######## design 1 ########
===== src/rtl/axi4lite_pkg.sv =====
// Shared definitions for the AXI4-Lite command master: FSM state encoding,
// AXI response codes and the fixed protection value.
package axi4lite_pkg;

   // FSM states are plain constants so legacy tools and waveform viewers see raw codes
   typedef logic [2:0] state_t;

   localparam state_t ST_IDLE    = 3'd0;
   localparam state_t ST_WR_REQ  = 3'd1;
   localparam state_t ST_WR_RESP = 3'd2;
   localparam state_t ST_RD_REQ  = 3'd3;
   localparam state_t ST_RD_RESP = 3'd4;
   localparam state_t ST_RSP     = 3'd5;

   // AXI response encodings
   localparam logic [1:0] RESP_OKAY   = 2'b00;
   localparam logic [1:0] RESP_EXOKAY = 2'b01;
   localparam logic [1:0] RESP_SLVERR = 2'b10;
   localparam logic [1:0] RESP_DECERR = 2'b11;

   // Unprivileged, secure, data access
   localparam logic [2:0] AXI_PROT = 3'b000;

   // True for the states in which the master is waiting on the slave
   function automatic logic is_wait_state(input state_t s);
      return (s == ST_WR_REQ) || (s == ST_WR_RESP) ||
             (s == ST_RD_REQ) || (s == ST_RD_RESP);
   endfunction

endpackage


===== src/rtl/axi4lite_timeout_cnt.sv =====
// Clear/enable counter that flags expiry once it has counted TIMEOUT cycles.
// TIMEOUT = 0 disables expiry entirely.
module axi4lite_timeout_cnt #(
   parameter int TIMEOUT = 255
) (
   input  logic aclk,
   input  logic areset,
   input  logic clear,
   input  logic enable,
   output logic expire
);

   localparam int CW = (TIMEOUT < 2) ? 1 : $clog2(TIMEOUT + 1);
   localparam logic [CW-1:0] LIMIT = CW'(TIMEOUT);

   logic [CW-1:0] count;

   // Count enabled cycles, saturating at the limit so a phase change that does
   // not clear the counter cannot wrap it past the expiry point
   always_ff @(posedge aclk) begin
      if (areset) begin
         count <= '0;
      end else if (clear) begin
         count <= '0;
      end else if (enable && (count != LIMIT)) begin
         count <= count + CW'(1);
      end
   end

   generate
      if (TIMEOUT == 0) begin : g_disabled
         assign expire = 1'b0;
      end else begin : g_enabled
         assign expire = (count == LIMIT);
      end
   endgenerate

endmodule


===== src/rtl/axi4lite_cmd_master.sv =====
// Converts a simple command/response stream into single outstanding AXI4-Lite
// write or read transactions, with a per-transaction timeout guarding against
// a slave that never answers.
module axi4lite_cmd_master
   import axi4lite_pkg::*;
#(
   parameter int ADDR_WIDTH = 3,
   parameter int DATA_WIDTH = 32,
   parameter int TIMEOUT    = 255
) (
   input  logic                    aclk,
   input  logic                    areset,

   input  logic                    cmd_valid,
   output logic                    cmd_ready,
   input  logic                    cmd_write,
   input  logic [ADDR_WIDTH-1:0]   cmd_addr,
   input  logic [DATA_WIDTH-1:0]   cmd_wdata,
   input  logic [DATA_WIDTH/8-1:0] cmd_wstrb,

   output logic                    rsp_valid,
   input  logic                    rsp_ready,
   output logic [DATA_WIDTH-1:0]   rsp_rdata,
   output logic [1:0]              rsp_resp,
   output logic                    rsp_timeout,

   output logic                    awvalid,
   input  logic                    awready,
   output logic [ADDR_WIDTH-1:0]   awaddr,
   output logic [2:0]              awprot,

   output logic                    wvalid,
   input  logic                    wready,
   output logic [DATA_WIDTH-1:0]   wdata,
   output logic [DATA_WIDTH/8-1:0] wstrb,

   input  logic                    bvalid,
   output logic                    bready,
   input  logic [1:0]              bresp,

   output logic                    arvalid,
   input  logic                    arready,
   output logic [ADDR_WIDTH-1:0]   araddr,
   output logic [2:0]              arprot,

   input  logic                    rvalid,
   output logic                    rready,
   input  logic [DATA_WIDTH-1:0]   rdata,
   input  logic [1:0]              rresp
);

   state_t state;
   logic   stale_b;
   logic   stale_r;

   logic   accept;
   logic   aw_hs;
   logic   w_hs;
   logic   ar_hs;
   logic   b_hs;
   logic   r_hs;
   logic   wr_addr_done;
   logic   wr_data_done;
   logic   cnt_clear;
   logic   expire;
   logic   abort;
   logic   abort_write;
   logic   abort_read;

   assign cmd_ready = (state == ST_IDLE) && !stale_b && !stale_r;
   assign accept    = cmd_valid && cmd_ready;

   assign aw_hs = awvalid && awready;
   assign w_hs  = wvalid && wready;
   assign ar_hs = arvalid && arready;
   assign b_hs  = bvalid && bready;
   assign r_hs  = rvalid && rready;

   // A write channel is finished once its valid has dropped or is handshaking now
   assign wr_addr_done = !awvalid || awready;
   assign wr_data_done = !wvalid || wready;

   // A stale flag keeps the ready high so the late answer of an aborted transfer is swallowed
   assign bready = (state == ST_WR_RESP) || stale_b;
   assign rready = (state == ST_RD_RESP) || stale_r;

   assign rsp_valid = (state == ST_RSP);

   assign awprot = AXI_PROT;
   assign arprot = AXI_PROT;

   // Restart the budget on every new command and on every write-side partial handshake
   assign cnt_clear = accept || ((state == ST_WR_REQ) && (aw_hs || w_hs));

   axi4lite_timeout_cnt #(
      .TIMEOUT (TIMEOUT)
   ) u_timeout (
      .aclk    (aclk),
      .areset  (areset),
      .clear   (cnt_clear),
      .enable  (is_wait_state(state)),
      .expire  (expire)
   );

   // Abort only when the timer expires without the awaited handshake in the same cycle
   always_comb begin
      abort = 1'b0;
      case (state)
         ST_WR_REQ:  abort = expire && !aw_hs && !w_hs;
         ST_WR_RESP: abort = expire && !bvalid;
         ST_RD_REQ:  abort = expire && !ar_hs;
         ST_RD_RESP: abort = expire && !rvalid;
         default:    abort = 1'b0;
      endcase
   end

   assign abort_write = abort && ((state == ST_WR_REQ) || (state == ST_WR_RESP));
   assign abort_read  = abort && ((state == ST_RD_REQ) || (state == ST_RD_RESP));

   // Transaction sequencing and capture of the response presented upstream
   always_ff @(posedge aclk) begin
      if (areset) begin
         state       <= ST_IDLE;
         rsp_rdata   <= '0;
         rsp_resp    <= RESP_OKAY;
         rsp_timeout <= 1'b0;
      end else if (abort) begin
         state       <= ST_RSP;
         rsp_rdata   <= '0;
         rsp_resp    <= RESP_OKAY;
         rsp_timeout <= 1'b1;
      end else begin
         case (state)
            ST_IDLE: begin
               if (accept) begin
                  state <= cmd_write ? ST_WR_REQ : ST_RD_REQ;
               end
            end
            ST_WR_REQ: begin
               if (wr_addr_done && wr_data_done) begin
                  state <= ST_WR_RESP;
               end
            end
            ST_WR_RESP: begin
               if (b_hs) begin
                  state       <= ST_RSP;
                  rsp_rdata   <= '0;
                  rsp_resp    <= bresp;
                  rsp_timeout <= 1'b0;
               end
            end
            ST_RD_REQ: begin
               if (ar_hs) begin
                  state <= ST_RD_RESP;
               end
            end
            ST_RD_RESP: begin
               if (r_hs) begin
                  state       <= ST_RSP;
                  rsp_rdata   <= rdata;
                  rsp_resp    <= rresp;
                  rsp_timeout <= 1'b0;
               end
            end
            ST_RSP: begin
               if (rsp_ready) begin
                  state <= ST_IDLE;
               end
            end
            default: begin
               state <= ST_IDLE;
            end
         endcase
      end
   end

   // AXI request channels: each valid rises on accept and falls only after its own handshake,
   // independent of the FSM so an abort never withdraws a valid early
   always_ff @(posedge aclk) begin
      if (areset) begin
         awvalid <= 1'b0;
         wvalid  <= 1'b0;
         arvalid <= 1'b0;
         awaddr  <= '0;
         wdata   <= '0;
         wstrb   <= '0;
         araddr  <= '0;
      end else begin
         if (accept && cmd_write) begin
            awvalid <= 1'b1;
            wvalid  <= 1'b1;
            awaddr  <= cmd_addr;
            wdata   <= cmd_wdata;
            wstrb   <= cmd_wstrb;
         end else begin
            if (awready) begin
               awvalid <= 1'b0;
            end
            if (wready) begin
               wvalid <= 1'b0;
            end
         end
         if (accept && !cmd_write) begin
            arvalid <= 1'b1;
            araddr  <= cmd_addr;
         end else if (arready) begin
            arvalid <= 1'b0;
         end
      end
   end

   // Remember an aborted transfer until its late response has been drained
   always_ff @(posedge aclk) begin
      if (areset) begin
         stale_b <= 1'b0;
         stale_r <= 1'b0;
      end else begin
         if (abort_write) begin
            stale_b <= 1'b1;
         end else if (stale_b && bvalid) begin
            stale_b <= 1'b0;
         end
         if (abort_read) begin
            stale_r <= 1'b1;
         end else if (stale_r && rvalid) begin
            stale_r <= 1'b0;
         end
      end
   end

endmodule

===== config.mk =====
export PLATFORM = sky130hd
export DESIGN_NAME = axi4lite_cmd_master
export DESIGN_NICKNAME = d
export VERILOG_FILES = /design/src/rtl/axi4lite_pkg.sv /design/src/rtl/axi4lite_timeout_cnt.sv /design/src/rtl/axi4lite_cmd_master.sv
export SDC_FILE = /design/constraint.sdc
export NUM_CORES = 1
export LEC_CHECK = 0
export CAP_MARGIN = 10
export CORE_MARGIN = 2
export CORE_UTILIZATION = 30
export DETAILED_ROUTE_END_ITERATION = 10
export SYNTH_ARGS = -nofsm -noshare
export SYNTH_HDL_FRONTEND = slang
export SYNTH_SLANG_ARGS = --single-unit

===== constraint.sdc =====
create_clock -name aclk -period 2 [get_ports aclk]
set_input_delay 0.2 -clock aclk [delete_from_list [all_inputs] [get_ports aclk]]
set_output_delay 0.2 -clock aclk [all_outputs]
set_load 0.005 [all_outputs]

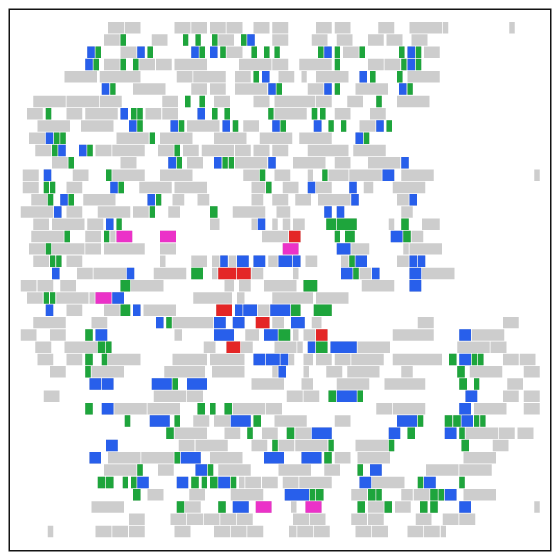
Design 1: gate-type map
aoi and oai cells: shown in blue, cells 113. non-inverting ao/oa cells: shown in red, cells 7, where center. mux cells: shown in magenta, cells 6. nand cells: shown in green, cells 160, where all over the die.
most numerous logic cell after layout: clkdlybuf4s50_1
combinational share of cell area: 0.304
final std cells w/o fill: 804

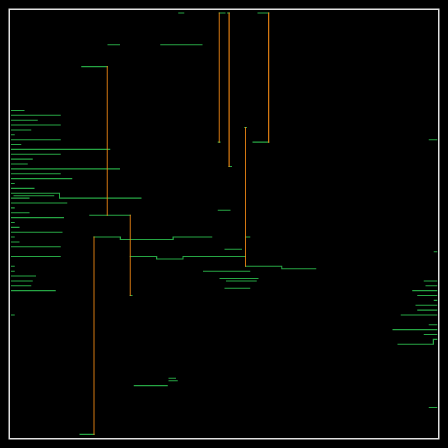
Design 1: routed metal, one color a layer
Only two layers are drawn.
M3: shown in green, wire length 618 microns. M4: shown in orange, wire length 273 microns.
via count: 3903
Overall Global Routing Usage: 0.167
final wirelength: 12100 microns
routed length per instance: 15.0 microns

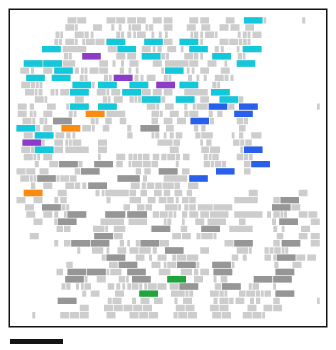
Design 1: register map, names as in the netlist
The bar under the picture is 20 microns long. Other sequential cells in the stronger gray, the rest of the logic in the fainter gray.
`wdata`: shown in cyan, flops 32. `wstrb`: shown in purple, flops 4. `awaddr`: shown in orange, flops 3. `u_timeout.count`: shown in blue, flops 8. `rsp_resp`: shown in green, flops 2.
Another 44 sequential cells are not colored.
Seq area share: 0.304
P_seq: 2.09 mW
final core utilization: 0.468

==> flow_summary_export.csv <==
group,metric,value,unit
pwr,powerDensity,824,nW/um^2
critical_path,reg2reg_slack,0.22,ns
pwr,intPower,3.64,mW
pwr,p_total,5.06,mW
yosys,ys_seq_elements,93,
clock_tree,cts_resized,4,
timing,max_clock_freq,527,MHz
timing,skew,0.00574,ns
yosys,synthArstFlopShare,0,
grt,grt.busiest_layer,"met2",
floorplanning,ios,175,
pwr,combPwrFrac,0.259,
clock_tree,post_cts_buffers,0,
placed_design,dp_slack,0.0703,ns
cells_and_area,top_regs,"rsp_rdata (32), wdata (32), u_timeout.count (8)",
pwr,power_clock,1.65,mW
yosys,yosysMostFrequentCell,"nand2_1",
run,cap_violations,0,
outcome,status,"finished, final reports clean",
critical_path,cp_top_family,"buffers and inverters",
yosys,ys_cells,465,
critical_path,path_cells,"buf_4, inv_1, nor2_1, clkdlybuf4s50_1",
cells_and_area,fillCellCount,1280,
critical_path,max_stage_delay,0.53,ns
## final timing paths
| path | to | cells after the start |
|---|---|---|
| setup / recovery | rsp_valid | 4 |
| hold / removal | state[2]$_SDFFE_PP0P_ | 3 |
| setup reg to reg | rsp_rdata[4]$_SDFFE_PP0P_ | 5 |
| hold reg to reg | wdata[2]$_SDFFE_PP0P_ | 2 |
## area by class of cell
class	instances	area [sq um]	area share
timing repair buffer	187	1880	0.306
clock inverter	2	35.0	0.00570
inverter	6	22.5	0.00367
multi-input combinational	328	1870	0.304
tap	176	220	0.0359
clock buffer	12	246	0.0401
sequential	93	1870	0.304

######## design 2 ########
Design 2, routing congestion:
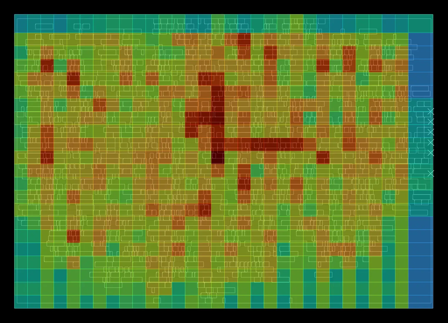
Design 2, M4 wires:
The bar under the picture is 50 microns long.
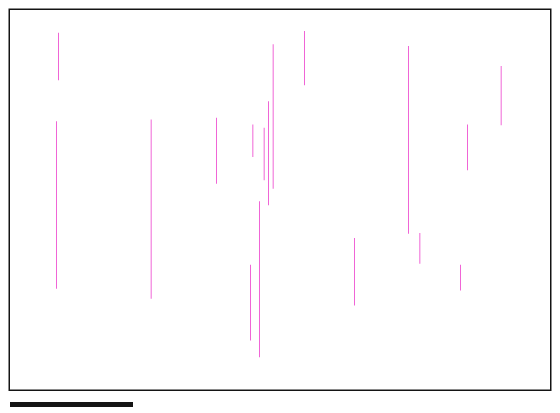
==> config.mk <==
export PLATFORM = sky130hd
export DESIGN_NAME = mmio_io_ctrl
export DESIGN_NICKNAME = d
export VERILOG_FILES = /design/src/rtl/io_mmio_pkg.sv /design/src/rtl/io_debounce.sv /design/src/rtl/mmio_io_ctrl.sv
export SDC_FILE = /design/constraint.sdc
export NUM_CORES = 1
export LEC_CHECK = 0
export CAP_MARGIN = 20
export CORE_ASPECT_RATIO = 0.7
export CORE_UTILIZATION = 45
export CTS_CLUSTER_SIZE = 28
export DETAILED_ROUTE_END_ITERATION = 10
export PLACE_DENSITY = 0.65
export SLEW_MARGIN = 15
export SYNTH_ARGS = -nofsm -noshare
export SYNTH_HDL_FRONTEND = slang
export SYNTH_SLANG_ARGS = --single-unit
==> constraint.sdc <==
create_clock -name clk -period 17.8 [get_ports clk]
set_input_delay 5.34 -clock clk [delete_from_list [all_inputs] [get_ports clk]]
set_output_delay 5.34 -clock clk [all_outputs]
set_load 0.05 [all_outputs]
==> src/rtl/io_mmio_pkg.sv <==
// +--------------------------------------------------------------------------+
// | io_mmio_pkg : register map and constants for the mmio_io_ctrl peripheral  |
// | Rev 1.0                                                                  |
// +--------------------------------------------------------------------------+
`default_nettype none

package io_mmio_pkg;

  localparam logic [5:0] OFS_HEX   = 6'h00;
  localparam logic [5:0] OFS_LEDR  = 6'h04;
  localparam logic [5:0] OFS_LEDG  = 6'h08;
  localparam logic [5:0] OFS_KEY   = 6'h10;
  localparam logic [5:0] OFS_SW    = 6'h14;
  localparam logic [5:0] OFS_KSTAT = 6'h18;
  localparam logic [5:0] OFS_SSTAT = 6'h1C;
  localparam logic [5:0] OFS_CTRL  = 6'h20;

  localparam int CTRL_KIE = 0;
  localparam int CTRL_SIE = 1;

  localparam logic [31:0] BADREAD = 32'hDEADBEEF;

endpackage

`default_nettype wire

==> src/rtl/io_debounce.sv <==
// +--------------------------------------------------------------------------+
// | io_debounce : 2-flop synchroniser plus per-bit stability counter          |
// | Rev 1.0                                                                  |
// +--------------------------------------------------------------------------+
`default_nettype none

module io_debounce #(
  parameter int W         = 1,
  parameter int DEBCYCLES = 50000
) (
  input  logic         clk,
  input  logic         reset,
  input  logic [W-1:0] i_raw,
  output logic [W-1:0] o_deb,
  output logic [W-1:0] o_rise,
  output logic [W-1:0] o_chg
);

  localparam int                 c_cnt_w   = $clog2(DEBCYCLES + 1);
  localparam logic [c_cnt_w-1:0] c_cnt_max = c_cnt_w'(DEBCYCLES - 1);

  logic [W-1:0] r_sync1;
  logic [W-1:0] r_sync2;
  logic [W-1:0] w_flip;
  logic [W-1:0] w_deb;

  always_ff @(posedge clk or posedge reset) begin
    if (reset) begin
      r_sync1 <= '0;
      r_sync2 <= '0;
    end else begin
      r_sync1 <= i_raw;
      r_sync2 <= r_sync1;
    end
  end

  generate
    for (genvar g = 0; g < W; g++) begin : g_bit
      logic [c_cnt_w-1:0] r_cnt;
      logic               r_deb;

      // Flip on the edge that completes DEBCYCLES consecutive mismatching samples.
      assign w_flip[g] = (r_sync2[g] != r_deb) && (r_cnt == c_cnt_max);
      assign w_deb[g]  = r_deb;

      always_ff @(posedge clk or posedge reset) begin
        if (reset) begin
          r_cnt <= '0;
          r_deb <= 1'b0;
        end else if (w_flip[g]) begin
          r_cnt <= '0;
          r_deb <= ~r_deb;
        end else if (r_sync2[g] != r_deb) begin
          r_cnt <= r_cnt + 1'b1;
        end else begin
          r_cnt <= '0;
        end
      end
    end
  endgenerate

  assign o_deb  = w_deb;
  assign o_rise = w_flip & ~w_deb;
  assign o_chg  = w_flip;

endmodule

`default_nettype wire

==> src/rtl/mmio_io_ctrl.sv <==
// +--------------------------------------------------------------------------+
// | mmio_io_ctrl : memory-mapped HEX/LED/KEY/SW peripheral with sticky status |
// | Rev 1.0                                                                  |
// +--------------------------------------------------------------------------+
`default_nettype none

module mmio_io_ctrl #(
  parameter int                     DBITS     = 32,
  parameter logic [DBITS-1:0]       BASEADDR  = 32'hF0000000,
  parameter int                     NKEYS     = 4,
  parameter int                     NSW       = 10,
  parameter int                     NLEDR     = 10,
  parameter int                     NLEDG     = 8,
  parameter int                     HEXDIGITS = 4,
  parameter logic [4*HEXDIGITS-1:0] HEXRESET  = 16'hDEAD,
  parameter int                     DEBCYCLES = 50000
) (
  input  logic                   clk,
  input  logic                   reset,
  input  logic [DBITS-1:0]       addr_i,
  input  logic [DBITS-1:0]       wrdata_i,
  input  logic                   we_i,
  input  logic                   re_i,
  output logic [DBITS-1:0]       rddata_o,
  output logic                   hit_o,
  input  logic [NKEYS-1:0]       key_n_i,
  input  logic [NSW-1:0]         sw_i,
  output logic [4*HEXDIGITS-1:0] hex_o,
  output logic [NLEDR-1:0]       ledr_o,
  output logic [NLEDG-1:0]       ledg_o,
  output logic                   irq_o
);

  import io_mmio_pkg::*;

  logic [4*HEXDIGITS-1:0] r_hex;
  logic [NLEDR-1:0]       r_ledr;
  logic [NLEDG-1:0]       r_ledg;
  logic [NKEYS-1:0]       r_kstat;
  logic [NSW-1:0]         r_sstat;
  logic [1:0]             r_ctrl;
  logic                   r_irq;

  logic [NKEYS-1:0] w_key;
  logic [NKEYS-1:0] w_key_rise;
  logic [NKEYS-1:0] w_key_chg;
  logic [NSW-1:0]   w_sw;
  logic [NSW-1:0]   w_sw_rise;
  logic [NSW-1:0]   w_sw_chg;
  logic [5:0]       w_ofs;
  logic             w_in_win;
  logic             w_mapped;
  logic             w_wr;
  logic [NKEYS-1:0] w_kclr;
  logic [NSW-1:0]   w_sclr;
  logic             w_unused;

  io_debounce #(.W(NKEYS), .DEBCYCLES(DEBCYCLES)) u_deb_key (
    .clk    (clk),
    .reset  (reset),
    .i_raw  (~key_n_i),
    .o_deb  (w_key),
    .o_rise (w_key_rise),
    .o_chg  (w_key_chg)
  );

  io_debounce #(.W(NSW), .DEBCYCLES(DEBCYCLES)) u_deb_sw (
    .clk    (clk),
    .reset  (reset),
    .i_raw  (sw_i),
    .o_deb  (w_sw),
    .o_rise (w_sw_rise),
    .o_chg  (w_sw_chg)
  );

  // The window is 64-byte aligned; misaligned addresses never decode.
  assign w_ofs    = addr_i[5:0];
  assign w_in_win = (addr_i[DBITS-1:6] == BASEADDR[DBITS-1:6]) && (addr_i[1:0] == 2'b00);
  assign w_wr     = we_i && w_in_win;

  always_comb begin
    w_mapped = 1'b0;
    rddata_o = DBITS'(BADREAD);
    if (w_in_win) begin
      case (w_ofs)
        OFS_HEX:   begin w_mapped = 1'b1; rddata_o = DBITS'(r_hex);   end
        OFS_LEDR:  begin w_mapped = 1'b1; rddata_o = DBITS'(r_ledr);  end
        OFS_LEDG:  begin w_mapped = 1'b1; rddata_o = DBITS'(r_ledg);  end
        OFS_KEY:   begin w_mapped = 1'b1; rddata_o = DBITS'(w_key);   end
        OFS_SW:    begin w_mapped = 1'b1; rddata_o = DBITS'(w_sw);    end
        OFS_KSTAT: begin w_mapped = 1'b1; rddata_o = DBITS'(r_kstat); end
        OFS_SSTAT: begin w_mapped = 1'b1; rddata_o = DBITS'(r_sstat); end
        OFS_CTRL:  begin w_mapped = 1'b1; rddata_o = DBITS'(r_ctrl);  end
        default:   ;
      endcase
    end
  end

  assign hit_o  = (re_i || we_i) && w_mapped;
  assign w_kclr = (w_wr && w_ofs == OFS_KSTAT) ? wrdata_i[NKEYS-1:0] : '0;
  assign w_sclr = (w_wr && w_ofs == OFS_SSTAT) ? wrdata_i[NSW-1:0]   : '0;

  always_ff @(posedge clk or posedge reset) begin
    if (reset) begin
      r_hex   <= HEXRESET;
      r_ledr  <= '0;
      r_ledg  <= '0;
      r_kstat <= '0;
      r_sstat <= '0;
      r_ctrl  <= '0;
      r_irq   <= 1'b0;
    end else begin
      if (w_wr && w_ofs == OFS_HEX)  r_hex  <= wrdata_i[4*HEXDIGITS-1:0];
      if (w_wr && w_ofs == OFS_LEDR) r_ledr <= wrdata_i[NLEDR-1:0];
      if (w_wr && w_ofs == OFS_LEDG) r_ledg <= wrdata_i[NLEDG-1:0];
      if (w_wr && w_ofs == OFS_CTRL) r_ctrl <= wrdata_i[1:0];
      // A new event outranks a simultaneous write-one-to-clear.
      r_kstat <= (r_kstat & ~w_kclr) | w_key_rise;
      r_sstat <= (r_sstat & ~w_sclr) | w_sw_chg;
      r_irq   <= (r_ctrl[CTRL_KIE] && (|r_kstat)) || (r_ctrl[CTRL_SIE] && (|r_sstat));
    end
  end

  assign hex_o  = r_hex;
  assign ledr_o = r_ledr;
  assign ledg_o = r_ledg;
  assign irq_o  = r_irq;

  assign w_unused = ^{wrdata_i, w_key_chg, w_sw_rise};

endmodule

`default_nettype wire

==> flow_summary_export.csv <==
group,metric,value,unit
floorplanning,taps,427,
outcome,violations,"DRC",
critical_path,max_stage_delay,0.88,ns
floorplanning,die_w,220,microns
pwr,swShare,0.228,
critical_path,reg2reg_depth,4,
placed_design,dpl_cell_area,16700,sq um
clock_tree,cts.clk_slew.worst_paths,0.06,ns
yosys,syn_inst,1446,
yosys,ys_seq_elements,317,
routing,firstDrtPassIters,8,
clock_tree,clock_path_buffers,3,
cells_and_area,fin_area,17800,sq um
yosys,synthAdderAreaFrac,0.0117,
yosys,synthArstFlopShare,1.00,
outcome,status,"finished, violations left",
pwr,seqPwrFrac,0.492,
floorplanning,die_y,155,microns
routing,drcViolationCount,12,
yosys,ys_cells,1446,
cells_and_area,comb_area_share,0.374,
pwr,power_clock,702,uW
## Picture notes: 'routing congestion' of design 2
Overall Global Routing Usage: 0.202
final core utilization: 0.546
routed length per instance: 16.5 microns

## Picture notes: 'M4 wires' of design 2
The wires run mostly vertical. The layer holds 1.8% of the routed length. 8 nets have wire on it. The layer carries 605 microns of wire. The longest straight run is 76.2 microns.
final wirelength: 33400 microns
via count: 10935

## critical path: cells and delay by family
family | cells | cell delay [ns]
and+or+nand+nor | 2 | 1.36
AOI/OAI and AO/OA | 2 | 0.50
buffers and inverters | 2 | 1.72
## per-layer routing
| metal | share of wire | GRT usage |
|---|---|---|
| met1 | 0.49 | 0.308 |
| met2 | 0.43 | 0.291 |
| met3 | 0.059 | 0.0454 |
| met4 | 0.018 | 0.0447 |
| met5 | 0 | 0 |

######## design 3 ########
Design 3, gate-type map:
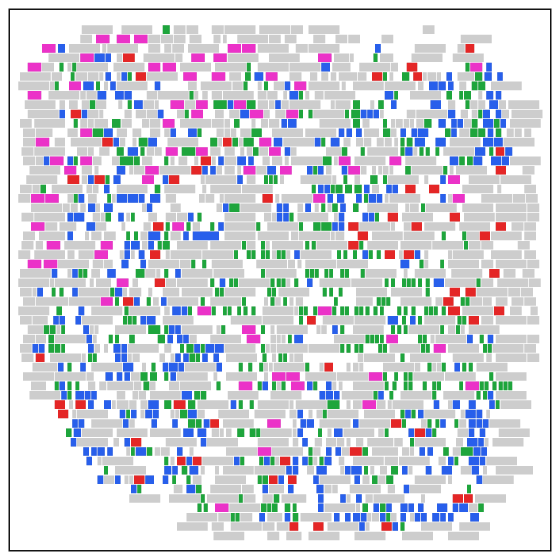
Design 3, M4 wires:
The bar under the picture is 50 microns long.
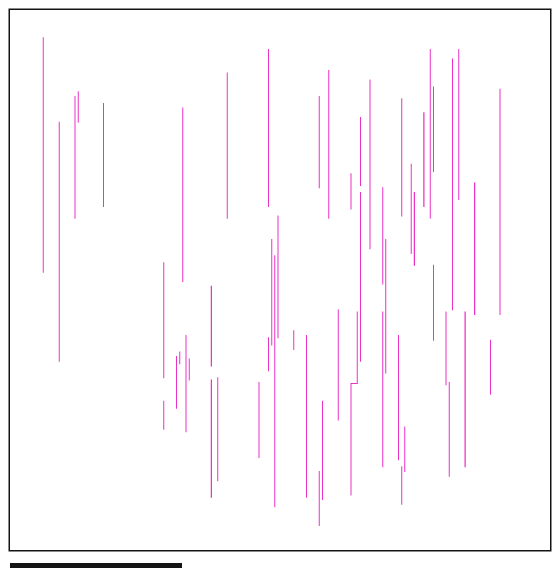
[src/rtl/pcie_thruput_meter.sv]
// Multi-channel dword throughput meter: windowed accumulation, snapshot latch, registered readback.
// Optional per-channel peak registers are built when THRUPUT_PEAK_EN is defined.
module pcie_thruput_meter #(
  parameter int NUM_CH = 2,
  parameter int INC_W  = 3,
  parameter int CNT_W  = 32,
  parameter int WIN_W  = 27,
  parameter int SEL_W  = 5
) (
  input  logic                    clk_125,
  input  logic                    rst,
  input  logic [NUM_CH-1:0]       ch_valid,
  input  logic [NUM_CH-1:0]       ch_ready,
  input  logic [NUM_CH*INC_W-1:0] ch_inc,
  input  logic                    start,
  input  logic                    stop,
  input  logic                    mode,
  input  logic [WIN_W-1:0]        window,
  input  logic [SEL_W-1:0]        rd_sel,
  output logic [CNT_W-1:0]        rd_data,
  output logic                    busy,
  output logic                    done,
  output logic [NUM_CH-1:0]       overflow
);

  typedef enum logic [1:0] {
    IDLE  = 2'd0,
    ARM   = 2'd1,
    RUN   = 2'd2,
    LATCH = 2'd3
  } state_t;

  localparam logic [WIN_W-1:0] WIN_ZERO = {WIN_W{1'b0}};
  localparam logic [WIN_W-1:0] WIN_ONE  = WIN_W'(32'd1);
  localparam logic [WIN_W-1:0] WIN_TWO  = WIN_W'(32'd2);
  localparam logic [CNT_W-1:0] CNT_ZERO = {CNT_W{1'b0}};
  localparam logic [CNT_W-1:0] CNT_ONE  = CNT_W'(32'd1);

  state_t state_r, state_s;

  logic [WIN_W-1:0]              win_len_r, win_len_s;
  logic [WIN_W-1:0]              timer_r, timer_s;
  logic                          cont_r, cont_s;
  logic [NUM_CH-1:0][CNT_W-1:0]  acc_r, acc_s;
  logic [NUM_CH-1:0]             pend_r, pend_s;
  logic [NUM_CH-1:0][CNT_W-1:0]  snap_r, snap_s;
  logic [NUM_CH-1:0]             ovf_r, ovf_s;
  logic [CNT_W-1:0]              nwin_r, nwin_s;
`ifdef THRUPUT_PEAK_EN
  logic [NUM_CH-1:0][CNT_W-1:0]  peak_r, peak_s;
`endif
  logic                          busy_r, busy_s;
  logic                          done_r, done_s;
  logic [CNT_W-1:0]              rd_r, rd_s;
  logic [CNT_W:0]                sum_s;
  logic [NUM_CH-1:0]             hit_s;
  logic [NUM_CH-1:0][INC_W-1:0]  inc_s;
  int                            sel_s;

  assign hit_s = ch_valid & ch_ready;
  assign inc_s = ch_inc;
  assign sel_s = int'(rd_sel);

  assign rd_data  = rd_r;
  assign busy     = busy_r;
  assign done     = done_r;
  assign overflow = ovf_r;

  // Returns {carry, value}; value clamps to all-ones when the add would wrap.
  function automatic logic [CNT_W:0] sat_add(input logic [CNT_W-1:0] a,
                                             input logic [INC_W-1:0] b);
    logic [CNT_W:0] sum;
    sum = {1'b0, a} + (CNT_W+1)'(b);
    if (sum[CNT_W]) begin
      sat_add = {1'b1, {CNT_W{1'b1}}};
    end else begin
      sat_add = sum;
    end
  endfunction

  // State register.
  always_ff @(posedge clk_125 or posedge rst) begin
    if (rst) begin
      state_r <= IDLE;
    end else begin
      state_r <= state_s;
    end
  end

  // Next-state logic; stop outranks the RUN->LATCH step and the LATCH exit.
  always_comb begin
    state_s = state_r;
    case (state_r)
      IDLE: begin
        if (start) state_s = ARM;
        else       state_s = IDLE;
      end
      ARM: begin
        if (stop) state_s = IDLE;
        else      state_s = RUN;
      end
      RUN: begin
        if (stop)                   state_s = IDLE;
        else if (timer_r == WIN_ZERO) state_s = LATCH;
        else                        state_s = RUN;
      end
      LATCH: begin
        if (stop)        state_s = IDLE;
        else if (cont_r) state_s = RUN;
        else             state_s = IDLE;
      end
      default: state_s = IDLE;
    endcase
  end

  // Output decode, registered below alongside the datapath.
  always_comb begin
    busy_s = (state_s != IDLE);
    done_s = (state_r == LATCH) && !stop;
  end

  // Datapath next values: window timer, accumulators, snapshots, counters.
  always_comb begin
    win_len_s = win_len_r;
    cont_s    = cont_r;
    timer_s   = timer_r;
    acc_s     = acc_r;
    pend_s    = pend_r;
    snap_s    = snap_r;
    ovf_s     = ovf_r;
    nwin_s    = nwin_r;
    sum_s     = {(CNT_W+1){1'b0}};
`ifdef THRUPUT_PEAK_EN
    peak_s    = peak_r;
`endif
    case (state_r)
      IDLE: begin
        if (start) begin
          win_len_s = (window < WIN_TWO) ? WIN_TWO : window;
          cont_s    = mode;
          nwin_s    = CNT_ZERO;
`ifdef THRUPUT_PEAK_EN
          peak_s    = {(NUM_CH*CNT_W){1'b0}};
`endif
        end else begin
          cont_s    = cont_r;
        end
      end
      ARM: begin
        acc_s   = {(NUM_CH*CNT_W){1'b0}};
        pend_s  = {NUM_CH{1'b0}};
        timer_s = win_len_r - WIN_ONE;
      end
      RUN: begin
        for (int c = 0; c < NUM_CH; c++) begin
          if (hit_s[c]) begin
            sum_s     = sat_add(acc_r[c], inc_s[c]);
            acc_s[c]  = sum_s[CNT_W-1:0];
            pend_s[c] = pend_r[c] | sum_s[CNT_W];
          end else begin
            acc_s[c]  = acc_r[c];
          end
        end
        if (timer_r != WIN_ZERO) timer_s = timer_r - WIN_ONE;
        else                     timer_s = timer_r;
      end
      LATCH: begin
        if (!stop) begin
          snap_s = acc_r;
          ovf_s  = pend_r;
          nwin_s = nwin_r + CNT_ONE;
`ifdef THRUPUT_PEAK_EN
          for (int c = 0; c < NUM_CH; c++) begin
            peak_s[c] = (acc_r[c] > peak_r[c]) ? acc_r[c] : peak_r[c];
          end
`endif
          if (cont_r) begin
            // The LATCH-cycle beat opens the next window so none are lost.
            for (int c = 0; c < NUM_CH; c++) begin
              acc_s[c] = hit_s[c] ? CNT_W'(inc_s[c]) : CNT_ZERO;
            end
            pend_s  = {NUM_CH{1'b0}};
            timer_s = win_len_r - WIN_TWO;
          end else begin
            acc_s   = acc_r;
          end
        end else begin
          snap_s = snap_r;
        end
      end
      default: timer_s = timer_r;
    endcase
  end

  // Readback mux built from next-state values so a fresh snapshot is visible with done.
  always_comb begin
    rd_s = CNT_ZERO;
    for (int c = 0; c < NUM_CH; c++) begin
      rd_s = rd_s | ((sel_s == c) ? snap_s[c] : CNT_ZERO);
`ifdef THRUPUT_PEAK_EN
      rd_s = rd_s | ((sel_s == NUM_CH + 1 + c) ? peak_s[c] : CNT_ZERO);
`endif
    end
    rd_s = rd_s | ((sel_s == NUM_CH) ? nwin_s : CNT_ZERO);
  end

  // Datapath and output registers.
  always_ff @(posedge clk_125 or posedge rst) begin
    if (rst) begin
      win_len_r <= WIN_TWO;
      cont_r    <= 1'b0;
      timer_r   <= WIN_ZERO;
      acc_r     <= {(NUM_CH*CNT_W){1'b0}};
      pend_r    <= {NUM_CH{1'b0}};
      snap_r    <= {(NUM_CH*CNT_W){1'b0}};
      ovf_r     <= {NUM_CH{1'b0}};
      nwin_r    <= CNT_ZERO;
`ifdef THRUPUT_PEAK_EN
      peak_r    <= {(NUM_CH*CNT_W){1'b0}};
`endif
      busy_r    <= 1'b0;
      done_r    <= 1'b0;
      rd_r      <= CNT_ZERO;
    end else begin
      win_len_r <= win_len_s;
      cont_r    <= cont_s;
      timer_r   <= timer_s;
      acc_r     <= acc_s;
      pend_r    <= pend_s;
      snap_r    <= snap_s;
      ovf_r     <= ovf_s;
      nwin_r    <= nwin_s;
`ifdef THRUPUT_PEAK_EN
      peak_r    <= peak_s;
`endif
      busy_r    <= busy_s;
      done_r    <= done_s;
      rd_r      <= rd_s;
    end
  end

endmodule

[config.mk]
export PLATFORM = sky130hd
export DESIGN_NAME = pcie_thruput_meter
export DESIGN_NICKNAME = d
export VERILOG_FILES = /design/src/rtl/pcie_thruput_meter.sv
export SDC_FILE = /design/constraint.sdc
export NUM_CORES = 1
export LEC_CHECK = 0
export CORE_MARGIN = 2
export CORE_UTILIZATION = 61
export DETAILED_ROUTE_END_ITERATION = 7
export GPL_ROUTABILITY_DRIVEN = 0
export HOLD_SLACK_MARGIN = 0.02
export PLACE_DENSITY = 0.81
export SYNTH_ARGS = -nofsm -noshare
export SYNTH_HDL_FRONTEND = slang
export SYNTH_SLANG_ARGS = --single-unit
[constraint.sdc]
create_clock -name clk_125 -period 15.31 [get_ports clk_125]
set_input_delay 3.062 -clock clk_125 [delete_from_list [all_inputs] [get_ports clk_125]]
set_output_delay 3.062 -clock clk_125 [all_outputs]
set_load 0.02 [all_outputs]
==> flow_summary_export.csv <==
group,metric,value,unit
floorplanning,fp-utilization,0.624,
run,tool_warnings,31,
clock_tree,post_cts_buffers,0,
pwr,power_clock,628,uW
placed_design,dp_slack,8.80,ns
pwr,p_comb,214,uW
cells_and_area,final_core_util,0.701,
yosys,top_cell_area_share,0.447,
routing,drcViolationCount,0,
routing,wl_met1,16700,microns
floorplanning,ios,83,
pwr,intPower,1.17,mW
pwr,powerDensity,101,nW/um^2
outcome,status,"finished, final reports clean",
grt,grt_pass1_vias,12241,
yosys,ys_chip_area,14200,sq um
About 'gate-type map' of design 3:
nand cells: shown in green, cells 399, where all over the die. mux cells: shown in magenta, cells 73. non-inverting ao/oa cells: shown in red, cells 63, where all over the die. aoi and oai cells: shown in blue, cells 343, where all over the die.
final std cells w/o fill: 1985
most numerous logic cell after layout: nand2_1
combinational share of cell area: 0.457

About 'M4 wires' of design 3:
The layer holds 4.4% of the routed length. 44 nets have wire on it. The layer carries 1780 microns of wire.
via count: 12969
final wirelength: 40400 microns

[area by class of cell]
type,count,area [sq um]
Clock buffer,39,771
Clock inverter,6,58.8
Fill cell,1789,6810
Inverter,34,135
Multi-Input combinational cell,1241,7300
Sequential cell,255,6380
Tap cell,313,392
Timing Repair Buffer,97,933
[sequential cells by signal, indices dropped and copies added (netlist names)]
register,flops
busy,1
rd_data,32
cont_r,1
done,1
state_r,2
win_len_r,27
snap_r,64
nwin_r,32
timer_r,27
overflow,2
pend_r,2
acc_r,64

######## design 4 ########
Design 4, register map, names as in the netlist:
The bar under the picture is 20 microns long. Other sequential cells in the stronger gray, the rest of the logic in the fainter gray.
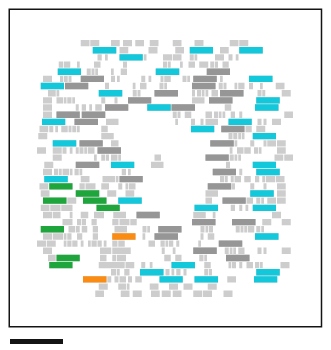
Design 4, routing congestion:
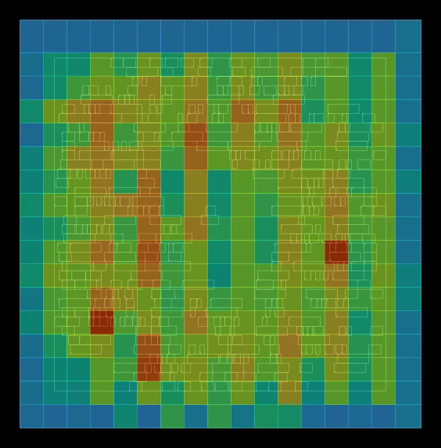
[src/rtl/pipe_stage_skid.sv]
// Flow-controlled pipeline stage register with optional two-entry skid buffer,
// synchronous flush and a saturating back-pressure (stall) counter.
module pipe_stage_skid #(
  parameter int unsigned      WIDTH       = 32,
  parameter bit               SKID_EN     = 1'b1,
  parameter logic [WIDTH-1:0] RESET_VALUE = '0,
  parameter int unsigned      CNT_W       = 8
) (
  input  logic             clk,
  input  logic             rst_n,      // active-high asynchronous reset despite the name
  input  logic             flush,
  input  logic             in_valid,
  output logic             in_ready,
  input  logic [WIDTH-1:0] in_data,
  output logic             out_valid,
  input  logic             out_ready,
  output logic [WIDTH-1:0] out_data,
  output logic [CNT_W-1:0] stall_cnt
);

  typedef enum logic [1:0] {
    ST_EMPTY = 2'd0,
    ST_ONE   = 2'd1,
    ST_FULL  = 2'd2
  } state_e;

  state_e           state_q, state_d;
  logic [WIDTH-1:0] main_q, main_d;
  logic [WIDTH-1:0] skid_q, skid_d;
  logic [CNT_W-1:0] stall_q, stall_d;
  logic             acc, drain;

  assign out_valid = (state_q != ST_EMPTY);
  assign out_data  = main_q;
  assign stall_cnt = stall_q;
  assign acc       = in_valid & in_ready;
  assign drain     = out_valid & out_ready;

  // The skid variant decodes ready from state flops only, so out_ready never
  // reaches in_ready; reset gating keeps the stage closed while rst_n is high.
  generate
    if (SKID_EN) begin : g_skid
      assign in_ready = ~rst_n & (state_q != ST_FULL);
    end else begin : g_no_skid
      assign in_ready = ~rst_n & (~out_valid | out_ready);
    end
  endgenerate

  always_comb begin
    // NOTE: every variable gets a default first so no path leaves it unassigned (no latch).
    state_d = state_q;
    main_d  = main_q;
    skid_d  = skid_q;
    if (flush) begin
      state_d = ST_EMPTY;
      main_d  = RESET_VALUE;
      skid_d  = RESET_VALUE;
    end else begin
      case (state_q)
        ST_EMPTY: begin
          if (acc) begin
            state_d = ST_ONE;
            main_d  = in_data;
          end
        end
        ST_ONE: begin
          if (acc && drain) begin
            main_d = in_data;
          end else if (acc && SKID_EN) begin
            state_d = ST_FULL;
            skid_d  = in_data;
          end else if (drain) begin
            state_d = ST_EMPTY;
          end
        end
        ST_FULL: begin
          // The skid entry is older than anything not yet accepted, so it moves up first.
          if (drain) begin
            state_d = ST_ONE;
            main_d  = skid_q;
            skid_d  = RESET_VALUE;
          end
        end
        default: state_d = ST_EMPTY;
      endcase
    end
  end

  always_comb begin
    stall_d = stall_q;
    if (out_valid && !out_ready && !flush && (stall_q != '1)) begin
      stall_d = stall_q + CNT_W'(1);
    end
  end

  // NOTE: state uses non-blocking assignments so every flop samples pre-edge values.
  // NOTE: the payload registers are reset too, because out_data must show RESET_VALUE.
  always_ff @(posedge clk or posedge rst_n) begin
    if (rst_n) begin
      state_q <= ST_EMPTY;
      main_q  <= RESET_VALUE;
      skid_q  <= RESET_VALUE;
      stall_q <= '0;
    end else begin
      state_q <= state_d;
      main_q  <= main_d;
      skid_q  <= skid_d;
      stall_q <= stall_d;
    end
  end

endmodule
[config.mk]
export PLATFORM = sky130hd
export DESIGN_NAME = pipe_stage_skid
export DESIGN_NICKNAME = d
export VERILOG_FILES = /design/src/rtl/pipe_stage_skid.sv
export SDC_FILE = /design/constraint.sdc
export NUM_CORES = 1
export LEC_CHECK = 0
export CORE_AREA = 10 10 108 110
export DETAILED_ROUTE_END_ITERATION = 10
export DIE_AREA = 0 0 118 120
export PLACE_DENSITY = 0.58
export SYNTH_ARGS = -nofsm -noshare
export SYNTH_HDL_FRONTEND = slang
export SYNTH_SLANG_ARGS = --single-unit
[constraint.sdc]
create_clock -name clk -period 5.77 [get_ports clk]
set_input_delay 1.154 -clock clk [delete_from_list [all_inputs] [get_ports clk]]
set_output_delay 1.154 -clock clk [all_outputs]
set_load 0.03 [all_outputs]
==> flow_summary_export.csv <==
group,metric,value,unit
critical_path,cp_slowest_cell,"clkdlybuf4s50_1",
pwr,power_leader,"registers",
yosys,fp_nets,375,
cells_and_area,final_core_util,0.450,
yosys,avgSynthCellArea,9.68,sq um
routing,avgViaCountPerCell,4.66,
yosys,top_cells_by_count,"99 x nand2_1, 74 x dfrtp_1, 60 x o21ai_0",
pwr,combPwrFrac,0.222,
cells_and_area,n_clock_buffer,10,
timing,fin_hold_ws,0.481,ns
routing,drt_iter0_markers,97,
yosys,synthAdderAreaFrac,0.00383,
cells_and_area,finalNonFillerCells,545,
yosys,synth_cell_type_count,31,
grt,grt_max_degree,75,
placed_design,io_buffer_count,78,
timing,tightest_slew,0.958,ns
routing,top_layer_used,"met4",
grt,grt_antenna_before_repair,0,
pwr,p_comb,273,uW
outcome,status,"finished, final reports clean",
## Picture notes: 'register map, names as in the netlist' of design 4
`stall_cnt`: shown in green, flops 8, where middle left. `out_data`: shown in cyan, flops 32, where all over the die. `state_q`: shown in orange, flops 2.
Another 32 sequential cells are not colored.
P_seq: 605 uW
Seq area share: 0.431
FF+latch area: 1850 sq um

## Picture notes: 'routing congestion' of design 4
met1 global-route usage: 0.137
routed length per instance: 14.0 microns
GRT met3 Usage: 0.0384

[placed cells by master (no fill, tap or decap), types with 2 or more instances in the layout]
master / count
o21ai_0: 60
inv_1: 2
nor3_1: 2
dfrtp_1: 74
nand2_1: 99
xnor2_1: 3
o21ai_1: 5
buf_4: 4
clkdlybuf4s50_1: 78
nand2b_1: 3
clkbuf_8: 9
nor2b_1: 2
o21ai_2: 2
nor2_1: 3
a22oi_1: 32
nand4_1: 4
clkinvlp_4: 4
clkinv_2: 2
nand3_1: 3
mux2_2: 5
[sequential cells by signal, indices dropped and copies added (netlist names)]
name	flops
stall_cnt	8
out_data	32
skid_q	32
state_q	2

######## design 5 ########
--- src/rtl/updown_counter_param_if.sv ---
// Bus bundle for updown_counter_param: controls and load data in, count and flags out.
interface updown_counter_param_if #(
  parameter int unsigned WIDTH = 8
);
  logic             enable;
  logic             direction;
  logic             load;
  logic [WIDTH-1:0] load_value;
  logic             clear_flags;
  logic [WIDTH-1:0] q;
  logic             carry;
  logic             borrow;
  logic             event_sticky;

  modport master (
    output enable, direction, load, load_value, clear_flags,
    input  q, carry, borrow, event_sticky
  );

  modport slave (
    input  enable, direction, load, load_value, clear_flags,
    output q, carry, borrow, event_sticky
  );
endinterface

--- src/rtl/updown_counter_param.sv ---
// Parametrised up/down counter with wrap/saturate, parallel load, carry/borrow pulses and sticky flag.
// Optional enable prescaler compiled in with `define COUNTER_PRESCALE_EN.
module updown_counter_param #(
  parameter int unsigned WIDTH    = 8,
  parameter int unsigned MAX_VAL  = (2**WIDTH) - 1,
  parameter bit          SATURATE = 1'b0,
  parameter int unsigned PRESCALE = 4
) (
  input  logic                  clock,
  input  logic                  reset,
  updown_counter_param_if.slave bus
);

  localparam logic [WIDTH-1:0] MAX_Q      = WIDTH'(MAX_VAL);
  localparam bit               FULL_RANGE = (MAX_VAL == ((2**WIDTH) - 1));

  // Elaboration-time parameter sanity checks
  if (WIDTH < 2) begin : g_bad_width
    $error("updown_counter_param: WIDTH must be >= 2");
  end
  if (PRESCALE < 1) begin : g_bad_prescale
    $error("updown_counter_param: PRESCALE must be >= 1");
  end

  logic [WIDTH-1:0] q_q, q_d;
  logic             carry_q, carry_d;
  logic             borrow_q, borrow_d;
  logic             sticky_q, sticky_d;
  logic             step_c;
  logic             oor_c;
  logic [WIDTH-1:0] load_clamped_c;

  // A full-range counter can never be out of range or need a clamp
  if (FULL_RANGE) begin : g_full
    assign oor_c          = 1'b0;
    assign load_clamped_c = bus.load_value;
  end else begin : g_part
    assign oor_c          = (q_q > MAX_Q);
    assign load_clamped_c = (bus.load_value > MAX_Q) ? MAX_Q : bus.load_value;
  end

`ifdef COUNTER_PRESCALE_EN
  localparam int unsigned   PW   = (PRESCALE > 1) ? $clog2(PRESCALE) : 1;
  localparam logic [PW-1:0] PTOP = PW'(PRESCALE - 1);

  logic [PW-1:0] presc_q, presc_d;
  logic          tick_c;

  assign tick_c = (presc_q == PTOP);
  assign step_c = bus.enable & ~bus.load & tick_c;

  // Prescaler advances on enabled cycles only; load restarts the period
  always_comb begin
    presc_d = presc_q;
    if (bus.load) begin
      presc_d = '0;
    end else if (bus.enable) begin
      presc_d = tick_c ? '0 : presc_q + PW'(1);
    end
  end

  always_ff @(posedge clock) begin
    if (!reset) begin
      presc_q <= '0;
    end else begin
      presc_q <= presc_d;
    end
  end
`else
  assign step_c = bus.enable & ~bus.load;
`endif

  // Next count and limit pulses; range checks use the pre-step value
  always_comb begin
    q_d      = q_q;
    carry_d  = 1'b0;
    borrow_d = 1'b0;
    sticky_d = sticky_q & ~bus.clear_flags;
    if (bus.load) begin
      q_d = load_clamped_c;
    end else if (step_c) begin
      if (oor_c) begin
        q_d = '0;
      end else if (bus.direction) begin
        if (q_q == MAX_Q) begin
          q_d     = SATURATE ? MAX_Q : '0;
          carry_d = 1'b1;
        end else begin
          q_d = q_q + WIDTH'(1);
        end
      end else begin
        if (q_q == '0) begin
          q_d      = SATURATE ? '0 : MAX_Q;
          borrow_d = 1'b1;
        end else begin
          q_d = q_q - WIDTH'(1);
        end
      end
    end
    if (carry_d || borrow_d) begin
      sticky_d = 1'b1;
    end
  end

  always_ff @(posedge clock) begin
    if (!reset) begin
      q_q      <= '0;
      carry_q  <= 1'b0;
      borrow_q <= 1'b0;
      sticky_q <= 1'b0;
    end else begin
      q_q      <= q_d;
      carry_q  <= carry_d;
      borrow_q <= borrow_d;
      sticky_q <= sticky_d;
    end
  end

  assign bus.q            = q_q;
  assign bus.carry        = carry_q;
  assign bus.borrow       = borrow_q;
  assign bus.event_sticky = sticky_q;

endmodule

--- src/flat_wrapper.sv ---
// flat-port wrapper written by rule: the top's interface ports become plain ports
module updown_counter_param_flat 
#(
  parameter int unsigned WIDTH    = 8,
  parameter int unsigned MAX_VAL  = (2**WIDTH) - 1,
  parameter bit          SATURATE = 1'b0,
  parameter int unsigned PRESCALE = 4
)
  (clock, reset, bus_enable, bus_direction, bus_load, bus_load_value, bus_clear_flags, bus_q, bus_carry, bus_borrow, bus_event_sticky);
  updown_counter_param_if #(.WIDTH(WIDTH)) bus_i ();
  input  logic clock;
  input  logic reset;
  input wire logic [$bits(bus_i.enable)-1:0] bus_enable;
  input wire logic [$bits(bus_i.direction)-1:0] bus_direction;
  input wire logic [$bits(bus_i.load)-1:0] bus_load;
  input wire logic [$bits(bus_i.load_value)-1:0] bus_load_value;
  input wire logic [$bits(bus_i.clear_flags)-1:0] bus_clear_flags;
  output wire logic [$bits(bus_i.q)-1:0] bus_q;
  output wire logic [$bits(bus_i.carry)-1:0] bus_carry;
  output wire logic [$bits(bus_i.borrow)-1:0] bus_borrow;
  output wire logic [$bits(bus_i.event_sticky)-1:0] bus_event_sticky;
  assign bus_i.enable = bus_enable;
  assign bus_i.direction = bus_direction;
  assign bus_i.load = bus_load;
  assign bus_i.load_value = bus_load_value;
  assign bus_i.clear_flags = bus_clear_flags;
  assign bus_q = bus_i.q;
  assign bus_carry = bus_i.carry;
  assign bus_borrow = bus_i.borrow;
  assign bus_event_sticky = bus_i.event_sticky;
  updown_counter_param #(.WIDTH(WIDTH), .MAX_VAL(MAX_VAL), .SATURATE(SATURATE), .PRESCALE(PRESCALE)) u_core (.clock(clock), .reset(reset), .bus(bus_i));
endmodule
--- config.mk ---
export PLATFORM = sky130hd
export DESIGN_NAME = updown_counter_param_flat
export DESIGN_NICKNAME = d
export VERILOG_FILES = /design/src/rtl/updown_counter_param_if.sv /design/src/rtl/updown_counter_param.sv /design/src/flat_wrapper.sv
export SDC_FILE = /design/constraint.sdc
export NUM_CORES = 1
export LEC_CHECK = 0
export CELL_PAD_IN_SITES_DETAIL_PLACEMENT = 1
export CELL_PAD_IN_SITES_GLOBAL_PLACEMENT = 1
export CORE_AREA = 5 5 62 64
export DETAILED_ROUTE_END_ITERATION = 8
export DIE_AREA = 0 0 67 69
export PLACE_DENSITY = 0.73
export SLEW_MARGIN = 40
export SYNTH_ARGS = -nofsm -noshare
export SYNTH_HDL_FRONTEND = slang
export SYNTH_SLANG_ARGS = --single-unit
export TNS_END_PERCENT = 50
--- constraint.sdc ---
create_clock -name clock -period 1.8 [get_ports clock]
set_clock_uncertainty 0.1 [all_clocks]
set_input_delay 0.36 -clock clock [delete_from_list [all_inputs] [get_ports clock]]
set_output_delay 0.36 -clock clock [all_outputs]
set_load 0.01 [all_outputs]
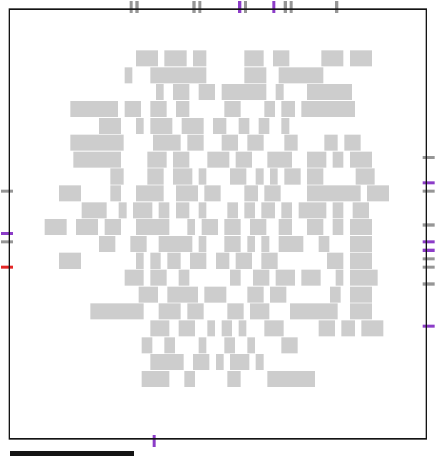
Design 5: I/O pins on the die edge
The bar under the picture is 20 microns long. Pins as bars across the die edge, other pins in gray.
`bus_q`: shown in purple, pins 8, direction output, edge 4 right, 2 top, 1 bottom, 1 left. `bus_enable`: shown in red, pins 1, direction input, edge left.
Die H: 69 microns
DIE WIDTH: 67 microns

==> flow_summary_export.csv <==
group,metric,value,unit
routing,avgViaCountPerCell,5.40,
timing,fin_hold_ws,0.540,ns
routing,wl_met1,1460,microns
placed_design,dp_slack,-0.188,ns
timing,slew_headroom,0.630,
yosys,avgSynthCellArea,7.66,sq um
yosys,yosys.area.top_type,"dfxtp_1",
cells_and_area,seqCellArea,240,sq um
outcome,violations,"setup timing",
timing,layout_setup_ws,-0.0240,ns
outcome,status,"finished, violations left",
clock_tree,clkSinkCount,11,
cells_and_area,fin_area,1430,sq um
grt,grt_pass1_wl,5790,microns
yosys,ys_sh_xor,0.0667,
clock_tree,cts.clk_slew.worst_paths,0.10,ns
pwr,power_leader,"combinational cells",
yosys,syn_inst,120,
yosys,yosys-mux-area-fraction,0.0109,
critical_path,reg2reg_depth,6,
clock_tree,clock_path_buffers,2,
grt,grt_pass1_vias,1196,
pwr,power_clock,193,uW
routing,postRouteAntennaNets,0,
yosys,edf_count,0,
timing,setup_viol,3,
floorplanning,ios,25,
-- flip-flops by register name, summed over array words and instances (netlist names) --
register and flops:
u_core.bus.event_sticky 1, u_core.bus.borrow 1, u_core.bus.carry 1, u_core.bus.q 8
-- repair_timing --
item / 4_1_cts / 5_1_grt
cloned: 0 / 0
pin swaps: 0 / 1
buffers inserted: 0 / 1
setup endpoints to repair: 10 / 8
hold endpoints to repair: 0 / 0
gates resized: 13 / 6
-- critical path: cells and delay by family, from the launching register on --
kind,cells,cell delay (ns)
compound gates,2,0.24
fa+ha+maj,1,0.14
buf+inv,1,0.06
flops,1,0.36
simple gates,2,0.85

######## design 6 ########
$ cat config.mk
export PLATFORM = sky130hd
export DESIGN_NAME = reg_hazard_unit_flat
export DESIGN_NICKNAME = d
export VERILOG_FILES = /design/src/rtl/reg_hazard_if.sv /design/src/rtl/reg_hazard_unit.sv /design/src/flat_wrapper.sv
export SDC_FILE = /design/constraint.sdc
export NUM_CORES = 1
export LEC_CHECK = 0
export ABC_AREA = 1
export CORE_ASPECT_RATIO = 1.4
export CORE_UTILIZATION = 47
export CTS_BUF_LIST = sky130_fd_sc_hd__clkbuf_4 sky130_fd_sc_hd__clkbuf_8 sky130_fd_sc_hd__clkbuf_16
export DETAILED_ROUTE_END_ITERATION = 8
export GPL_ROUTABILITY_DRIVEN = 0
export PLACE_DENSITY = 0.77
export SYNTH_ARGS = -nofsm -noshare
export SYNTH_HDL_FRONTEND = slang
export SYNTH_SLANG_ARGS = --single-unit
$ cat constraint.sdc
create_clock -name clk -period 4.59 [get_ports clk]
set_input_delay 0.918 -clock clk [delete_from_list [all_inputs] [get_ports clk]]
set_output_delay 0.918 -clock clk [all_outputs]
set_load 0.01 [all_outputs]
$ cat src/rtl/reg_hazard_if.sv
// Decode-to-hazard-unit bundle: issuing instruction fields in, stall/forwarding selects and
// the stall counter out.
interface reg_hazard_if #(
  parameter int ADDR_W = 5,
  parameter int DEPTH  = 3,
  parameter int CNT_W  = 16
);
  localparam int SEL_W = $clog2(DEPTH + 1);

  logic              issue_valid;
  logic [ADDR_W-1:0] issue_rs;
  logic [ADDR_W-1:0] issue_rt;
  logic              issue_rs_used;
  logic              issue_rt_used;
  logic [ADDR_W-1:0] issue_rd;
  logic              issue_wr;
  logic              issue_is_load;
  logic              flush;
  logic              stall;
  logic [SEL_W-1:0]  fwd_rs_sel;
  logic [SEL_W-1:0]  fwd_rt_sel;
  logic [CNT_W-1:0]  stall_cnt;

  modport master (
    output issue_valid, issue_rs, issue_rt, issue_rs_used, issue_rt_used,
           issue_rd, issue_wr, issue_is_load, flush,
    input  stall, fwd_rs_sel, fwd_rt_sel, stall_cnt
  );

  modport slave (
    input  issue_valid, issue_rs, issue_rt, issue_rs_used, issue_rt_used,
           issue_rd, issue_wr, issue_is_load, flush,
    output stall, fwd_rs_sel, fwd_rt_sel, stall_cnt
  );
endinterface

$ cat src/rtl/reg_hazard_unit.sv
// Register-number hazard unit: scoreboard of in-flight destinations, operand forwarding
// selects, load-use stall and a saturating stall-cycle counter.
module reg_hazard_unit #(
  parameter int ADDR_W   = 5,
  parameter int DEPTH    = 3,
  parameter int LOAD_LAT = 1,
  parameter int CNT_W    = 16
) (
  input  logic        clk,
  input  logic        rst_n,
  reg_hazard_if.slave hz
);
  localparam int SEL_W = $clog2(DEPTH + 1);

  function automatic logic [CNT_W-1:0] sat_inc(input logic [CNT_W-1:0] v);
    return (&v) ? v : v + 1'b1;
  endfunction

  // Scoreboard, index 0 is the youngest in-flight instruction.
  logic [DEPTH-1:0]  sb_vld_p0;
  logic [ADDR_W-1:0] sb_dest_p0 [DEPTH];
  logic              sb_load_p0 [DEPTH];
  logic [CNT_W-1:0]  cnt_p0;

  logic [SEL_W-1:0] rs_sel;
  logic [SEL_W-1:0] rt_sel;
  logic             rs_lu;
  logic             rt_lu;
  logic             stall;
  logic             ent_vld;

  // Scanning oldest to youngest lets the youngest match overwrite older ones.
  always_comb begin
    rs_sel = '0;
    rt_sel = '0;
    rs_lu  = 1'b0;
    rt_lu  = 1'b0;
    for (int i = DEPTH - 1; i >= 0; i--) begin
      if (sb_vld_p0[i] && sb_dest_p0[i] == hz.issue_rs && hz.issue_rs != '0 && hz.issue_rs_used) begin
        rs_sel = SEL_W'(i + 1);
        rs_lu  = sb_load_p0[i] && (i < LOAD_LAT);
      end
      if (sb_vld_p0[i] && sb_dest_p0[i] == hz.issue_rt && hz.issue_rt != '0 && hz.issue_rt_used) begin
        rt_sel = SEL_W'(i + 1);
        rt_lu  = sb_load_p0[i] && (i < LOAD_LAT);
      end
    end
  end

  assign stall   = hz.issue_valid && (rs_lu || rt_lu) && !hz.flush;
  assign ent_vld = hz.issue_valid && !stall && hz.issue_wr && (hz.issue_rd != '0);

  assign hz.stall      = stall;
  assign hz.fwd_rs_sel = hz.issue_valid ? rs_sel : '0;
  assign hz.fwd_rt_sel = hz.issue_valid ? rt_sel : '0;
  assign hz.stall_cnt  = cnt_p0;

  always_ff @(posedge clk or negedge rst_n) begin
    if (!rst_n) begin
      sb_vld_p0 <= '0;
      cnt_p0    <= '0;
    end else begin
      if (hz.flush) begin
        sb_vld_p0 <= '0;
      end else begin
        for (int i = DEPTH - 1; i > 0; i--) sb_vld_p0[i] <= sb_vld_p0[i-1];
        sb_vld_p0[0] <= ent_vld;
      end
      if (stall) cnt_p0 <= sat_inc(cnt_p0);
    end
  end

  // Payload fields carry no meaning while the matching valid bit is clear, so no reset.
  always_ff @(posedge clk) begin
    for (int i = DEPTH - 1; i > 0; i--) begin
      sb_dest_p0[i] <= sb_dest_p0[i-1];
      sb_load_p0[i] <= sb_load_p0[i-1];
    end
    sb_dest_p0[0] <= hz.issue_rd;
    sb_load_p0[0] <= hz.issue_is_load;
  end
endmodule
$ cat src/flat_wrapper.sv
// flat-port wrapper written by rule: the top's interface ports become plain ports
module reg_hazard_unit_flat 
#(
  parameter int ADDR_W   = 5,
  parameter int DEPTH    = 3,
  parameter int LOAD_LAT = 1,
  parameter int CNT_W    = 16
)
  (clk, rst_n, hz_issue_valid, hz_issue_rs, hz_issue_rt, hz_issue_rs_used, hz_issue_rt_used, hz_issue_rd, hz_issue_wr, hz_issue_is_load, hz_flush, hz_stall, hz_fwd_rs_sel, hz_fwd_rt_sel, hz_stall_cnt);
  reg_hazard_if #(.ADDR_W(ADDR_W), .DEPTH(DEPTH), .CNT_W(CNT_W)) hz_i ();
  input  logic clk;
  input  logic rst_n;
  input wire logic [$bits(hz_i.issue_valid)-1:0] hz_issue_valid;
  input wire logic [$bits(hz_i.issue_rs)-1:0] hz_issue_rs;
  input wire logic [$bits(hz_i.issue_rt)-1:0] hz_issue_rt;
  input wire logic [$bits(hz_i.issue_rs_used)-1:0] hz_issue_rs_used;
  input wire logic [$bits(hz_i.issue_rt_used)-1:0] hz_issue_rt_used;
  input wire logic [$bits(hz_i.issue_rd)-1:0] hz_issue_rd;
  input wire logic [$bits(hz_i.issue_wr)-1:0] hz_issue_wr;
  input wire logic [$bits(hz_i.issue_is_load)-1:0] hz_issue_is_load;
  input wire logic [$bits(hz_i.flush)-1:0] hz_flush;
  output wire logic [$bits(hz_i.stall)-1:0] hz_stall;
  output wire logic [$bits(hz_i.fwd_rs_sel)-1:0] hz_fwd_rs_sel;
  output wire logic [$bits(hz_i.fwd_rt_sel)-1:0] hz_fwd_rt_sel;
  output wire logic [$bits(hz_i.stall_cnt)-1:0] hz_stall_cnt;
  assign hz_i.issue_valid = hz_issue_valid;
  assign hz_i.issue_rs = hz_issue_rs;
  assign hz_i.issue_rt = hz_issue_rt;
  assign hz_i.issue_rs_used = hz_issue_rs_used;
  assign hz_i.issue_rt_used = hz_issue_rt_used;
  assign hz_i.issue_rd = hz_issue_rd;
  assign hz_i.issue_wr = hz_issue_wr;
  assign hz_i.issue_is_load = hz_issue_is_load;
  assign hz_i.flush = hz_flush;
  assign hz_stall = hz_i.stall;
  assign hz_fwd_rs_sel = hz_i.fwd_rs_sel;
  assign hz_fwd_rt_sel = hz_i.fwd_rt_sel;
  assign hz_stall_cnt = hz_i.stall_cnt;
  reg_hazard_unit #(.ADDR_W(ADDR_W), .DEPTH(DEPTH), .LOAD_LAT(LOAD_LAT), .CNT_W(CNT_W)) u_core (.clk(clk), .rst_n(rst_n), .hz(hz_i));
endmodule
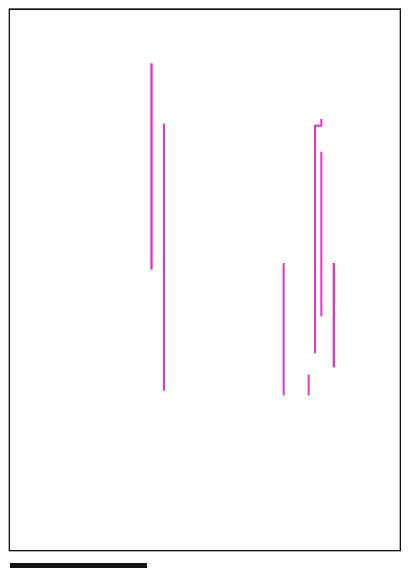
Design 6: M4 wires
The bar under the picture is 20 microns long.
7 nets have wire on it. The layer holds 3.4% of the routed length. The longest straight run is 38.8 microns.
final wirelength: 4770 microns
via count: 1944

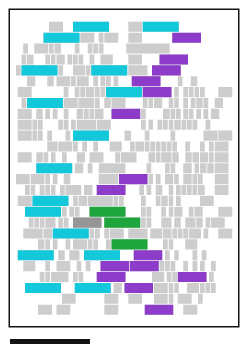
Design 6: register map, names as in the netlist
The bar under the picture is 20 microns long. Other sequential cells in the stronger gray, the rest of the logic in the fainter gray.
`u_core.hz.stall_cnt`: shown in cyan, flops 16. `u_core.sb_dest_p0`: shown in purple, flops 15. `u_core.sb_vld_p0`: shown in green, flops 3.
FF+latch area: 796 sq um
final core utilization: 0.646

==> flow_summary_export.csv <==
group,metric,value,unit
floorplanning,taps,43,
outcome,violations,"DRC",
critical_path,cp_slowest_cell,"clkdlybuf4s50_1",
outcome,status,"finished, violations left",
cells_and_area,final-nonclk-buf-share,0.167,
pwr,power_clock,277,uW
yosys,syn_inst,290,
clock_tree,clock.latency.late_pin,0.29,ns
pwr,p_total,669,uW
yosys,ys_seq_share,0.400,
clock_tree,root_buffer,"clkbuf_8",
cells_and_area,mi_logic_area,992,sq um
critical_path,timing_worst_setup_path_type,"input pin to primary output",
timing,tightest_slew,0.890,ns
grt,grt_pass1_vias,1910,
yosys,yosysMostFrequentCell,"nand2_1",
routing,drcViolationCount,6,
min_path,hold_class,"flop to flop",
routing,postRouteAntennaNets,0,
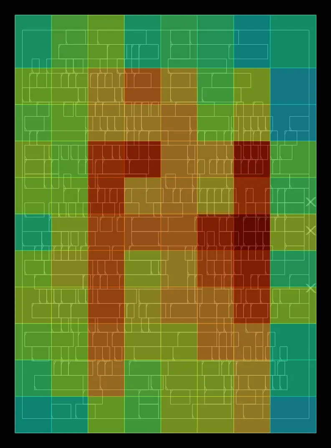
Design 6: routing congestion
M2 GR Usage: 0.438
met1 global-route usage: 0.248

## logic make-up after synthesis
family                     Yosys count  share of synthesized area
DFF                                 35                      0.400
adders and majority gates            1                    0.00628
and+or+nand+nor                    174                      0.398
AOI/OAI and AO/OA                   24                     0.0761
buffers and inverters               52                      0.102
xor gates and xnor gates             4                     0.0176
## per-layer routing
metal | wire length [microns] | share of wire | track usage
met2 | 2430 | 0.51 | 0.438
met5 | 0 | 0 | 0
met4 | 164 | 0.034 | 0.124
met3 | 263 | 0.055 | 0.0570
met1 | 1910 | 0.40 | 0.248

######## design 7 ########
$ cat config.mk
export PLATFORM = sky130hd
export DESIGN_NAME = burst_handshake_src_flat
export DESIGN_NICKNAME = d
export VERILOG_FILES = /design/src/rtl/burst_handshake_src_if.sv /design/src/rtl/burst_handshake_src.sv /design/src/flat_wrapper.sv
export SDC_FILE = /design/constraint.sdc
export NUM_CORES = 1
export LEC_CHECK = 0
export CAP_MARGIN = 15
export CELL_PAD_IN_SITES_DETAIL_PLACEMENT = 1
export CELL_PAD_IN_SITES_GLOBAL_PLACEMENT = 1
export CORE_MARGIN = 4
export CORE_UTILIZATION = 35
export DETAILED_ROUTE_END_ITERATION = 10
export PLACE_DENSITY_LB_ADDON = 0.1
export RECOVER_POWER = 50
export SYNTH_ARGS = -nofsm -noshare
export SYNTH_HDL_FRONTEND = slang
export SYNTH_SLANG_ARGS = --single-unit
$ cat constraint.sdc
create_clock -name clk -period 3.5 [get_ports clk]
set_input_delay 0.35 -clock clk [delete_from_list [all_inputs] [get_ports clk]]
set_output_delay 0.35 -clock clk [all_outputs]
set_load 0.02 [all_outputs]
$ cat src/rtl/burst_handshake_src_if.sv
// Valid/ready bus between the burst source and the downstream register slice.
// The master side offers data words; the slave side returns ready.
interface burst_handshake_src_if #(
  parameter int WIDTH = 8
);
  logic             src_vaild;
  logic [WIDTH-1:0] src_data_out;
  logic             src_ready;

  modport master (
    output src_vaild,
    output src_data_out,
    input  src_ready
  );

  modport slave (
    input  src_vaild,
    input  src_data_out,
    output src_ready
  );
endinterface

$ cat src/rtl/burst_handshake_src.sv
// Burst source: emits bursts of incrementing data words on a valid/ready bus.
// Every output is registered, so src_vaild never depends combinationally on
// src_ready. idle is held high between bursts so the downstream slice can see
// burst edges, and a fixed gap of IDLE_GAP cycles follows every burst.
module burst_handshake_src #(
  parameter  int WIDTH    = 8,
  parameter  int DEPTH    = 256,
  parameter  int IDLE_GAP = 4,
  localparam int LEN_W    = $clog2(DEPTH + 1)
) (
  input  logic                  clk,
  input  logic                  s_rst_n,
  input  logic                  start,
  input  logic [LEN_W-1:0]      burst_len,
  input  logic [WIDTH-1:0]      seed,
  input  logic                  hold,
  burst_handshake_src_if.master src,
  output logic                  idle,
  output logic                  busy,
  output logic                  done,
  output logic [LEN_W-1:0]      beat_cnt
);

  localparam int GAP_W = (IDLE_GAP > 1) ? $clog2(IDLE_GAP) : 1;

  typedef enum logic [1:0] {
    ST_IDLE,
    ST_SEND,
    ST_GAP
  } state_t;

  state_t           state;
  state_t           state_nxt;

  logic [LEN_W-1:0] len_q;
  logic [LEN_W-1:0] len_nxt;
  logic [WIDTH-1:0] seed_q;
  logic [WIDTH-1:0] seed_nxt;
  logic [LEN_W-1:0] beat_cnt_nxt;
  logic [GAP_W-1:0] gap_cnt;
  logic [GAP_W-1:0] gap_cnt_nxt;
  logic             vld_nxt;
  logic [WIDTH-1:0] data_nxt;
  logic             idle_nxt;
  logic             busy_nxt;
  logic             done_nxt;

  logic             xfer;
  logic             len_ok;
  logic [LEN_W-1:0] beat_inc;
  logic             last_beat;

  // A beat moves when the offered word meets ready at a rising edge.
  assign xfer      = src.src_vaild & src.src_ready;
  // Zero-length and oversize requests are dropped rather than clamped.
  assign len_ok    = (burst_len != '0) && (burst_len <= LEN_W'(DEPTH));
  assign beat_inc  = beat_cnt + LEN_W'(1);
  assign last_beat = (beat_inc == len_q);

  // Next-state and next-output decode; every target defaults to holding.
  always_comb begin
    state_nxt    = state;
    len_nxt      = len_q;
    seed_nxt     = seed_q;
    beat_cnt_nxt = beat_cnt;
    gap_cnt_nxt  = gap_cnt;
    vld_nxt      = src.src_vaild;
    data_nxt     = src.src_data_out;
    idle_nxt     = idle;
    busy_nxt     = busy;
    done_nxt     = 1'b0;

    case (state)
      ST_IDLE: begin
        if (start && len_ok) begin
          state_nxt    = ST_SEND;
          len_nxt      = burst_len;
          seed_nxt     = seed;
          beat_cnt_nxt = '0;
          // First beat goes out immediately unless hold defers it.
          vld_nxt      = ~hold;
          data_nxt     = seed;
          idle_nxt     = 1'b0;
          busy_nxt     = 1'b1;
        end
      end

      ST_SEND: begin
        if (xfer) begin
          beat_cnt_nxt = beat_inc;
          if (last_beat) begin
            state_nxt   = ST_GAP;
            vld_nxt     = 1'b0;
            done_nxt    = 1'b1;
            idle_nxt    = 1'b1;
            gap_cnt_nxt = '0;
          end else begin
            // Next word is seed plus beats already moved, wrapping at 2^WIDTH.
            // It is loaded even when hold drops valid so a later re-offer
            // simply raises valid over an already correct word.
            vld_nxt  = ~hold;
            data_nxt = seed_q + WIDTH'(beat_inc);
          end
        end else if (!src.src_vaild) begin
          // Bubble in progress: re-offer once hold is released. A pending
          // beat is never retracted, so hold is ignored while valid is high.
          vld_nxt = ~hold;
        end
      end

      ST_GAP: begin
        if (gap_cnt == GAP_W'(IDLE_GAP - 1)) begin
          state_nxt = ST_IDLE;
          busy_nxt  = 1'b0;
        end else begin
          gap_cnt_nxt = gap_cnt + GAP_W'(1);
        end
      end

      default: begin
        state_nxt = ST_IDLE;
      end
    endcase
  end

  // FSM state register.
  always_ff @(posedge clk or negedge s_rst_n) begin
    if (!s_rst_n) begin
      state <= ST_IDLE;
    end else begin
      state <= state_nxt;
    end
  end

  // Burst context, counters and all registered outputs.
  always_ff @(posedge clk or negedge s_rst_n) begin
    if (!s_rst_n) begin
      len_q            <= '0;
      seed_q           <= '0;
      beat_cnt         <= '0;
      gap_cnt          <= '0;
      src.src_vaild    <= 1'b0;
      src.src_data_out <= '0;
      idle             <= 1'b1;
      busy             <= 1'b0;
      done             <= 1'b0;
    end else begin
      len_q            <= len_nxt;
      seed_q           <= seed_nxt;
      beat_cnt         <= beat_cnt_nxt;
      gap_cnt          <= gap_cnt_nxt;
      src.src_vaild    <= vld_nxt;
      src.src_data_out <= data_nxt;
      idle             <= idle_nxt;
      busy             <= busy_nxt;
      done             <= done_nxt;
    end
  end

endmodule
$ cat src/flat_wrapper.sv
// flat-port wrapper written by rule: the top's interface ports become plain ports
module burst_handshake_src_flat 
#(
  parameter  int WIDTH    = 8,
  parameter  int DEPTH    = 256,
  parameter  int IDLE_GAP = 4,
  localparam int LEN_W    = $clog2(DEPTH + 1)
)
  (clk, s_rst_n, start, burst_len, seed, hold, idle, busy, done, beat_cnt, src_src_vaild, src_src_data_out, src_src_ready);
  burst_handshake_src_if #(.WIDTH(WIDTH)) src_i ();
  input  logic clk;
  input  logic s_rst_n;
  input  logic start;
  input  logic [LEN_W-1:0] burst_len;
  input  logic [WIDTH-1:0] seed;
  input  logic hold;
  output logic idle;
  output logic busy;
  output logic done;
  output logic [LEN_W-1:0] beat_cnt;
  output wire logic [$bits(src_i.src_vaild)-1:0] src_src_vaild;
  output wire logic [$bits(src_i.src_data_out)-1:0] src_src_data_out;
  input wire logic [$bits(src_i.src_ready)-1:0] src_src_ready;
  assign src_src_vaild = src_i.src_vaild;
  assign src_src_data_out = src_i.src_data_out;
  assign src_i.src_ready = src_src_ready;
  burst_handshake_src #(.WIDTH(WIDTH), .DEPTH(DEPTH), .IDLE_GAP(IDLE_GAP)) u_core (.clk(clk), .s_rst_n(s_rst_n), .start(start), .burst_len(burst_len), .seed(seed), .hold(hold), .src(src_i), .idle(idle), .busy(busy), .done(done), .beat_cnt(beat_cnt));
endmodule
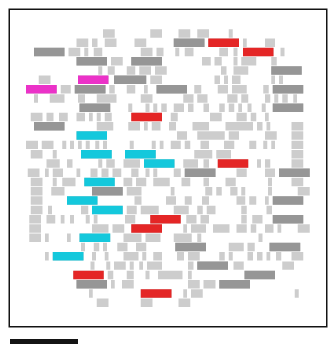
Design 7: register map, names as in the netlist
The bar under the picture is 20 microns long. Other sequential cells in the stronger gray, the rest of the logic in the fainter gray.
`u_core.seed_q`: shown in red, flops 8. `u_core.gap_cnt`: shown in magenta, flops 2. `u_core.len_q`: shown in cyan, flops 9, where middle left.
Another 23 sequential cells are not colored.
Seq area share: 0.340
P_seq: 858 uW
final core utilization: 0.451
FF+latch area: 1050 sq um

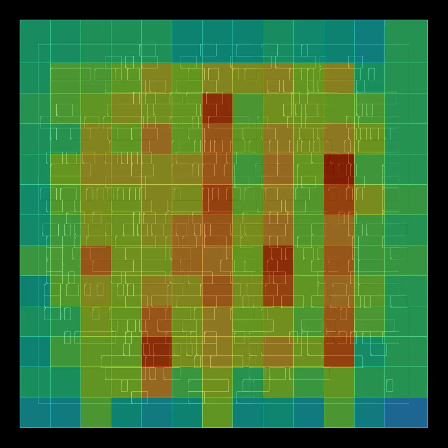
Design 7: routing congestion
gr busiest metal: met2
GRT met3 Usage: 0.0382
M2 GR Usage: 0.266
met1 global-route usage: 0.238

==> flow_summary_export.csv <==
group,metric,value,unit
outcome,status,"finished, violations left",
outcome,violations,"capacitance limit, slew limit",
clock_tree,post_cts_buffers,0,
timing,skew,0.00434,ns
pwr,seqPwrFrac,0.353,
floorplanning,taps,96,
clock_tree,cts_resized,0,
critical_path,startpoint_type,"flop",
clock_tree,root_buffer,"clkbuf_8",
grt,grt_max_degree,43,
cells_and_area,comb_cells,204,
pwr,power_leader,"combinational cells",
timing,slew_violations,43,
cells_and_area,mi_logic_area,1370,sq um
clock_tree,cts_tree,"built",
timing,hold_violations,0,
yosys,ys_chip_area,2500,sq um
critical_path,path_cells,"ha_1, nand3_1, xnor2_1, ha_1, and3_1, a22oi_1, nand2b_1, xor2_1, and2_1, a221o_1",
run,cap_violations,1,
cells_and_area,layout_top_cell,"nand2_1",
timing,slew_headroom,-0.551,
routing,wl_met3,271,microns
pwr,peakVddDrop,0.000284,V
critical_path,reg2reg_depth,10,
grt,grt_antenna_before_repair,0,
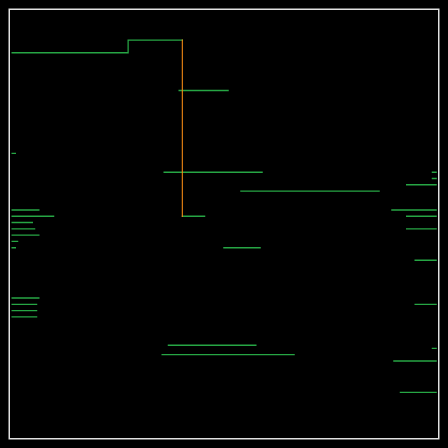
Design 7: routed metal, one color a layer
Only two layers are drawn.
M3: shown in green, wire length 272 microns. M4: shown in orange, wire length 38.1 microns.
Overall Global Routing Usage: 0.170
via count: 2068

==> logic make-up after synthesis <==
logic type / after synthesis / synth area share
compound gates: 48 / 0.141
xor+xnor: 23 / 0.0915
fa+ha+maj: 11 / 0.0580
buf+inv: 15 / 0.0330
flops: 42 / 0.421
mux: 5 / 0.0260
simple gates: 117 / 0.230
==> stage by stage <==
step | cells | hold WS, ns
finish | 402 | 0.500
global route | 402 | 0.522
CTS | 402 | 0.233
detailed placement | 394 | 0.479
global placement | 394 | 0.484
floorplan | 261 | 0.0544

######## design 8 ########
`src/rtl/issue_scheduler.sv`:
```
// issue_scheduler: one-deep hold register with scoreboard hazard check, per-unit credit limits and SYNC drain barrier.
module issue_scheduler #(
  parameter int NUM_REGS        = 16,
  parameter int REG_W           = 4,
  parameter int MAX_OUTSTANDING = 4,
  parameter int PERF_W          = 16
) (
  input  logic                  clk,
  input  logic                  rst_n,
  input  logic                  in_valid,
  output logic                  in_ready,
  input  logic [3:0]            in_opcode,
  input  logic [REG_W-1:0]      in_rd,
  input  logic [REG_W-1:0]      in_rs1,
  input  logic [REG_W-1:0]      in_rs2,
  input  logic [15:0]           in_imm,
  input  logic                  in_is_matrix,
  input  logic                  in_uses_dma,
  input  logic                  in_needs_sync,
  output logic                  alu_valid,
  output logic                  mat_valid,
  output logic                  dma_valid,
  input  logic                  alu_ready,
  input  logic                  mat_ready,
  input  logic                  dma_ready,
  output logic [3:0]            iss_opcode,
  output logic [REG_W-1:0]      iss_rd,
  output logic [REG_W-1:0]      iss_rs1,
  output logic [REG_W-1:0]      iss_rs2,
  output logic [15:0]           iss_imm,
  input  logic [2:0]            cmp_valid,
  input  logic [3*REG_W-1:0]    cmp_rd,
  output logic                  sync_done,
  output logic [NUM_REGS-1:0]   busy_vec,
  output logic                  idle,
  output logic [PERF_W-1:0]     stall_cycles,
  output logic                  err_underflow
);
  localparam int CNT_W = $clog2(MAX_OUTSTANDING + 1);
  localparam logic [1:0] U_ALU = 2'd0, U_MAT = 2'd1, U_DMA = 2'd2, U_SYNC = 2'd3;
  typedef enum logic [1:0] {S_EMPTY, S_HOLD, S_SYNC} state_t;
  state_t state_q, state_d;
  logic [1:0] route_q, route_d;
  logic [3:0] opcode_q, opcode_d;
  logic [REG_W-1:0] rd_q, rd_d, rs1_q, rs1_d, rs2_q, rs2_d;
  logic [15:0] imm_q, imm_d;
  logic [NUM_REGS-1:0] busy_q, busy_d, set_v, clr_v;
  logic [CNT_W-1:0] cnt_q [3];
  logic [CNT_W-1:0] cnt_d [3];
  logic [PERF_W-1:0] stall_q, stall_d;
  logic err_q, err_d;
  logic [2:0] lim, vld, fire_u;
  logic hazard, cnt_zero, fire, acc;
  always_comb begin
    hazard = busy_q[rs1_q] || busy_q[rs2_q] || (route_q != U_DMA && busy_q[rd_q]);
    for (int u = 0; u < 3; u++) lim[u] = cnt_q[u] < CNT_W'(MAX_OUTSTANDING);
    cnt_zero = cnt_q[0] == '0 && cnt_q[1] == '0 && cnt_q[2] == '0;
    vld = (state_q == S_HOLD && !hazard) ? (3'b001 << route_q) & lim : 3'b000;
    fire_u = vld & {dma_ready, mat_ready, alu_ready};
    sync_done = state_q == S_SYNC && cnt_zero && busy_q == '0;
    fire = |fire_u || sync_done;
    in_ready = state_q == S_EMPTY || fire;
    acc = in_valid && in_ready;
    state_d = acc ? (in_needs_sync ? S_SYNC : S_HOLD) : fire ? S_EMPTY : state_q;
    route_d = acc ? (in_needs_sync ? U_SYNC : in_uses_dma ? U_DMA : in_is_matrix ? U_MAT : U_ALU) : route_q;
    opcode_d = acc ? in_opcode : opcode_q;
    rd_d = acc ? in_rd : rd_q;
    rs1_d = acc ? in_rs1 : rs1_q;
    rs2_d = acc ? in_rs2 : rs2_q;
    imm_d = acc ? in_imm : imm_q;
    // set is applied after clear so a same-cycle reissue of a register keeps it busy
    set_v = '0;
    clr_v = '0;
    if (fire_u[0] || fire_u[1]) set_v[rd_q] = 1'b1;
    for (int u = 0; u < 2; u++) if (cmp_valid[u]) clr_v[cmp_rd[u*REG_W +: REG_W]] = 1'b1;
    busy_d = ((busy_q & ~clr_v) | set_v) & ~NUM_REGS'(1);
    err_d = err_q;
    for (int u = 0; u < 3; u++) begin
      cnt_d[u] = cnt_q[u] + CNT_W'(fire_u[u]) - CNT_W'(cmp_valid[u] && cnt_q[u] != '0);
      if (cmp_valid[u] && cnt_q[u] == '0) err_d = 1'b1;
    end
    stall_d = (state_q != S_EMPTY && !fire && stall_q != '1) ? stall_q + 1'b1 : stall_q;
  end
  always_ff @(posedge clk or negedge rst_n) begin
    if (!rst_n) begin
      state_q <= S_EMPTY;
      route_q <= U_ALU;
      opcode_q <= '0;
      rd_q <= '0;
      rs1_q <= '0;
      rs2_q <= '0;
      imm_q <= '0;
      busy_q <= '0;
      cnt_q <= '{default: '0};
      stall_q <= '0;
      err_q <= 1'b0;
    end else begin
      state_q <= state_d;
      route_q <= route_d;
      opcode_q <= opcode_d;
      rd_q <= rd_d;
      rs1_q <= rs1_d;
      rs2_q <= rs2_d;
      imm_q <= imm_d;
      busy_q <= busy_d;
      cnt_q <= cnt_d;
      stall_q <= stall_d;
      err_q <= err_d;
    end
  end
  assign {dma_valid, mat_valid, alu_valid} = vld;
  assign iss_opcode = opcode_q;
  assign iss_rd = rd_q;
  assign iss_rs1 = rs1_q;
  assign iss_rs2 = rs2_q;
  assign iss_imm = imm_q;
  assign busy_vec = busy_q;
  assign idle = state_q == S_EMPTY && cnt_zero;
  assign stall_cycles = stall_q;
  assign err_underflow = err_q;
endmodule

```
`config.mk`:
```
export PLATFORM = sky130hd
export DESIGN_NAME = issue_scheduler
export DESIGN_NICKNAME = d
export VERILOG_FILES = /design/src/rtl/issue_scheduler.sv
export SDC_FILE = /design/constraint.sdc
export NUM_CORES = 1
export LEC_CHECK = 0
export CAP_MARGIN = 15
export CORE_ASPECT_RATIO = 1.75
export CORE_UTILIZATION = 43
export DETAILED_ROUTE_END_ITERATION = 10
export HOLD_SLACK_MARGIN = 0.03
export PLACE_DENSITY_LB_ADDON = 0.3
export SLEW_MARGIN = 10
export SYNTH_ARGS = -nofsm -noshare
export SYNTH_HDL_FRONTEND = slang
export SYNTH_SLANG_ARGS = --single-unit
```
`constraint.sdc`:
```
create_clock -name clk -period 3.15 [get_ports clk]
set_input_delay 0.945 -clock clk [delete_from_list [all_inputs] [get_ports clk]]
set_output_delay 0.945 -clock clk [all_outputs]
set_load 0.02 [all_outputs]
```
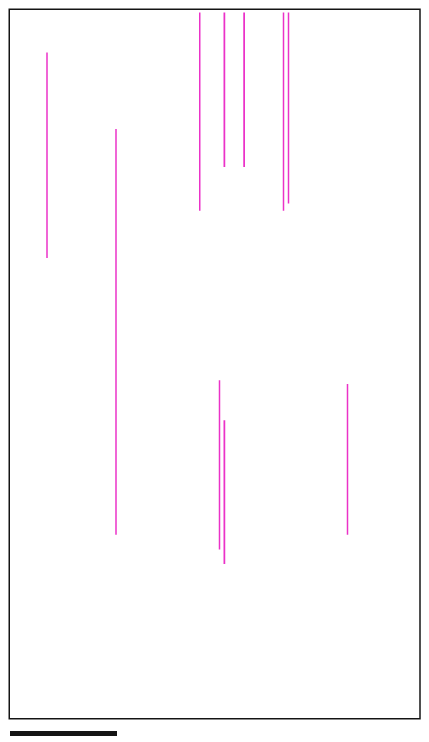
Design 8: M4 wires
The bar under the picture is 20 microns long.
The layer carries 365 microns of wire. 10 nets have wire on it. The layer holds 3.1% of the routed length. The longest straight run is 75.5 microns. The wires run mostly vertical.
final wirelength: 11700 microns
via count: 3546

==> flow_summary_export.csv <==
group,metric,value,unit
outcome,status,"finished, violations left",
outcome,violations,"setup timing",
floorplanning,die_area,10100,sq um
yosys,synth_cell_type_count,47,
yosys,avgSynthCellArea,11.7,sq um
yosys,yosys.area.top_type,"dfrtp_1",
min_path,holdPathEnd,"err_underflow$_DFFE_PN0P_",
timing,layout_setup_ws,-0.289,ns
timing,setup_viol,8,
floorplanning,ios,127,
pwr,peakVddDrop,0.000494,V
pwr,power_clock,930,uW
cells_and_area,final-clk-cell-share,0.0417,
yosys,ys_warn_count,0,
routing,drcViolationCount,0,
floorplanning,fp-utilization,0.443,
-- cells by family (layout without fill, tap and decap cells) --
group / after synthesis / after routing / share of synthesized area
AND-OR/OR-AND: 46 / 46 / 0.0808
XOR/XNOR: 19 / 19 / 0.0400
adder cells (fa/ha/maj): 10 / 10 / 0.0355
buffers and inverters: 31 / 221 / 0.0364
flip-flops: 77 / 77 / 0.463
multiplexers: 53 / 53 / 0.191
other: 1 / 1 / 0.000901
AND/OR/NAND/NOR: 120 / 120 / 0.153

######## design 9 ########
`src/rtl/status_register_unit.sv`:
```
`default_nettype none
// ============================================================================
//  Module   : status_register_unit
//  Purpose  : Architectural N Z C V status flag register. Captures EX-stage
//             ALU flags for S-bit instructions or takes a direct MSR-style
//             write. Presents the flags to the ID-stage condition check,
//             either forwarded from EX (BYPASS=1) or from the register only
//             with a read-after-write hazard raised (BYPASS=0). A saturating
//             counter records hazard stall cycles.
//  Ports    :
//    clk           in   system clock, rising edge
//    rst_n         in   synchronous active-low reset
//    freeze        in   pipeline stall, holds all state
//    flush         in   squashes the EX instruction's flag write
//    exe_valid     in   EX stage holds a real instruction
//    exe_s         in   EX instruction updates flags
//    exe_nzcv      in   [3:0] ALU flags from EX (N Z C V, MSB first)
//    msr_we        in   direct flag write enable
//    msr_data      in   [3:0] direct flag write value
//    id_valid      in   ID stage holds a real instruction
//    id_cond       in   [3:0] condition field of the ID instruction
//    hcnt_clr      in   clears the hazard counter
//    sr_out        out  [3:0] flags presented to the condition check
//    flag_hazard   out  ID must stall this cycle
//    hazard_count  out  [HCNT_W-1:0] hazard stall cycle count (saturating)
//  Revision : 1.0  initial release
// ============================================================================
module status_register_unit #(
    parameter bit         BYPASS   = 1'b1,
    parameter logic [3:0] RESET_SR = 4'b0000,
    parameter int         HCNT_W   = 16
) (
    input  logic              clk,
    input  logic              rst_n,
    input  logic              freeze,
    input  logic              flush,
    input  logic              exe_valid,
    input  logic              exe_s,
    input  logic [3:0]        exe_nzcv,
    input  logic              msr_we,
    input  logic [3:0]        msr_data,
    input  logic              id_valid,
    input  logic [3:0]        id_cond,
    input  logic              hcnt_clr,
    output logic [3:0]        sr_out,
    output logic              flag_hazard,
    output logic [HCNT_W-1:0] hazard_count
);

    // Condition codes that never consult the flags.
    localparam logic [3:0]        c_cond_al  = 4'b1110;
    localparam logic [3:0]        c_cond_nv  = 4'b1111;
    localparam logic [HCNT_W-1:0] c_hcnt_max = '1;
    localparam logic [HCNT_W-1:0] c_hcnt_one = HCNT_W'(1);

    logic [3:0]        r_sr;
    logic [HCNT_W-1:0] r_hcnt;

    logic       w_ex_wr;
    logic       w_id_needs;
    logic       w_sr_wr;
    logic [3:0] w_sr_next;
    logic       w_hazard;

    // A flushed EX instruction is treated as if it had no S bit.
    assign w_ex_wr    = exe_valid & exe_s & ~flush;
    assign w_id_needs = id_valid & (id_cond != c_cond_al) & (id_cond != c_cond_nv);
    assign w_sr_wr    = msr_we | w_ex_wr;

    // MSR write wins over a simultaneous EX write. The same mux feeds both
    // the register and the forwarding path so they can never disagree.
    always_comb begin
        w_sr_next = r_sr;
        if (msr_we) begin
            w_sr_next = msr_data;
        end else if (w_ex_wr) begin
            w_sr_next = exe_nzcv;
        end
    end

    always_ff @(posedge clk) begin
        if (!rst_n) begin
            r_sr <= RESET_SR;
        end else if (!freeze) begin
            r_sr <= w_sr_next;
        end
    end

    // With forwarding there is nothing to wait for, so the hazard is tied
    // off; without it, any pending write blocks a flag-reading ID.
    assign w_hazard    = ~BYPASS & w_id_needs & w_sr_wr;
    assign flag_hazard = w_hazard;
    assign sr_out      = BYPASS ? w_sr_next : r_sr;

    // Clear beats freeze; frozen hazard cycles are not stall cycles caused
    // by this block, so they are not counted.
    always_ff @(posedge clk) begin
        if (!rst_n || hcnt_clr) begin
            r_hcnt <= '0;
        end else if (w_hazard && !freeze && (r_hcnt != c_hcnt_max)) begin
            r_hcnt <= r_hcnt + c_hcnt_one;
        end
    end

    assign hazard_count = r_hcnt;

endmodule
`default_nettype wire

```
`config.mk`:
```
export PLATFORM = sky130hd
export DESIGN_NAME = status_register_unit
export DESIGN_NICKNAME = d
export VERILOG_FILES = /design/src/rtl/status_register_unit.sv
export SDC_FILE = /design/constraint.sdc
export NUM_CORES = 1
export LEC_CHECK = 0
export ABC_CLOCK_PERIOD_IN_PS = 2300
export CAP_MARGIN = 20
export CORE_MARGIN = 8
export CORE_UTILIZATION = 33
export DETAILED_ROUTE_END_ITERATION = 6
export PLACE_DENSITY = 0.83
export SYNTH_ARGS = -nofsm -noshare
export SYNTH_HDL_FRONTEND = slang
export SYNTH_SLANG_ARGS = --single-unit
export TNS_END_PERCENT = 10
```
`constraint.sdc`:
```
create_clock -name clk -period 2.3 [get_ports clk]
set_clock_uncertainty 0.2 [all_clocks]
set_input_delay 0.69 -clock clk [delete_from_list [all_inputs] [get_ports clk]]
set_output_delay 0.69 -clock clk [all_outputs]
set_load 0.02 [all_outputs]
```
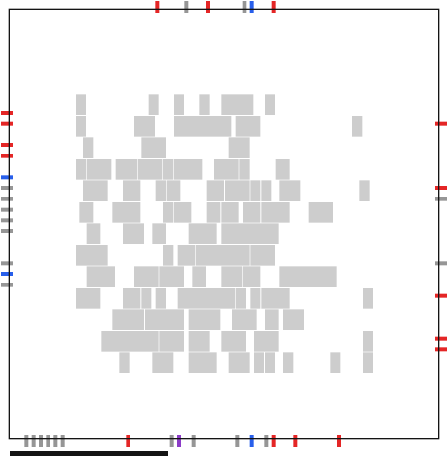
Design 9: I/O pins on the die edge
The bar under the picture is 20 microns long. Pins as bars across the die edge, other pins in gray.
`msr_we`: shown in purple, pins 1, direction input, edge bottom. `hazard_count`: shown in red, pins 16, direction output, edge 5 right, 4 left, 4 bottom, 3 top. `sr_out`: shown in blue, pins 4, direction output, edge 2 left, 1 top, 1 bottom.
All pins by edge: 16 bottom, 13 left, 7 right, 6 top.
Die H: 54.2 microns
count of input and output buffers: 18

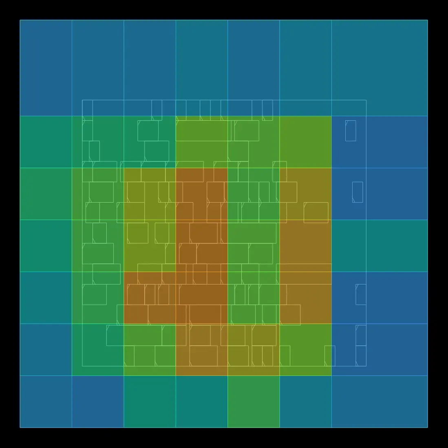
Design 9: routing congestion
Overall Global Routing Usage: 0.0964
gr busiest metal: met2

==> flow_summary_export.csv <==
group,metric,value,unit
critical_path,reg2reg_depth,3,
floorplanning,fp-utilization,0.360,
cells_and_area,fillCellCount,156,
critical_path,timing_worst_setup_path_type,"input pin to primary output",
grt,grt_pass1_wl,2100,microns
critical_path,cp.arrival,1.43,ns
cells_and_area,fin_area,681,sq um
floorplanning,core_region_area,1330,sq um
timing,max_clock_freq,431,MHz
cells_and_area,largest_reg_flops,4,
yosys,top_cells_by_count,"18 x buf_4, 12 x nand2_1, 8 x a21oi_1",
cells_and_area,seq_cell_count,4,
grt,grt_pass1_vias,495,
yosys,yosysMostFrequentCell,"buf_4",
grt,grt_antenna_before_repair,0,
min_path,worstHoldStart,"r_sr[2]$_SDFFE_PN0N_",
outcome,violations,"setup timing",
critical_path,cp_num_cells,5,
timing,layout_setup_ws,-0.0198,ns
cells_and_area,nNetsFinal,112,
outcome,status,"finished, violations left",
yosys,ys_cells,64,
timing,setup_viol,4,
==> cells by family after synthesis <==
group	share of synthesized area
AND-OR/OR-AND	0.208
buffers and inverters	0.292
flip-flops	0.167
other	0.00781
AND/OR/NAND/NOR	0.326
==> where the power goes <==
part / leakage [nW] / internal, mW / switching, mW
logic: 0.300 / 0.0496 / 0.0704
clock network: 0.0138 / 0.0587 / 0.0335
registers: 0.0328 / 0.0746 / 0.00344
total: 0.347 / 0.183 / 0.107
==> repair_timing <==
action                                  CTS  global route
resized                                  48             6
endpoints found under the setup margin    4             4
setup buffers                             1             0
gates cloned                              1             0
pin swaps                                11             0

######## design 10 ########
Design 10, routing congestion:
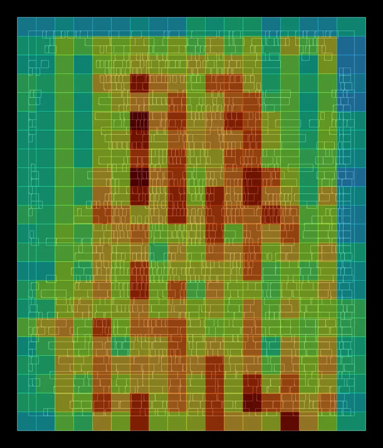
Design 10, gate-type map:
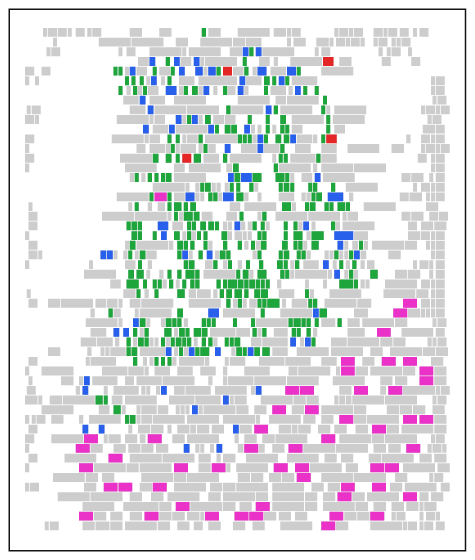
==> src/rtl/spawnout_queue_drain_pkg.sv <==
// Shared scheduler definitions: spawn-out slot header layout, slot sizing and drain states.
package spawnout_queue_drain_pkg;

  localparam int VALID_BIT        = 63;
  localparam int COPIES_MSB       = 31;
  localparam int COPIES_LSB       = 24;
  localparam int DEPS_MSB         = 23;
  localparam int DEPS_LSB         = 16;
  localparam int ARGS_MSB         = 15;
  localparam int ARGS_LSB         = 8;
  localparam int SLOT_FIXED_WORDS = 4;
  localparam int COPY_WORDS       = 3;
  localparam int LEN_W            = 11;

  typedef enum logic [3:0] {
    ST_IDLE,
    ST_HDR_RD,
    ST_HDR_LATCH,
    ST_HDR_SEND,
    ST_WORD_RD,
    ST_WORD_LATCH,
    ST_WORD_SEND,
    ST_WORD_CLR,
    ST_HDR_CLR
  } drain_state_e;

  // Total slot length in words; 11 bits holds the worst case of 4 + 255 + 255 + 3*255.
  function automatic logic [LEN_W-1:0] slot_len(input logic [63:0] hdr);
    logic [LEN_W-1:0] n_args;
    logic [LEN_W-1:0] n_deps;
    logic [LEN_W-1:0] n_copies;
    n_args   = LEN_W'(hdr[ARGS_MSB:ARGS_LSB]);
    n_deps   = LEN_W'(hdr[DEPS_MSB:DEPS_LSB]);
    n_copies = LEN_W'(hdr[COPIES_MSB:COPIES_LSB]);
    return LEN_W'(SLOT_FIXED_WORDS) + n_args + n_deps + LEN_W'(COPY_WORDS) * n_copies;
  endfunction

endpackage

==> src/rtl/spawnout_queue_drain_if.sv <==
// Queue BRAM port plus outgoing AXI-Stream, as seen by the drain (master) and its surroundings (slave).
interface spawnout_queue_drain_if;
  logic [31:0] spawnout_queue_addr;
  logic        spawnout_queue_en;
  logic [7:0]  spawnout_queue_we;
  logic [63:0] spawnout_queue_din;
  logic [63:0] spawnout_queue_dout;
  logic [63:0] outStream_TDATA;
  logic        outStream_TVALID;
  logic        outStream_TREADY;
  logic        outStream_TLAST;

  modport master (
    output spawnout_queue_addr, spawnout_queue_en, spawnout_queue_we, spawnout_queue_din,
    output outStream_TDATA, outStream_TVALID, outStream_TLAST,
    input  spawnout_queue_dout, outStream_TREADY
  );

  modport slave (
    input  spawnout_queue_addr, spawnout_queue_en, spawnout_queue_we, spawnout_queue_din,
    input  outStream_TDATA, outStream_TVALID, outStream_TLAST,
    output spawnout_queue_dout, outStream_TREADY
  );
endinterface

==> src/rtl/spawnout_queue_drain.sv <==
// Spawn-out queue drain: streams each valid slot out, zeroes its body, then frees the header.
//
// state        | meaning
// IDLE         | waiting for enable
// HDR_RD       | read header word at rd_ptr
// HDR_LATCH    | capture header; invalid header polls back to IDLE
// HDR_SEND     | header beat on the stream
// WORD_RD      | read body word i
// WORD_LATCH   | capture body word i
// WORD_SEND    | body beat on the stream, TLAST on the final word
// WORD_CLR     | zero body word i, advance i
// HDR_CLR      | zero header (slot released), advance rd_ptr
module spawnout_queue_drain
  import spawnout_queue_drain_pkg::*;
#(
  parameter int QUEUE_LEN = 1024
) (
  input logic                   clk,
  input logic                   rstn,
  input logic                   enable,
  spawnout_queue_drain_if.master q_if
);

  localparam int IDX_W = $clog2(QUEUE_LEN);

  drain_state_e     state_q, state_d;
  logic [IDX_W-1:0] rd_ptr_q, rd_ptr_d;
  logic [LEN_W-1:0] i_q, i_d;
  logic [LEN_W-1:0] len_q, len_d;
  logic [63:0]      data_q, data_d;
  logic             en_q, en_d;
  logic [7:0]       we_q, we_d;
  logic [31:0]      addr_q, addr_d;
  logic             tvalid_q, tvalid_d;
  logic             tlast_q, tlast_d;
  logic [IDX_W-1:0] word_idx;
  logic             last_word;

  function automatic logic [31:0] byte_addr(input logic [IDX_W-1:0] idx);
    return 32'(idx) << 3;
  endfunction

  assign last_word = (i_q == len_q - LEN_W'(1));

  // Next-state, slot pointer and word-counter logic.
  always_comb begin
    state_d  = state_q;
    rd_ptr_d = rd_ptr_q;
    i_d      = i_q;
    len_d    = len_q;
    data_d   = data_q;
    case (state_q)
      ST_IDLE:       if (enable) state_d = ST_HDR_RD;
      ST_HDR_RD:     state_d = ST_HDR_LATCH;
      ST_HDR_LATCH: begin
        data_d = q_if.spawnout_queue_dout;
        if (q_if.spawnout_queue_dout[VALID_BIT]) begin
          len_d   = slot_len(q_if.spawnout_queue_dout);
          i_d     = LEN_W'(1);
          state_d = ST_HDR_SEND;
        end else begin
          state_d = ST_IDLE;
        end
      end
      ST_HDR_SEND:   if (q_if.outStream_TREADY) state_d = ST_WORD_RD;
      ST_WORD_RD:    state_d = ST_WORD_LATCH;
      ST_WORD_LATCH: begin
        data_d  = q_if.spawnout_queue_dout;
        state_d = ST_WORD_SEND;
      end
      ST_WORD_SEND:  if (q_if.outStream_TREADY) state_d = ST_WORD_CLR;
      ST_WORD_CLR: begin
        i_d     = i_q + LEN_W'(1);
        state_d = last_word ? ST_HDR_CLR : ST_WORD_RD;
      end
      ST_HDR_CLR: begin
        rd_ptr_d = rd_ptr_q + IDX_W'(len_q);
        state_d  = ST_IDLE;
      end
      default:       state_d = ST_IDLE;
    endcase
  end

  // Moore outputs decoded from the upcoming state so they can be registered alongside it.
  always_comb begin
    en_d     = 1'b0;
    we_d     = 8'h00;
    addr_d   = 32'h0;
    tvalid_d = 1'b0;
    tlast_d  = 1'b0;
    word_idx = rd_ptr_d + IDX_W'(i_d);
    case (state_d)
      ST_HDR_RD: begin
        en_d   = 1'b1;
        addr_d = byte_addr(rd_ptr_d);
      end
      ST_HDR_SEND:  tvalid_d = 1'b1;
      ST_WORD_RD: begin
        en_d   = 1'b1;
        addr_d = byte_addr(word_idx);
      end
      ST_WORD_SEND: begin
        tvalid_d = 1'b1;
        tlast_d  = (i_d == len_d - LEN_W'(1));
      end
      ST_WORD_CLR: begin
        en_d   = 1'b1;
        we_d   = 8'hFF;
        addr_d = byte_addr(word_idx);
      end
      ST_HDR_CLR: begin
        en_d   = 1'b1;
        we_d   = 8'hFF;
        addr_d = byte_addr(rd_ptr_d);
      end
      default: ;
    endcase
  end

  // State, slot context and registered outputs; reset aborts any slot in flight.
  always_ff @(posedge clk or negedge rstn) begin
    if (!rstn) begin
      state_q  <= ST_IDLE;
      rd_ptr_q <= '0;
      i_q      <= '0;
      len_q    <= '0;
      data_q   <= '0;
      en_q     <= 1'b0;
      we_q     <= 8'h00;
      addr_q   <= 32'h0;
      tvalid_q <= 1'b0;
      tlast_q  <= 1'b0;
    end else begin
      state_q  <= state_d;
      rd_ptr_q <= rd_ptr_d;
      i_q      <= i_d;
      len_q    <= len_d;
      data_q   <= data_d;
      en_q     <= en_d;
      we_q     <= we_d;
      addr_q   <= addr_d;
      tvalid_q <= tvalid_d;
      tlast_q  <= tlast_d;
    end
  end

  assign q_if.spawnout_queue_addr = addr_q;
  assign q_if.spawnout_queue_en   = en_q;
  assign q_if.spawnout_queue_we   = we_q;
  assign q_if.spawnout_queue_din  = 64'h0;
  assign q_if.outStream_TDATA     = data_q;
  assign q_if.outStream_TVALID    = tvalid_q;
  assign q_if.outStream_TLAST     = tlast_q;

endmodule

==> src/flat_wrapper.sv <==
// flat-port wrapper written by rule: the top's interface ports become plain ports
module spawnout_queue_drain_flat import spawnout_queue_drain_pkg::*;
#(
  parameter int QUEUE_LEN = 1024
)
  (clk, rstn, enable, q_if_spawnout_queue_addr, q_if_spawnout_queue_en, q_if_spawnout_queue_we, q_if_spawnout_queue_din, q_if_outStream_TDATA, q_if_outStream_TVALID, q_if_outStream_TLAST, q_if_spawnout_queue_dout, q_if_outStream_TREADY);
  spawnout_queue_drain_if q_if_i ();
  input logic clk;
  input logic rstn;
  input logic enable;
  output wire logic [$bits(q_if_i.spawnout_queue_addr)-1:0] q_if_spawnout_queue_addr;
  output wire logic [$bits(q_if_i.spawnout_queue_en)-1:0] q_if_spawnout_queue_en;
  output wire logic [$bits(q_if_i.spawnout_queue_we)-1:0] q_if_spawnout_queue_we;
  output wire logic [$bits(q_if_i.spawnout_queue_din)-1:0] q_if_spawnout_queue_din;
  output wire logic [$bits(q_if_i.outStream_TDATA)-1:0] q_if_outStream_TDATA;
  output wire logic [$bits(q_if_i.outStream_TVALID)-1:0] q_if_outStream_TVALID;
  output wire logic [$bits(q_if_i.outStream_TLAST)-1:0] q_if_outStream_TLAST;
  input wire logic [$bits(q_if_i.spawnout_queue_dout)-1:0] q_if_spawnout_queue_dout;
  input wire logic [$bits(q_if_i.outStream_TREADY)-1:0] q_if_outStream_TREADY;
  assign q_if_spawnout_queue_addr = q_if_i.spawnout_queue_addr;
  assign q_if_spawnout_queue_en = q_if_i.spawnout_queue_en;
  assign q_if_spawnout_queue_we = q_if_i.spawnout_queue_we;
  assign q_if_spawnout_queue_din = q_if_i.spawnout_queue_din;
  assign q_if_outStream_TDATA = q_if_i.outStream_TDATA;
  assign q_if_outStream_TVALID = q_if_i.outStream_TVALID;
  assign q_if_outStream_TLAST = q_if_i.outStream_TLAST;
  assign q_if_i.spawnout_queue_dout = q_if_spawnout_queue_dout;
  assign q_if_i.outStream_TREADY = q_if_outStream_TREADY;
  spawnout_queue_drain #(.QUEUE_LEN(QUEUE_LEN)) u_core (.clk(clk), .rstn(rstn), .enable(enable), .q_if(q_if_i));
endmodule
==> config.mk <==
export PLATFORM = sky130hd
export DESIGN_NAME = spawnout_queue_drain_flat
export DESIGN_NICKNAME = d
export VERILOG_FILES = /design/src/rtl/spawnout_queue_drain_pkg.sv /design/src/rtl/spawnout_queue_drain_if.sv /design/src/rtl/spawnout_queue_drain.sv /design/src/flat_wrapper.sv
export SDC_FILE = /design/constraint.sdc
export NUM_CORES = 1
export LEC_CHECK = 0
export ABC_AREA = 1
export CORE_ASPECT_RATIO = 1.2
export CORE_MARGIN = 4
export CORE_UTILIZATION = 45
export DETAILED_ROUTE_END_ITERATION = 6
export GPL_TIMING_DRIVEN = 0
export HOLD_SLACK_MARGIN = 0.1
export PLACE_DENSITY = 0.77
export SLEW_MARGIN = 20
export SYNTH_ARGS = -nofsm -noshare
export SYNTH_HDL_FRONTEND = slang
export SYNTH_SLANG_ARGS = --single-unit
export TNS_END_PERCENT = 1
==> constraint.sdc <==
create_clock -name clk -period 8.75 [get_ports clk]
set_input_delay 1.75 -clock clk [delete_from_list [all_inputs] [get_ports clk]]
set_output_delay 1.75 -clock clk [all_outputs]
set_load 0.02 [all_outputs]
==> flow_summary_export.csv <==
group,metric,value,unit
critical_path,cp-end-kind,"flop",
pwr,powerDensity,324,nW/um^2
critical_path,endpoint,"u_core.q_if.outStream_TLAST$_DFF_PN0_",
critical_path,reg2reg_depth,21,
cells_and_area,seq_share,0.273,
timing,hold_violations,0,
timing,rsz0062_at_grt,"false",
yosys,ys_sh_xor,0.0316,
yosys,topCombFamilyByArea,"simple AND/OR/NAND/NOR gates",
yosys,yosys_most_used_dff,"dfrtp_1",
yosys,synthAdderAreaFrac,0.103,
timing,fin_hold_ws,0.502,ns
outcome,status,"finished, final reports clean",
grt,grt_use_total,0.201,
floorplanning,ios,239,
cells_and_area,n_clock_buffer,18,
grt,grt_util_met3,0.0467,
Notes on 'routing congestion' of design 10 above:
met1 global-route usage: 0.218
routed length per instance: 13.7 microns
gr busiest metal: met2
final core utilization: 0.619

Notes on 'gate-type map' of design 10 above:
non-inverting ao/oa cells: shown in red, cells 4, where top center. aoi and oai cells: shown in blue, cells 72. mux cells: shown in magenta, cells 54. nand cells: shown in green, cells 288.
combinational share of cell area: 0.387
most numerous logic cell after layout: nand2_1
final std cells w/o fill: 1399

==> sequential cells by signal, summed over array words and instances (netlist names) <==
register / flops
u_core.q_if.spawnout_queue_addr: 10
u_core.i_q: 11
u_core.q_if.spawnout_queue_we: 1
u_core.q_if.spawnout_queue_en: 1
u_core.rd_ptr_q: 10
u_core.q_if.outStream_TVALID: 1
u_core.state_q: 4
u_core.len_q: 11
u_core.q_if.outStream_TLAST: 1
u_core.q_if.outStream_TDATA: 64

######## design 11 ########
Design 11, routing congestion:
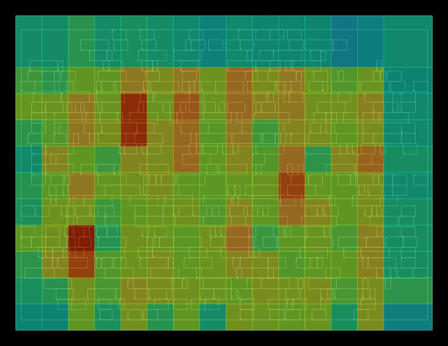
Design 11, cells by drive strength:
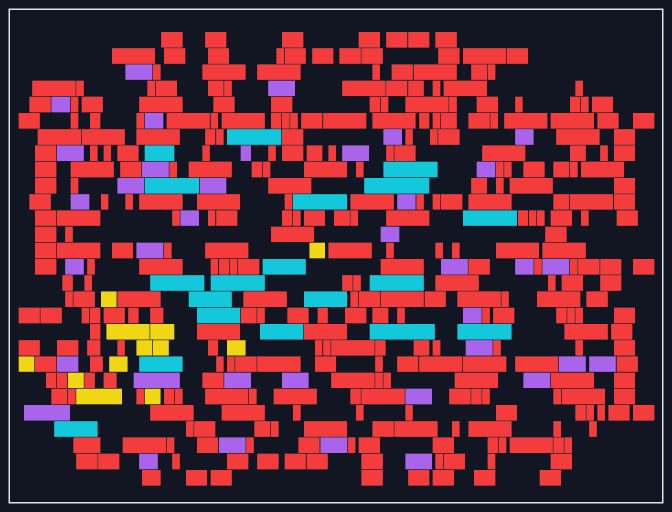
## src/rtl/fp_cal_norm_skid.sv

```systemverilog
// cal->norm FP-adder pipeline register with a 2-entry skid buffer; 1-cycle latency when M is free or popping.
// Backpressure: in_ready comes from registered skid state only, so out_ready never reaches it combinationally.
module fp_cal_norm_skid #(
  parameter int EXP_W = 5,
  parameter int MAN_W = 10,
  localparam int CAL_W = MAN_W + 5
) (
  input  logic             clk,
  input  logic             clr,
  input  logic             flush,
  input  logic             in_valid,
  output logic             in_ready,
  input  logic [1:0]       c_rm,
  input  logic             c_is_nan,
  input  logic             c_is_inf,
  input  logic [MAN_W-1:0] c_inf_nan_frac,
  input  logic             c_sign,
  input  logic [EXP_W-1:0] c_exp,
  input  logic [CAL_W-1:0] c_frac,
  output logic             out_valid,
  input  logic             out_ready,
  output logic [1:0]       n_rm,
  output logic             n_is_nan,
  output logic             n_is_inf,
  output logic [MAN_W-1:0] n_inf_nan_frac,
  output logic             n_sign,
  output logic [EXP_W-1:0] n_exp,
  output logic [CAL_W-1:0] n_frac,
  output logic [1:0]       count
);

  typedef struct packed {
    logic [1:0]       rm;
    logic             is_nan;
    logic             is_inf;
    logic [MAN_W-1:0] inf_nan_frac;
    logic             sign;
    logic [EXP_W-1:0] exp;
    logic [CAL_W-1:0] frac;
  } bundle_t;

  bundle_t in_bundle;
  bundle_t m_dat;
  bundle_t s_dat;
  logic    m_valid;
  logic    s_valid;
  logic    acc;
  logic    pop;

  assign in_bundle = '{rm: c_rm, is_nan: c_is_nan, is_inf: c_is_inf,
                       inf_nan_frac: c_inf_nan_frac, sign: c_sign,
                       exp: c_exp, frac: c_frac};

  assign in_ready  = ~s_valid & ~clr;
  assign out_valid = m_valid;
  assign count     = {1'b0, m_valid} + {1'b0, s_valid};
  assign acc       = in_valid & in_ready;
  assign pop       = m_valid & out_ready;

  always_ff @(posedge clk) begin
    if (clr) begin
      m_valid <= 1'b0;
      s_valid <= 1'b0;
      m_dat   <= '0;
      s_dat   <= '0;
    end else if (flush) begin
      // Only the valid bits drop; data is left as-is since nothing downstream looks at it.
      m_valid <= 1'b0;
      s_valid <= 1'b0;
    end else if (pop) begin
      if (s_valid) begin
        m_dat   <= s_dat;
        s_valid <= 1'b0;
      end else if (acc) begin
        m_dat   <= in_bundle;
      end else begin
        m_valid <= 1'b0;
      end
    end else if (!m_valid) begin
      if (acc) begin
        m_dat   <= in_bundle;
        m_valid <= 1'b1;
      end
    end else if (acc) begin
      s_dat   <= in_bundle;
      s_valid <= 1'b1;
    end
  end

  assign n_rm           = m_dat.rm;
  assign n_is_nan       = m_dat.is_nan;
  assign n_is_inf       = m_dat.is_inf;
  assign n_inf_nan_frac = m_dat.inf_nan_frac;
  assign n_sign         = m_dat.sign;
  assign n_exp          = m_dat.exp;
  assign n_frac         = m_dat.frac;

endmodule

```

## config.mk

```make
export PLATFORM = sky130hd
export DESIGN_NAME = fp_cal_norm_skid
export DESIGN_NICKNAME = d
export VERILOG_FILES = /design/src/rtl/fp_cal_norm_skid.sv
export SDC_FILE = /design/constraint.sdc
export NUM_CORES = 1
export LEC_CHECK = 0
export CELL_PAD_IN_SITES_DETAIL_PLACEMENT = 0
export CELL_PAD_IN_SITES_GLOBAL_PLACEMENT = 1
export CORE_ASPECT_RATIO = 0.75
export CORE_UTILIZATION = 37
export CTS_CLUSTER_SIZE = 14
export DETAILED_ROUTE_END_ITERATION = 7
export PLACE_DENSITY_LB_ADDON = 0.1
export SYNTH_ARGS = -nofsm -noshare
export SYNTH_HDL_FRONTEND = slang
export SYNTH_SLANG_ARGS = --single-unit
```

## constraint.sdc

```tcl
create_clock -name clk -period 1.9 [get_ports clk]
set_input_delay 0.285 -clock clk [delete_from_list [all_inputs] [get_ports clk]]
set_output_delay 0.285 -clock clk [all_outputs]
set_load 0.02 [all_outputs]
```

==> flow_summary_export.csv <==
group,metric,value,unit
pwr,p_comb,428,uW
pwr,power_clock,1.78,mW
routing,drcViolationCount,0,
timing,hold_violations,0,
grt,grt.busiest_layer,"met2",
critical_path,cp-end-kind,"primary output",
timing,skew,0.00405,ns
routing,wl_met2,3260,microns
clock_tree,root_buffer,"clkbuf_16",
min_path,hold_class,"input pin to flop",
critical_path,timing_worst_setup_path_type,"flop to primary output",
yosys,avgSynthCellArea,9.75,sq um
yosys,yosysMostFrequentCell,"dfxtp_1",
grt,grt_overflow,0,
pwr,p_total,3.79,mW
yosys,synthArstFlopShare,0,
grt,grt_max_degree,37,
critical_path,endpoint,"count[0]",
outcome,status,"finished, final reports clean",
floorplanning,ios,79,
yosys,top_cells_by_count,"72 x dfxtp_1, 70 x nand2_1, 36 x nor2_1",
yosys,top_cell_area_share,0.451,
routing,drt-total-wl,6920,microns
clock_tree,cts.clk_slew.worst_paths,0.05,ns
clock_tree,clkSinkCount,72,
pwr,seqPwrFrac,0.418,
floorplanning,die_area,9020,sq um
routing,vias,2465,
yosys,edf_count,0,
cells_and_area,n_antenna_cell,0,
## Picture notes: 'routing congestion' of design 11
Overall Global Routing Usage: 0.165
met1 global-route usage: 0.208
M2 GR Usage: 0.275
GRT met3 Usage: 0.0487

## Picture notes: 'cells by drive strength' of design 11
x3 and x4: shown in yellow, cells 12, share 3.0%. x6 and larger: shown in cyan, cells 19, share 4.7%. x2: shown in purple, cells 37, share 9.1%. x1 and smaller: shown in red, cells 338, share 83%.
Buffers, non-clock: 90
design area: 4330 sq um
final worst slack: 0.0580 ns
area grow syn2layout: 35.5%

final cells by class:
class	instances	area, sq um	area share
Sequential cell	72	1440	0.333
Timing Repair Buffer	90	955	0.220
Multi-Input combinational cell	227	1470	0.340
Clock inverter	5	81.3	0.0188
Clock buffer	10	239	0.0552
Tap cell	105	131	0.0303
Inverter	2	7.51	0.00173
logic make-up after synthesis:
group | count (synthesis) | synth area share
fa+ha+maj | 1 | 0.00391
simple gates | 116 | 0.151
compound gates | 76 | 0.199
flops | 72 | 0.451
mux | 34 | 0.106
buf+inv | 29 | 0.0881

######## design 12 ########
Design 12, routing congestion:
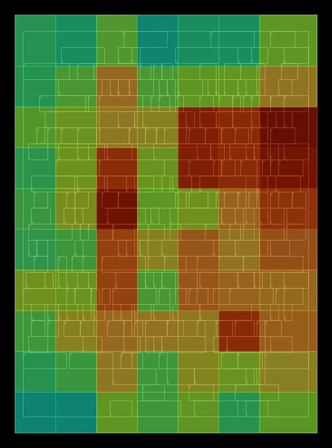
Design 12, register map, names as in the netlist:
The bar under the picture is 20 microns long. Other sequential cells in the stronger gray, the rest of the logic in the fainter gray.
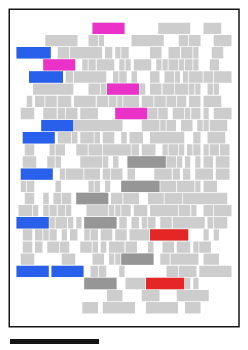
==> src/rtl/pci_arbiter.sv <==
// Round-robin central arbiter for the shared PCI-style bus. It issues one
// registered active-low grant at a time and inserts a turnaround cycle after each transaction.
module pci_arbiter #(
  parameter int unsigned NUM_DEV     = 4,
  parameter int unsigned IDW         = 2,
  parameter int unsigned GNT_TIMEOUT = 16
) (
  input  logic               CLK,
  input  logic               RST,
  input  logic [NUM_DEV-1:0] REQ_N,
  input  logic               FRAME_N,
  input  logic               IRDY_N,
  output logic [NUM_DEV-1:0] GNT_N,
  output logic [IDW-1:0]     OWNER,
  output logic               BUS_BUSY,
  output logic               TIMEOUT
);

  typedef enum logic [1:0] {
    S_IDLE,
    S_GRANT,
    S_BUSY,
    S_TURN
  } state_e;

  state_e             state_q;
  logic [NUM_DEV-1:0] gnt_n_q;
  logic [IDW-1:0]     owner_q;
  logic [IDW-1:0]     ptr_q;
  logic               busy_q;
  logic               timeout_q;
  logic [7:0]         cnt_q;

  logic               bus_idle;
  logic               win_found;
  logic [IDW-1:0]     win_idx;
  logic [IDW-1:0]     ptr_adv_d;

  assign bus_idle = FRAME_N & IRDY_N;

  // Search order starts at ptr_q and wraps, so the first hit is the round-robin winner.
  always_comb begin
    logic [IDW:0]   sum;
    logic [IDW-1:0] idx;
    win_found = 1'b0;
    win_idx   = '0;
    sum       = '0;
    idx       = '0;
    for (int unsigned i = 0; i < NUM_DEV; i++) begin
      sum = {1'b0, ptr_q} + (IDW+1)'(i);
      if (sum >= (IDW+1)'(NUM_DEV)) begin
        sum = sum - (IDW+1)'(NUM_DEV);
      end
      idx = sum[IDW-1:0];
      if (!win_found && !REQ_N[idx]) begin
        win_found = 1'b1;
        win_idx   = idx;
      end
    end
  end

  assign ptr_adv_d = (owner_q == IDW'(NUM_DEV - 1)) ? '0 : owner_q + 1'b1;

  always_ff @(posedge CLK) begin
    if (RST) begin
      state_q   <= S_IDLE;
      gnt_n_q   <= '1;
      owner_q   <= '0;
      ptr_q     <= '0;
      busy_q    <= 1'b0;
      timeout_q <= 1'b0;
      cnt_q     <= '0;
    end else begin
      timeout_q <= 1'b0;
      case (state_q)
        S_IDLE: begin
          if (win_found && bus_idle) begin
            state_q <= S_GRANT;
            gnt_n_q <= ~(NUM_DEV'(1) << win_idx);
            owner_q <= win_idx;
            cnt_q   <= '0;
          end
        end
        S_GRANT: begin
          cnt_q <= cnt_q + 8'd1;
          // FRAME# beats both withdrawal and timeout when they coincide.
          if (!FRAME_N) begin
            state_q <= S_BUSY;
            gnt_n_q <= '1;
            busy_q  <= 1'b1;
            ptr_q   <= ptr_adv_d;
          end else if (REQ_N[owner_q]) begin
            state_q <= S_IDLE;
            gnt_n_q <= '1;
          end else if (cnt_q == 8'(GNT_TIMEOUT - 1)) begin
            state_q   <= S_IDLE;
            gnt_n_q   <= '1;
            timeout_q <= 1'b1;
            ptr_q     <= ptr_adv_d;
          end
        end
        S_BUSY: begin
          if (bus_idle) begin
            state_q <= S_TURN;
            busy_q  <= 1'b0;
          end
        end
        S_TURN: begin
          state_q <= S_IDLE;
        end
        default: begin
          state_q <= S_IDLE;
          gnt_n_q <= '1;
          busy_q  <= 1'b0;
        end
      endcase
    end
  end

  assign GNT_N    = gnt_n_q;
  assign OWNER    = owner_q;
  assign BUS_BUSY = busy_q;
  assign TIMEOUT  = timeout_q;

endmodule

==> config.mk <==
export PLATFORM = sky130hd
export DESIGN_NAME = pci_arbiter
export DESIGN_NICKNAME = d
export VERILOG_FILES = /design/src/rtl/pci_arbiter.sv
export SDC_FILE = /design/constraint.sdc
export NUM_CORES = 1
export LEC_CHECK = 0
export ABC_AREA = 1
export CAP_MARGIN = 20
export CORE_ASPECT_RATIO = 1.4
export CORE_UTILIZATION = 40
export DETAILED_ROUTE_END_ITERATION = 8
export GPL_ROUTABILITY_DRIVEN = 0
export PLACE_DENSITY = 0.63
export SLEW_MARGIN = 20
export SYNTH_ARGS = -nofsm -noshare
export SYNTH_HDL_FRONTEND = slang
export SYNTH_SLANG_ARGS = --single-unit
==> constraint.sdc <==
create_clock -name CLK -period 1.5 [get_ports CLK]
set_input_delay 0.3 -clock CLK [delete_from_list [all_inputs] [get_ports CLK]]
set_output_delay 0.3 -clock CLK [all_outputs]
set_load 0.1 [all_outputs]
==> flow_summary_export.csv <==
group,metric,value,unit
yosys,top_cells_by_count,"62 x nand2_1, 23 x nand3_1, 20 x dfxtp_1, 20 x inv_1, 17 x nand2_2",
critical_path,timing_worst_setup_path_type,"flop to flop",
pwr,seqPwrFrac,0.286,
cells_and_area,final_cell_mix,"44 x nand2_1, 31 x buf_4, 22 x nand2_2, 19 x inv_1, 15 x nand3_1",
routing,firstDrtPassIters,4,
yosys,ys_chip_area,1350,sq um
yosys,syn_inst,208,
clock_tree,htree_levels,1,
yosys,synth_cell_type_count,28,
cells_and_area,layout_top_cell,"nand2_1",
timing,layout_setup_ws,-0.162,ns
cells_and_area,mi_logic_area,1060,sq um
critical_path,critPathRequiredTime,1.64,ns
outcome,status,"finished, violations left",
clock_tree,clock_path_buffers,2,
grt,grt_antenna_before_repair,0,
timing,setup_viol,12,
placed_design,dp_slack,-0.428,ns
routing,vias,1534,
outcome,violations,"setup timing",
clock_tree,cts_tree,"built",
critical_path,reg2reg_depth,12,
min_path,hold_class,"flop to flop",
critical_path,endpoint,"GNT_N[0]$_SDFFE_PP1P_",
## Picture notes: 'routing congestion' of design 12
met1 global-route usage: 0.224
gr busiest metal: met2
M2 GR Usage: 0.455
final core utilization: 0.709

## Picture notes: 'register map, names as in the netlist' of design 12
`ptr_q`: shown in red, flops 2. `GNT_N`: shown in magenta, flops 4, where top center. `cnt_q`: shown in blue, flops 8.
P_seq: 632 uW
Seq area share: 0.187
FF+latch area: 418 sq um

what timing repair did:
item | 4_1_cts | 5_1_grt
setup buffers | 7 | 5
gates resized | 46 | 31
pin swaps | 17 | 8
cloned | 1 | 0
endpoints found under the setup margin | 15 | 16
cells by family (layout without fill, tap and decap cells):
group                      Yosys count  count (layout)  share of synthesized area
adders and majority gates            2               2                     0.0185
buffers and inverters               29              78                     0.0926
DFF                                 20              20                      0.296
and+or+nand+nor                    124             124                      0.439
AOI/OAI and AO/OA                   33              33                      0.154


==> layout pictures side by side <==
Register map, names as in the netlist.
image #1
The bar under the picture is 50 microns long. Other sequential cells in the stronger gray, the rest of the logic in the fainter gray.
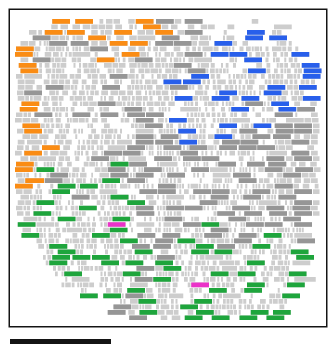
image #2
The bar under the picture is 50 microns long. Other sequential cells in the stronger gray, the rest of the logic in the fainter gray.
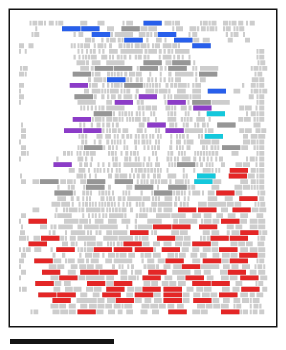
image #3
The bar under the picture is 20 microns long. Other sequential cells in the stronger gray, the rest of the logic in the fainter gray.
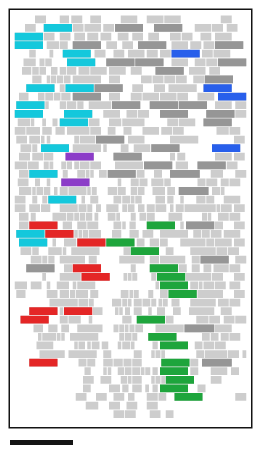
image #4
The bar under the picture is 20 microns long. Other sequential cells in the stronger gray, the rest of the logic in the fainter gray.
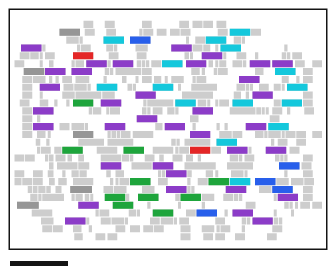
image #5
The bar under the picture is 50 microns long. Other sequential cells in the stronger gray, the rest of the logic in the fainter gray.
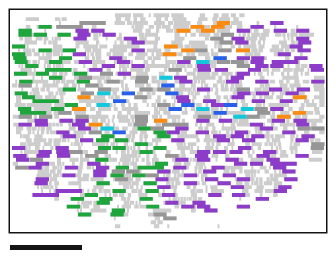
- most sequential cells: image #5
- largest die: image #5
image #1: design 3
image #4: design 11
image #5: design 2
image #3: design 8
image #2: design 10


==> gallery <==
Cells by drive strength.
panel A
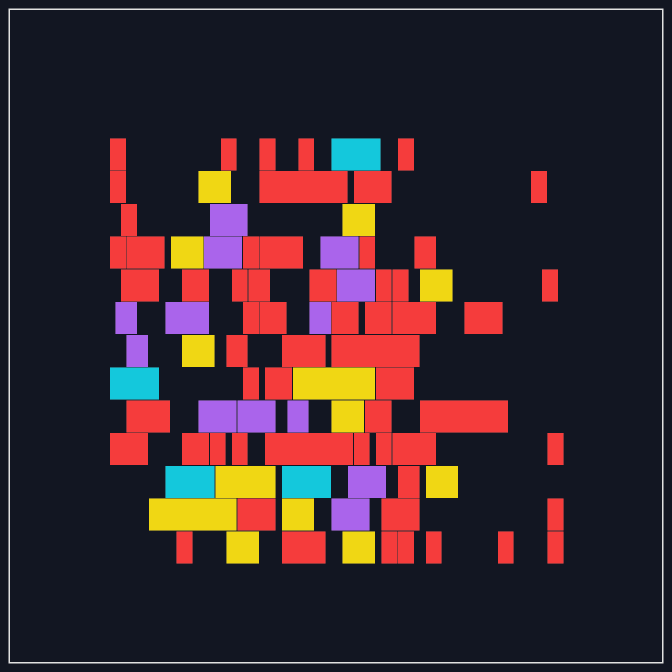
panel B
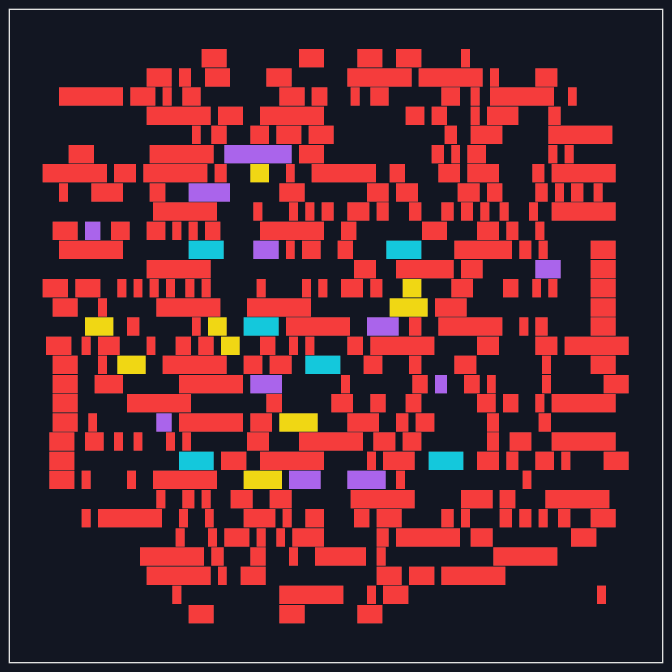
panel C
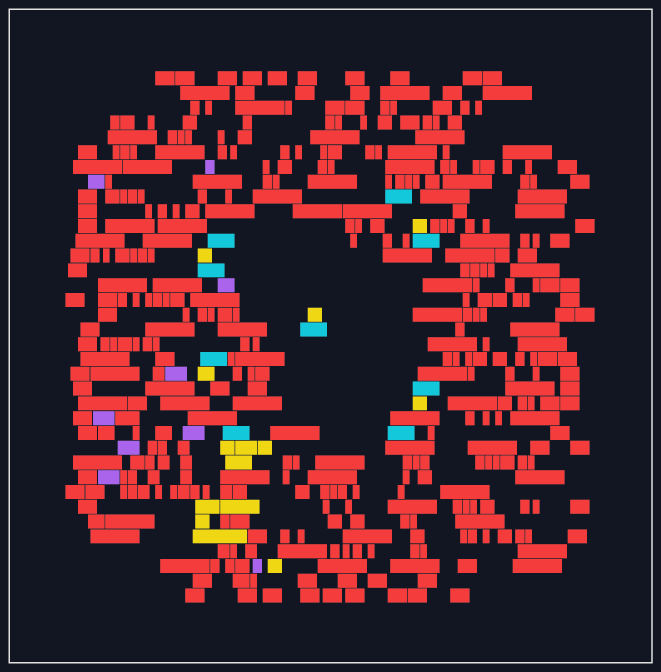
panel D
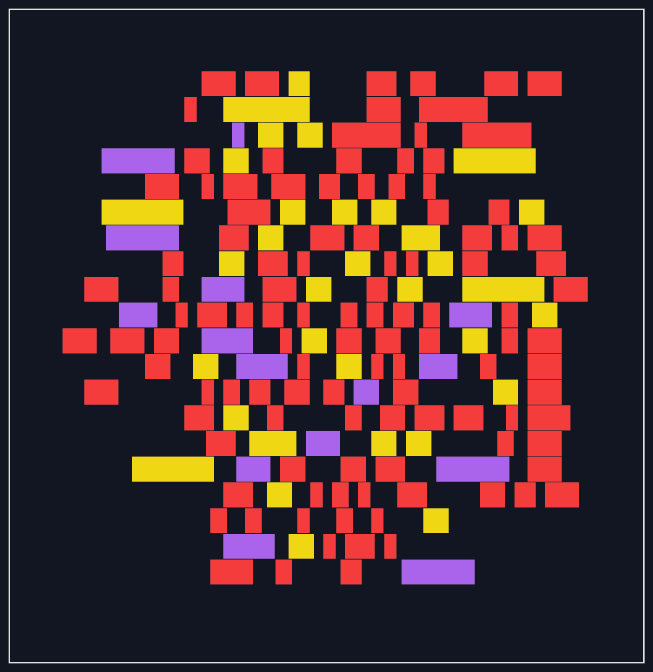
design 7: panel B
design 5: panel D
design 9: panel A
design 4: panel C
- most cells: panel C
- fewest cells: panel A

Key to panel C:
x1 and smaller: shown in red, cells 380, share 92%. x2: shown in purple, cells 9, share 2.2%. x3 and x4: shown in yellow, cells 14, share 3.4%. x6 and larger: shown in cyan, cells 9, share 2.2%.

No activity file was given, so power comes from the tool's default toggle rates.
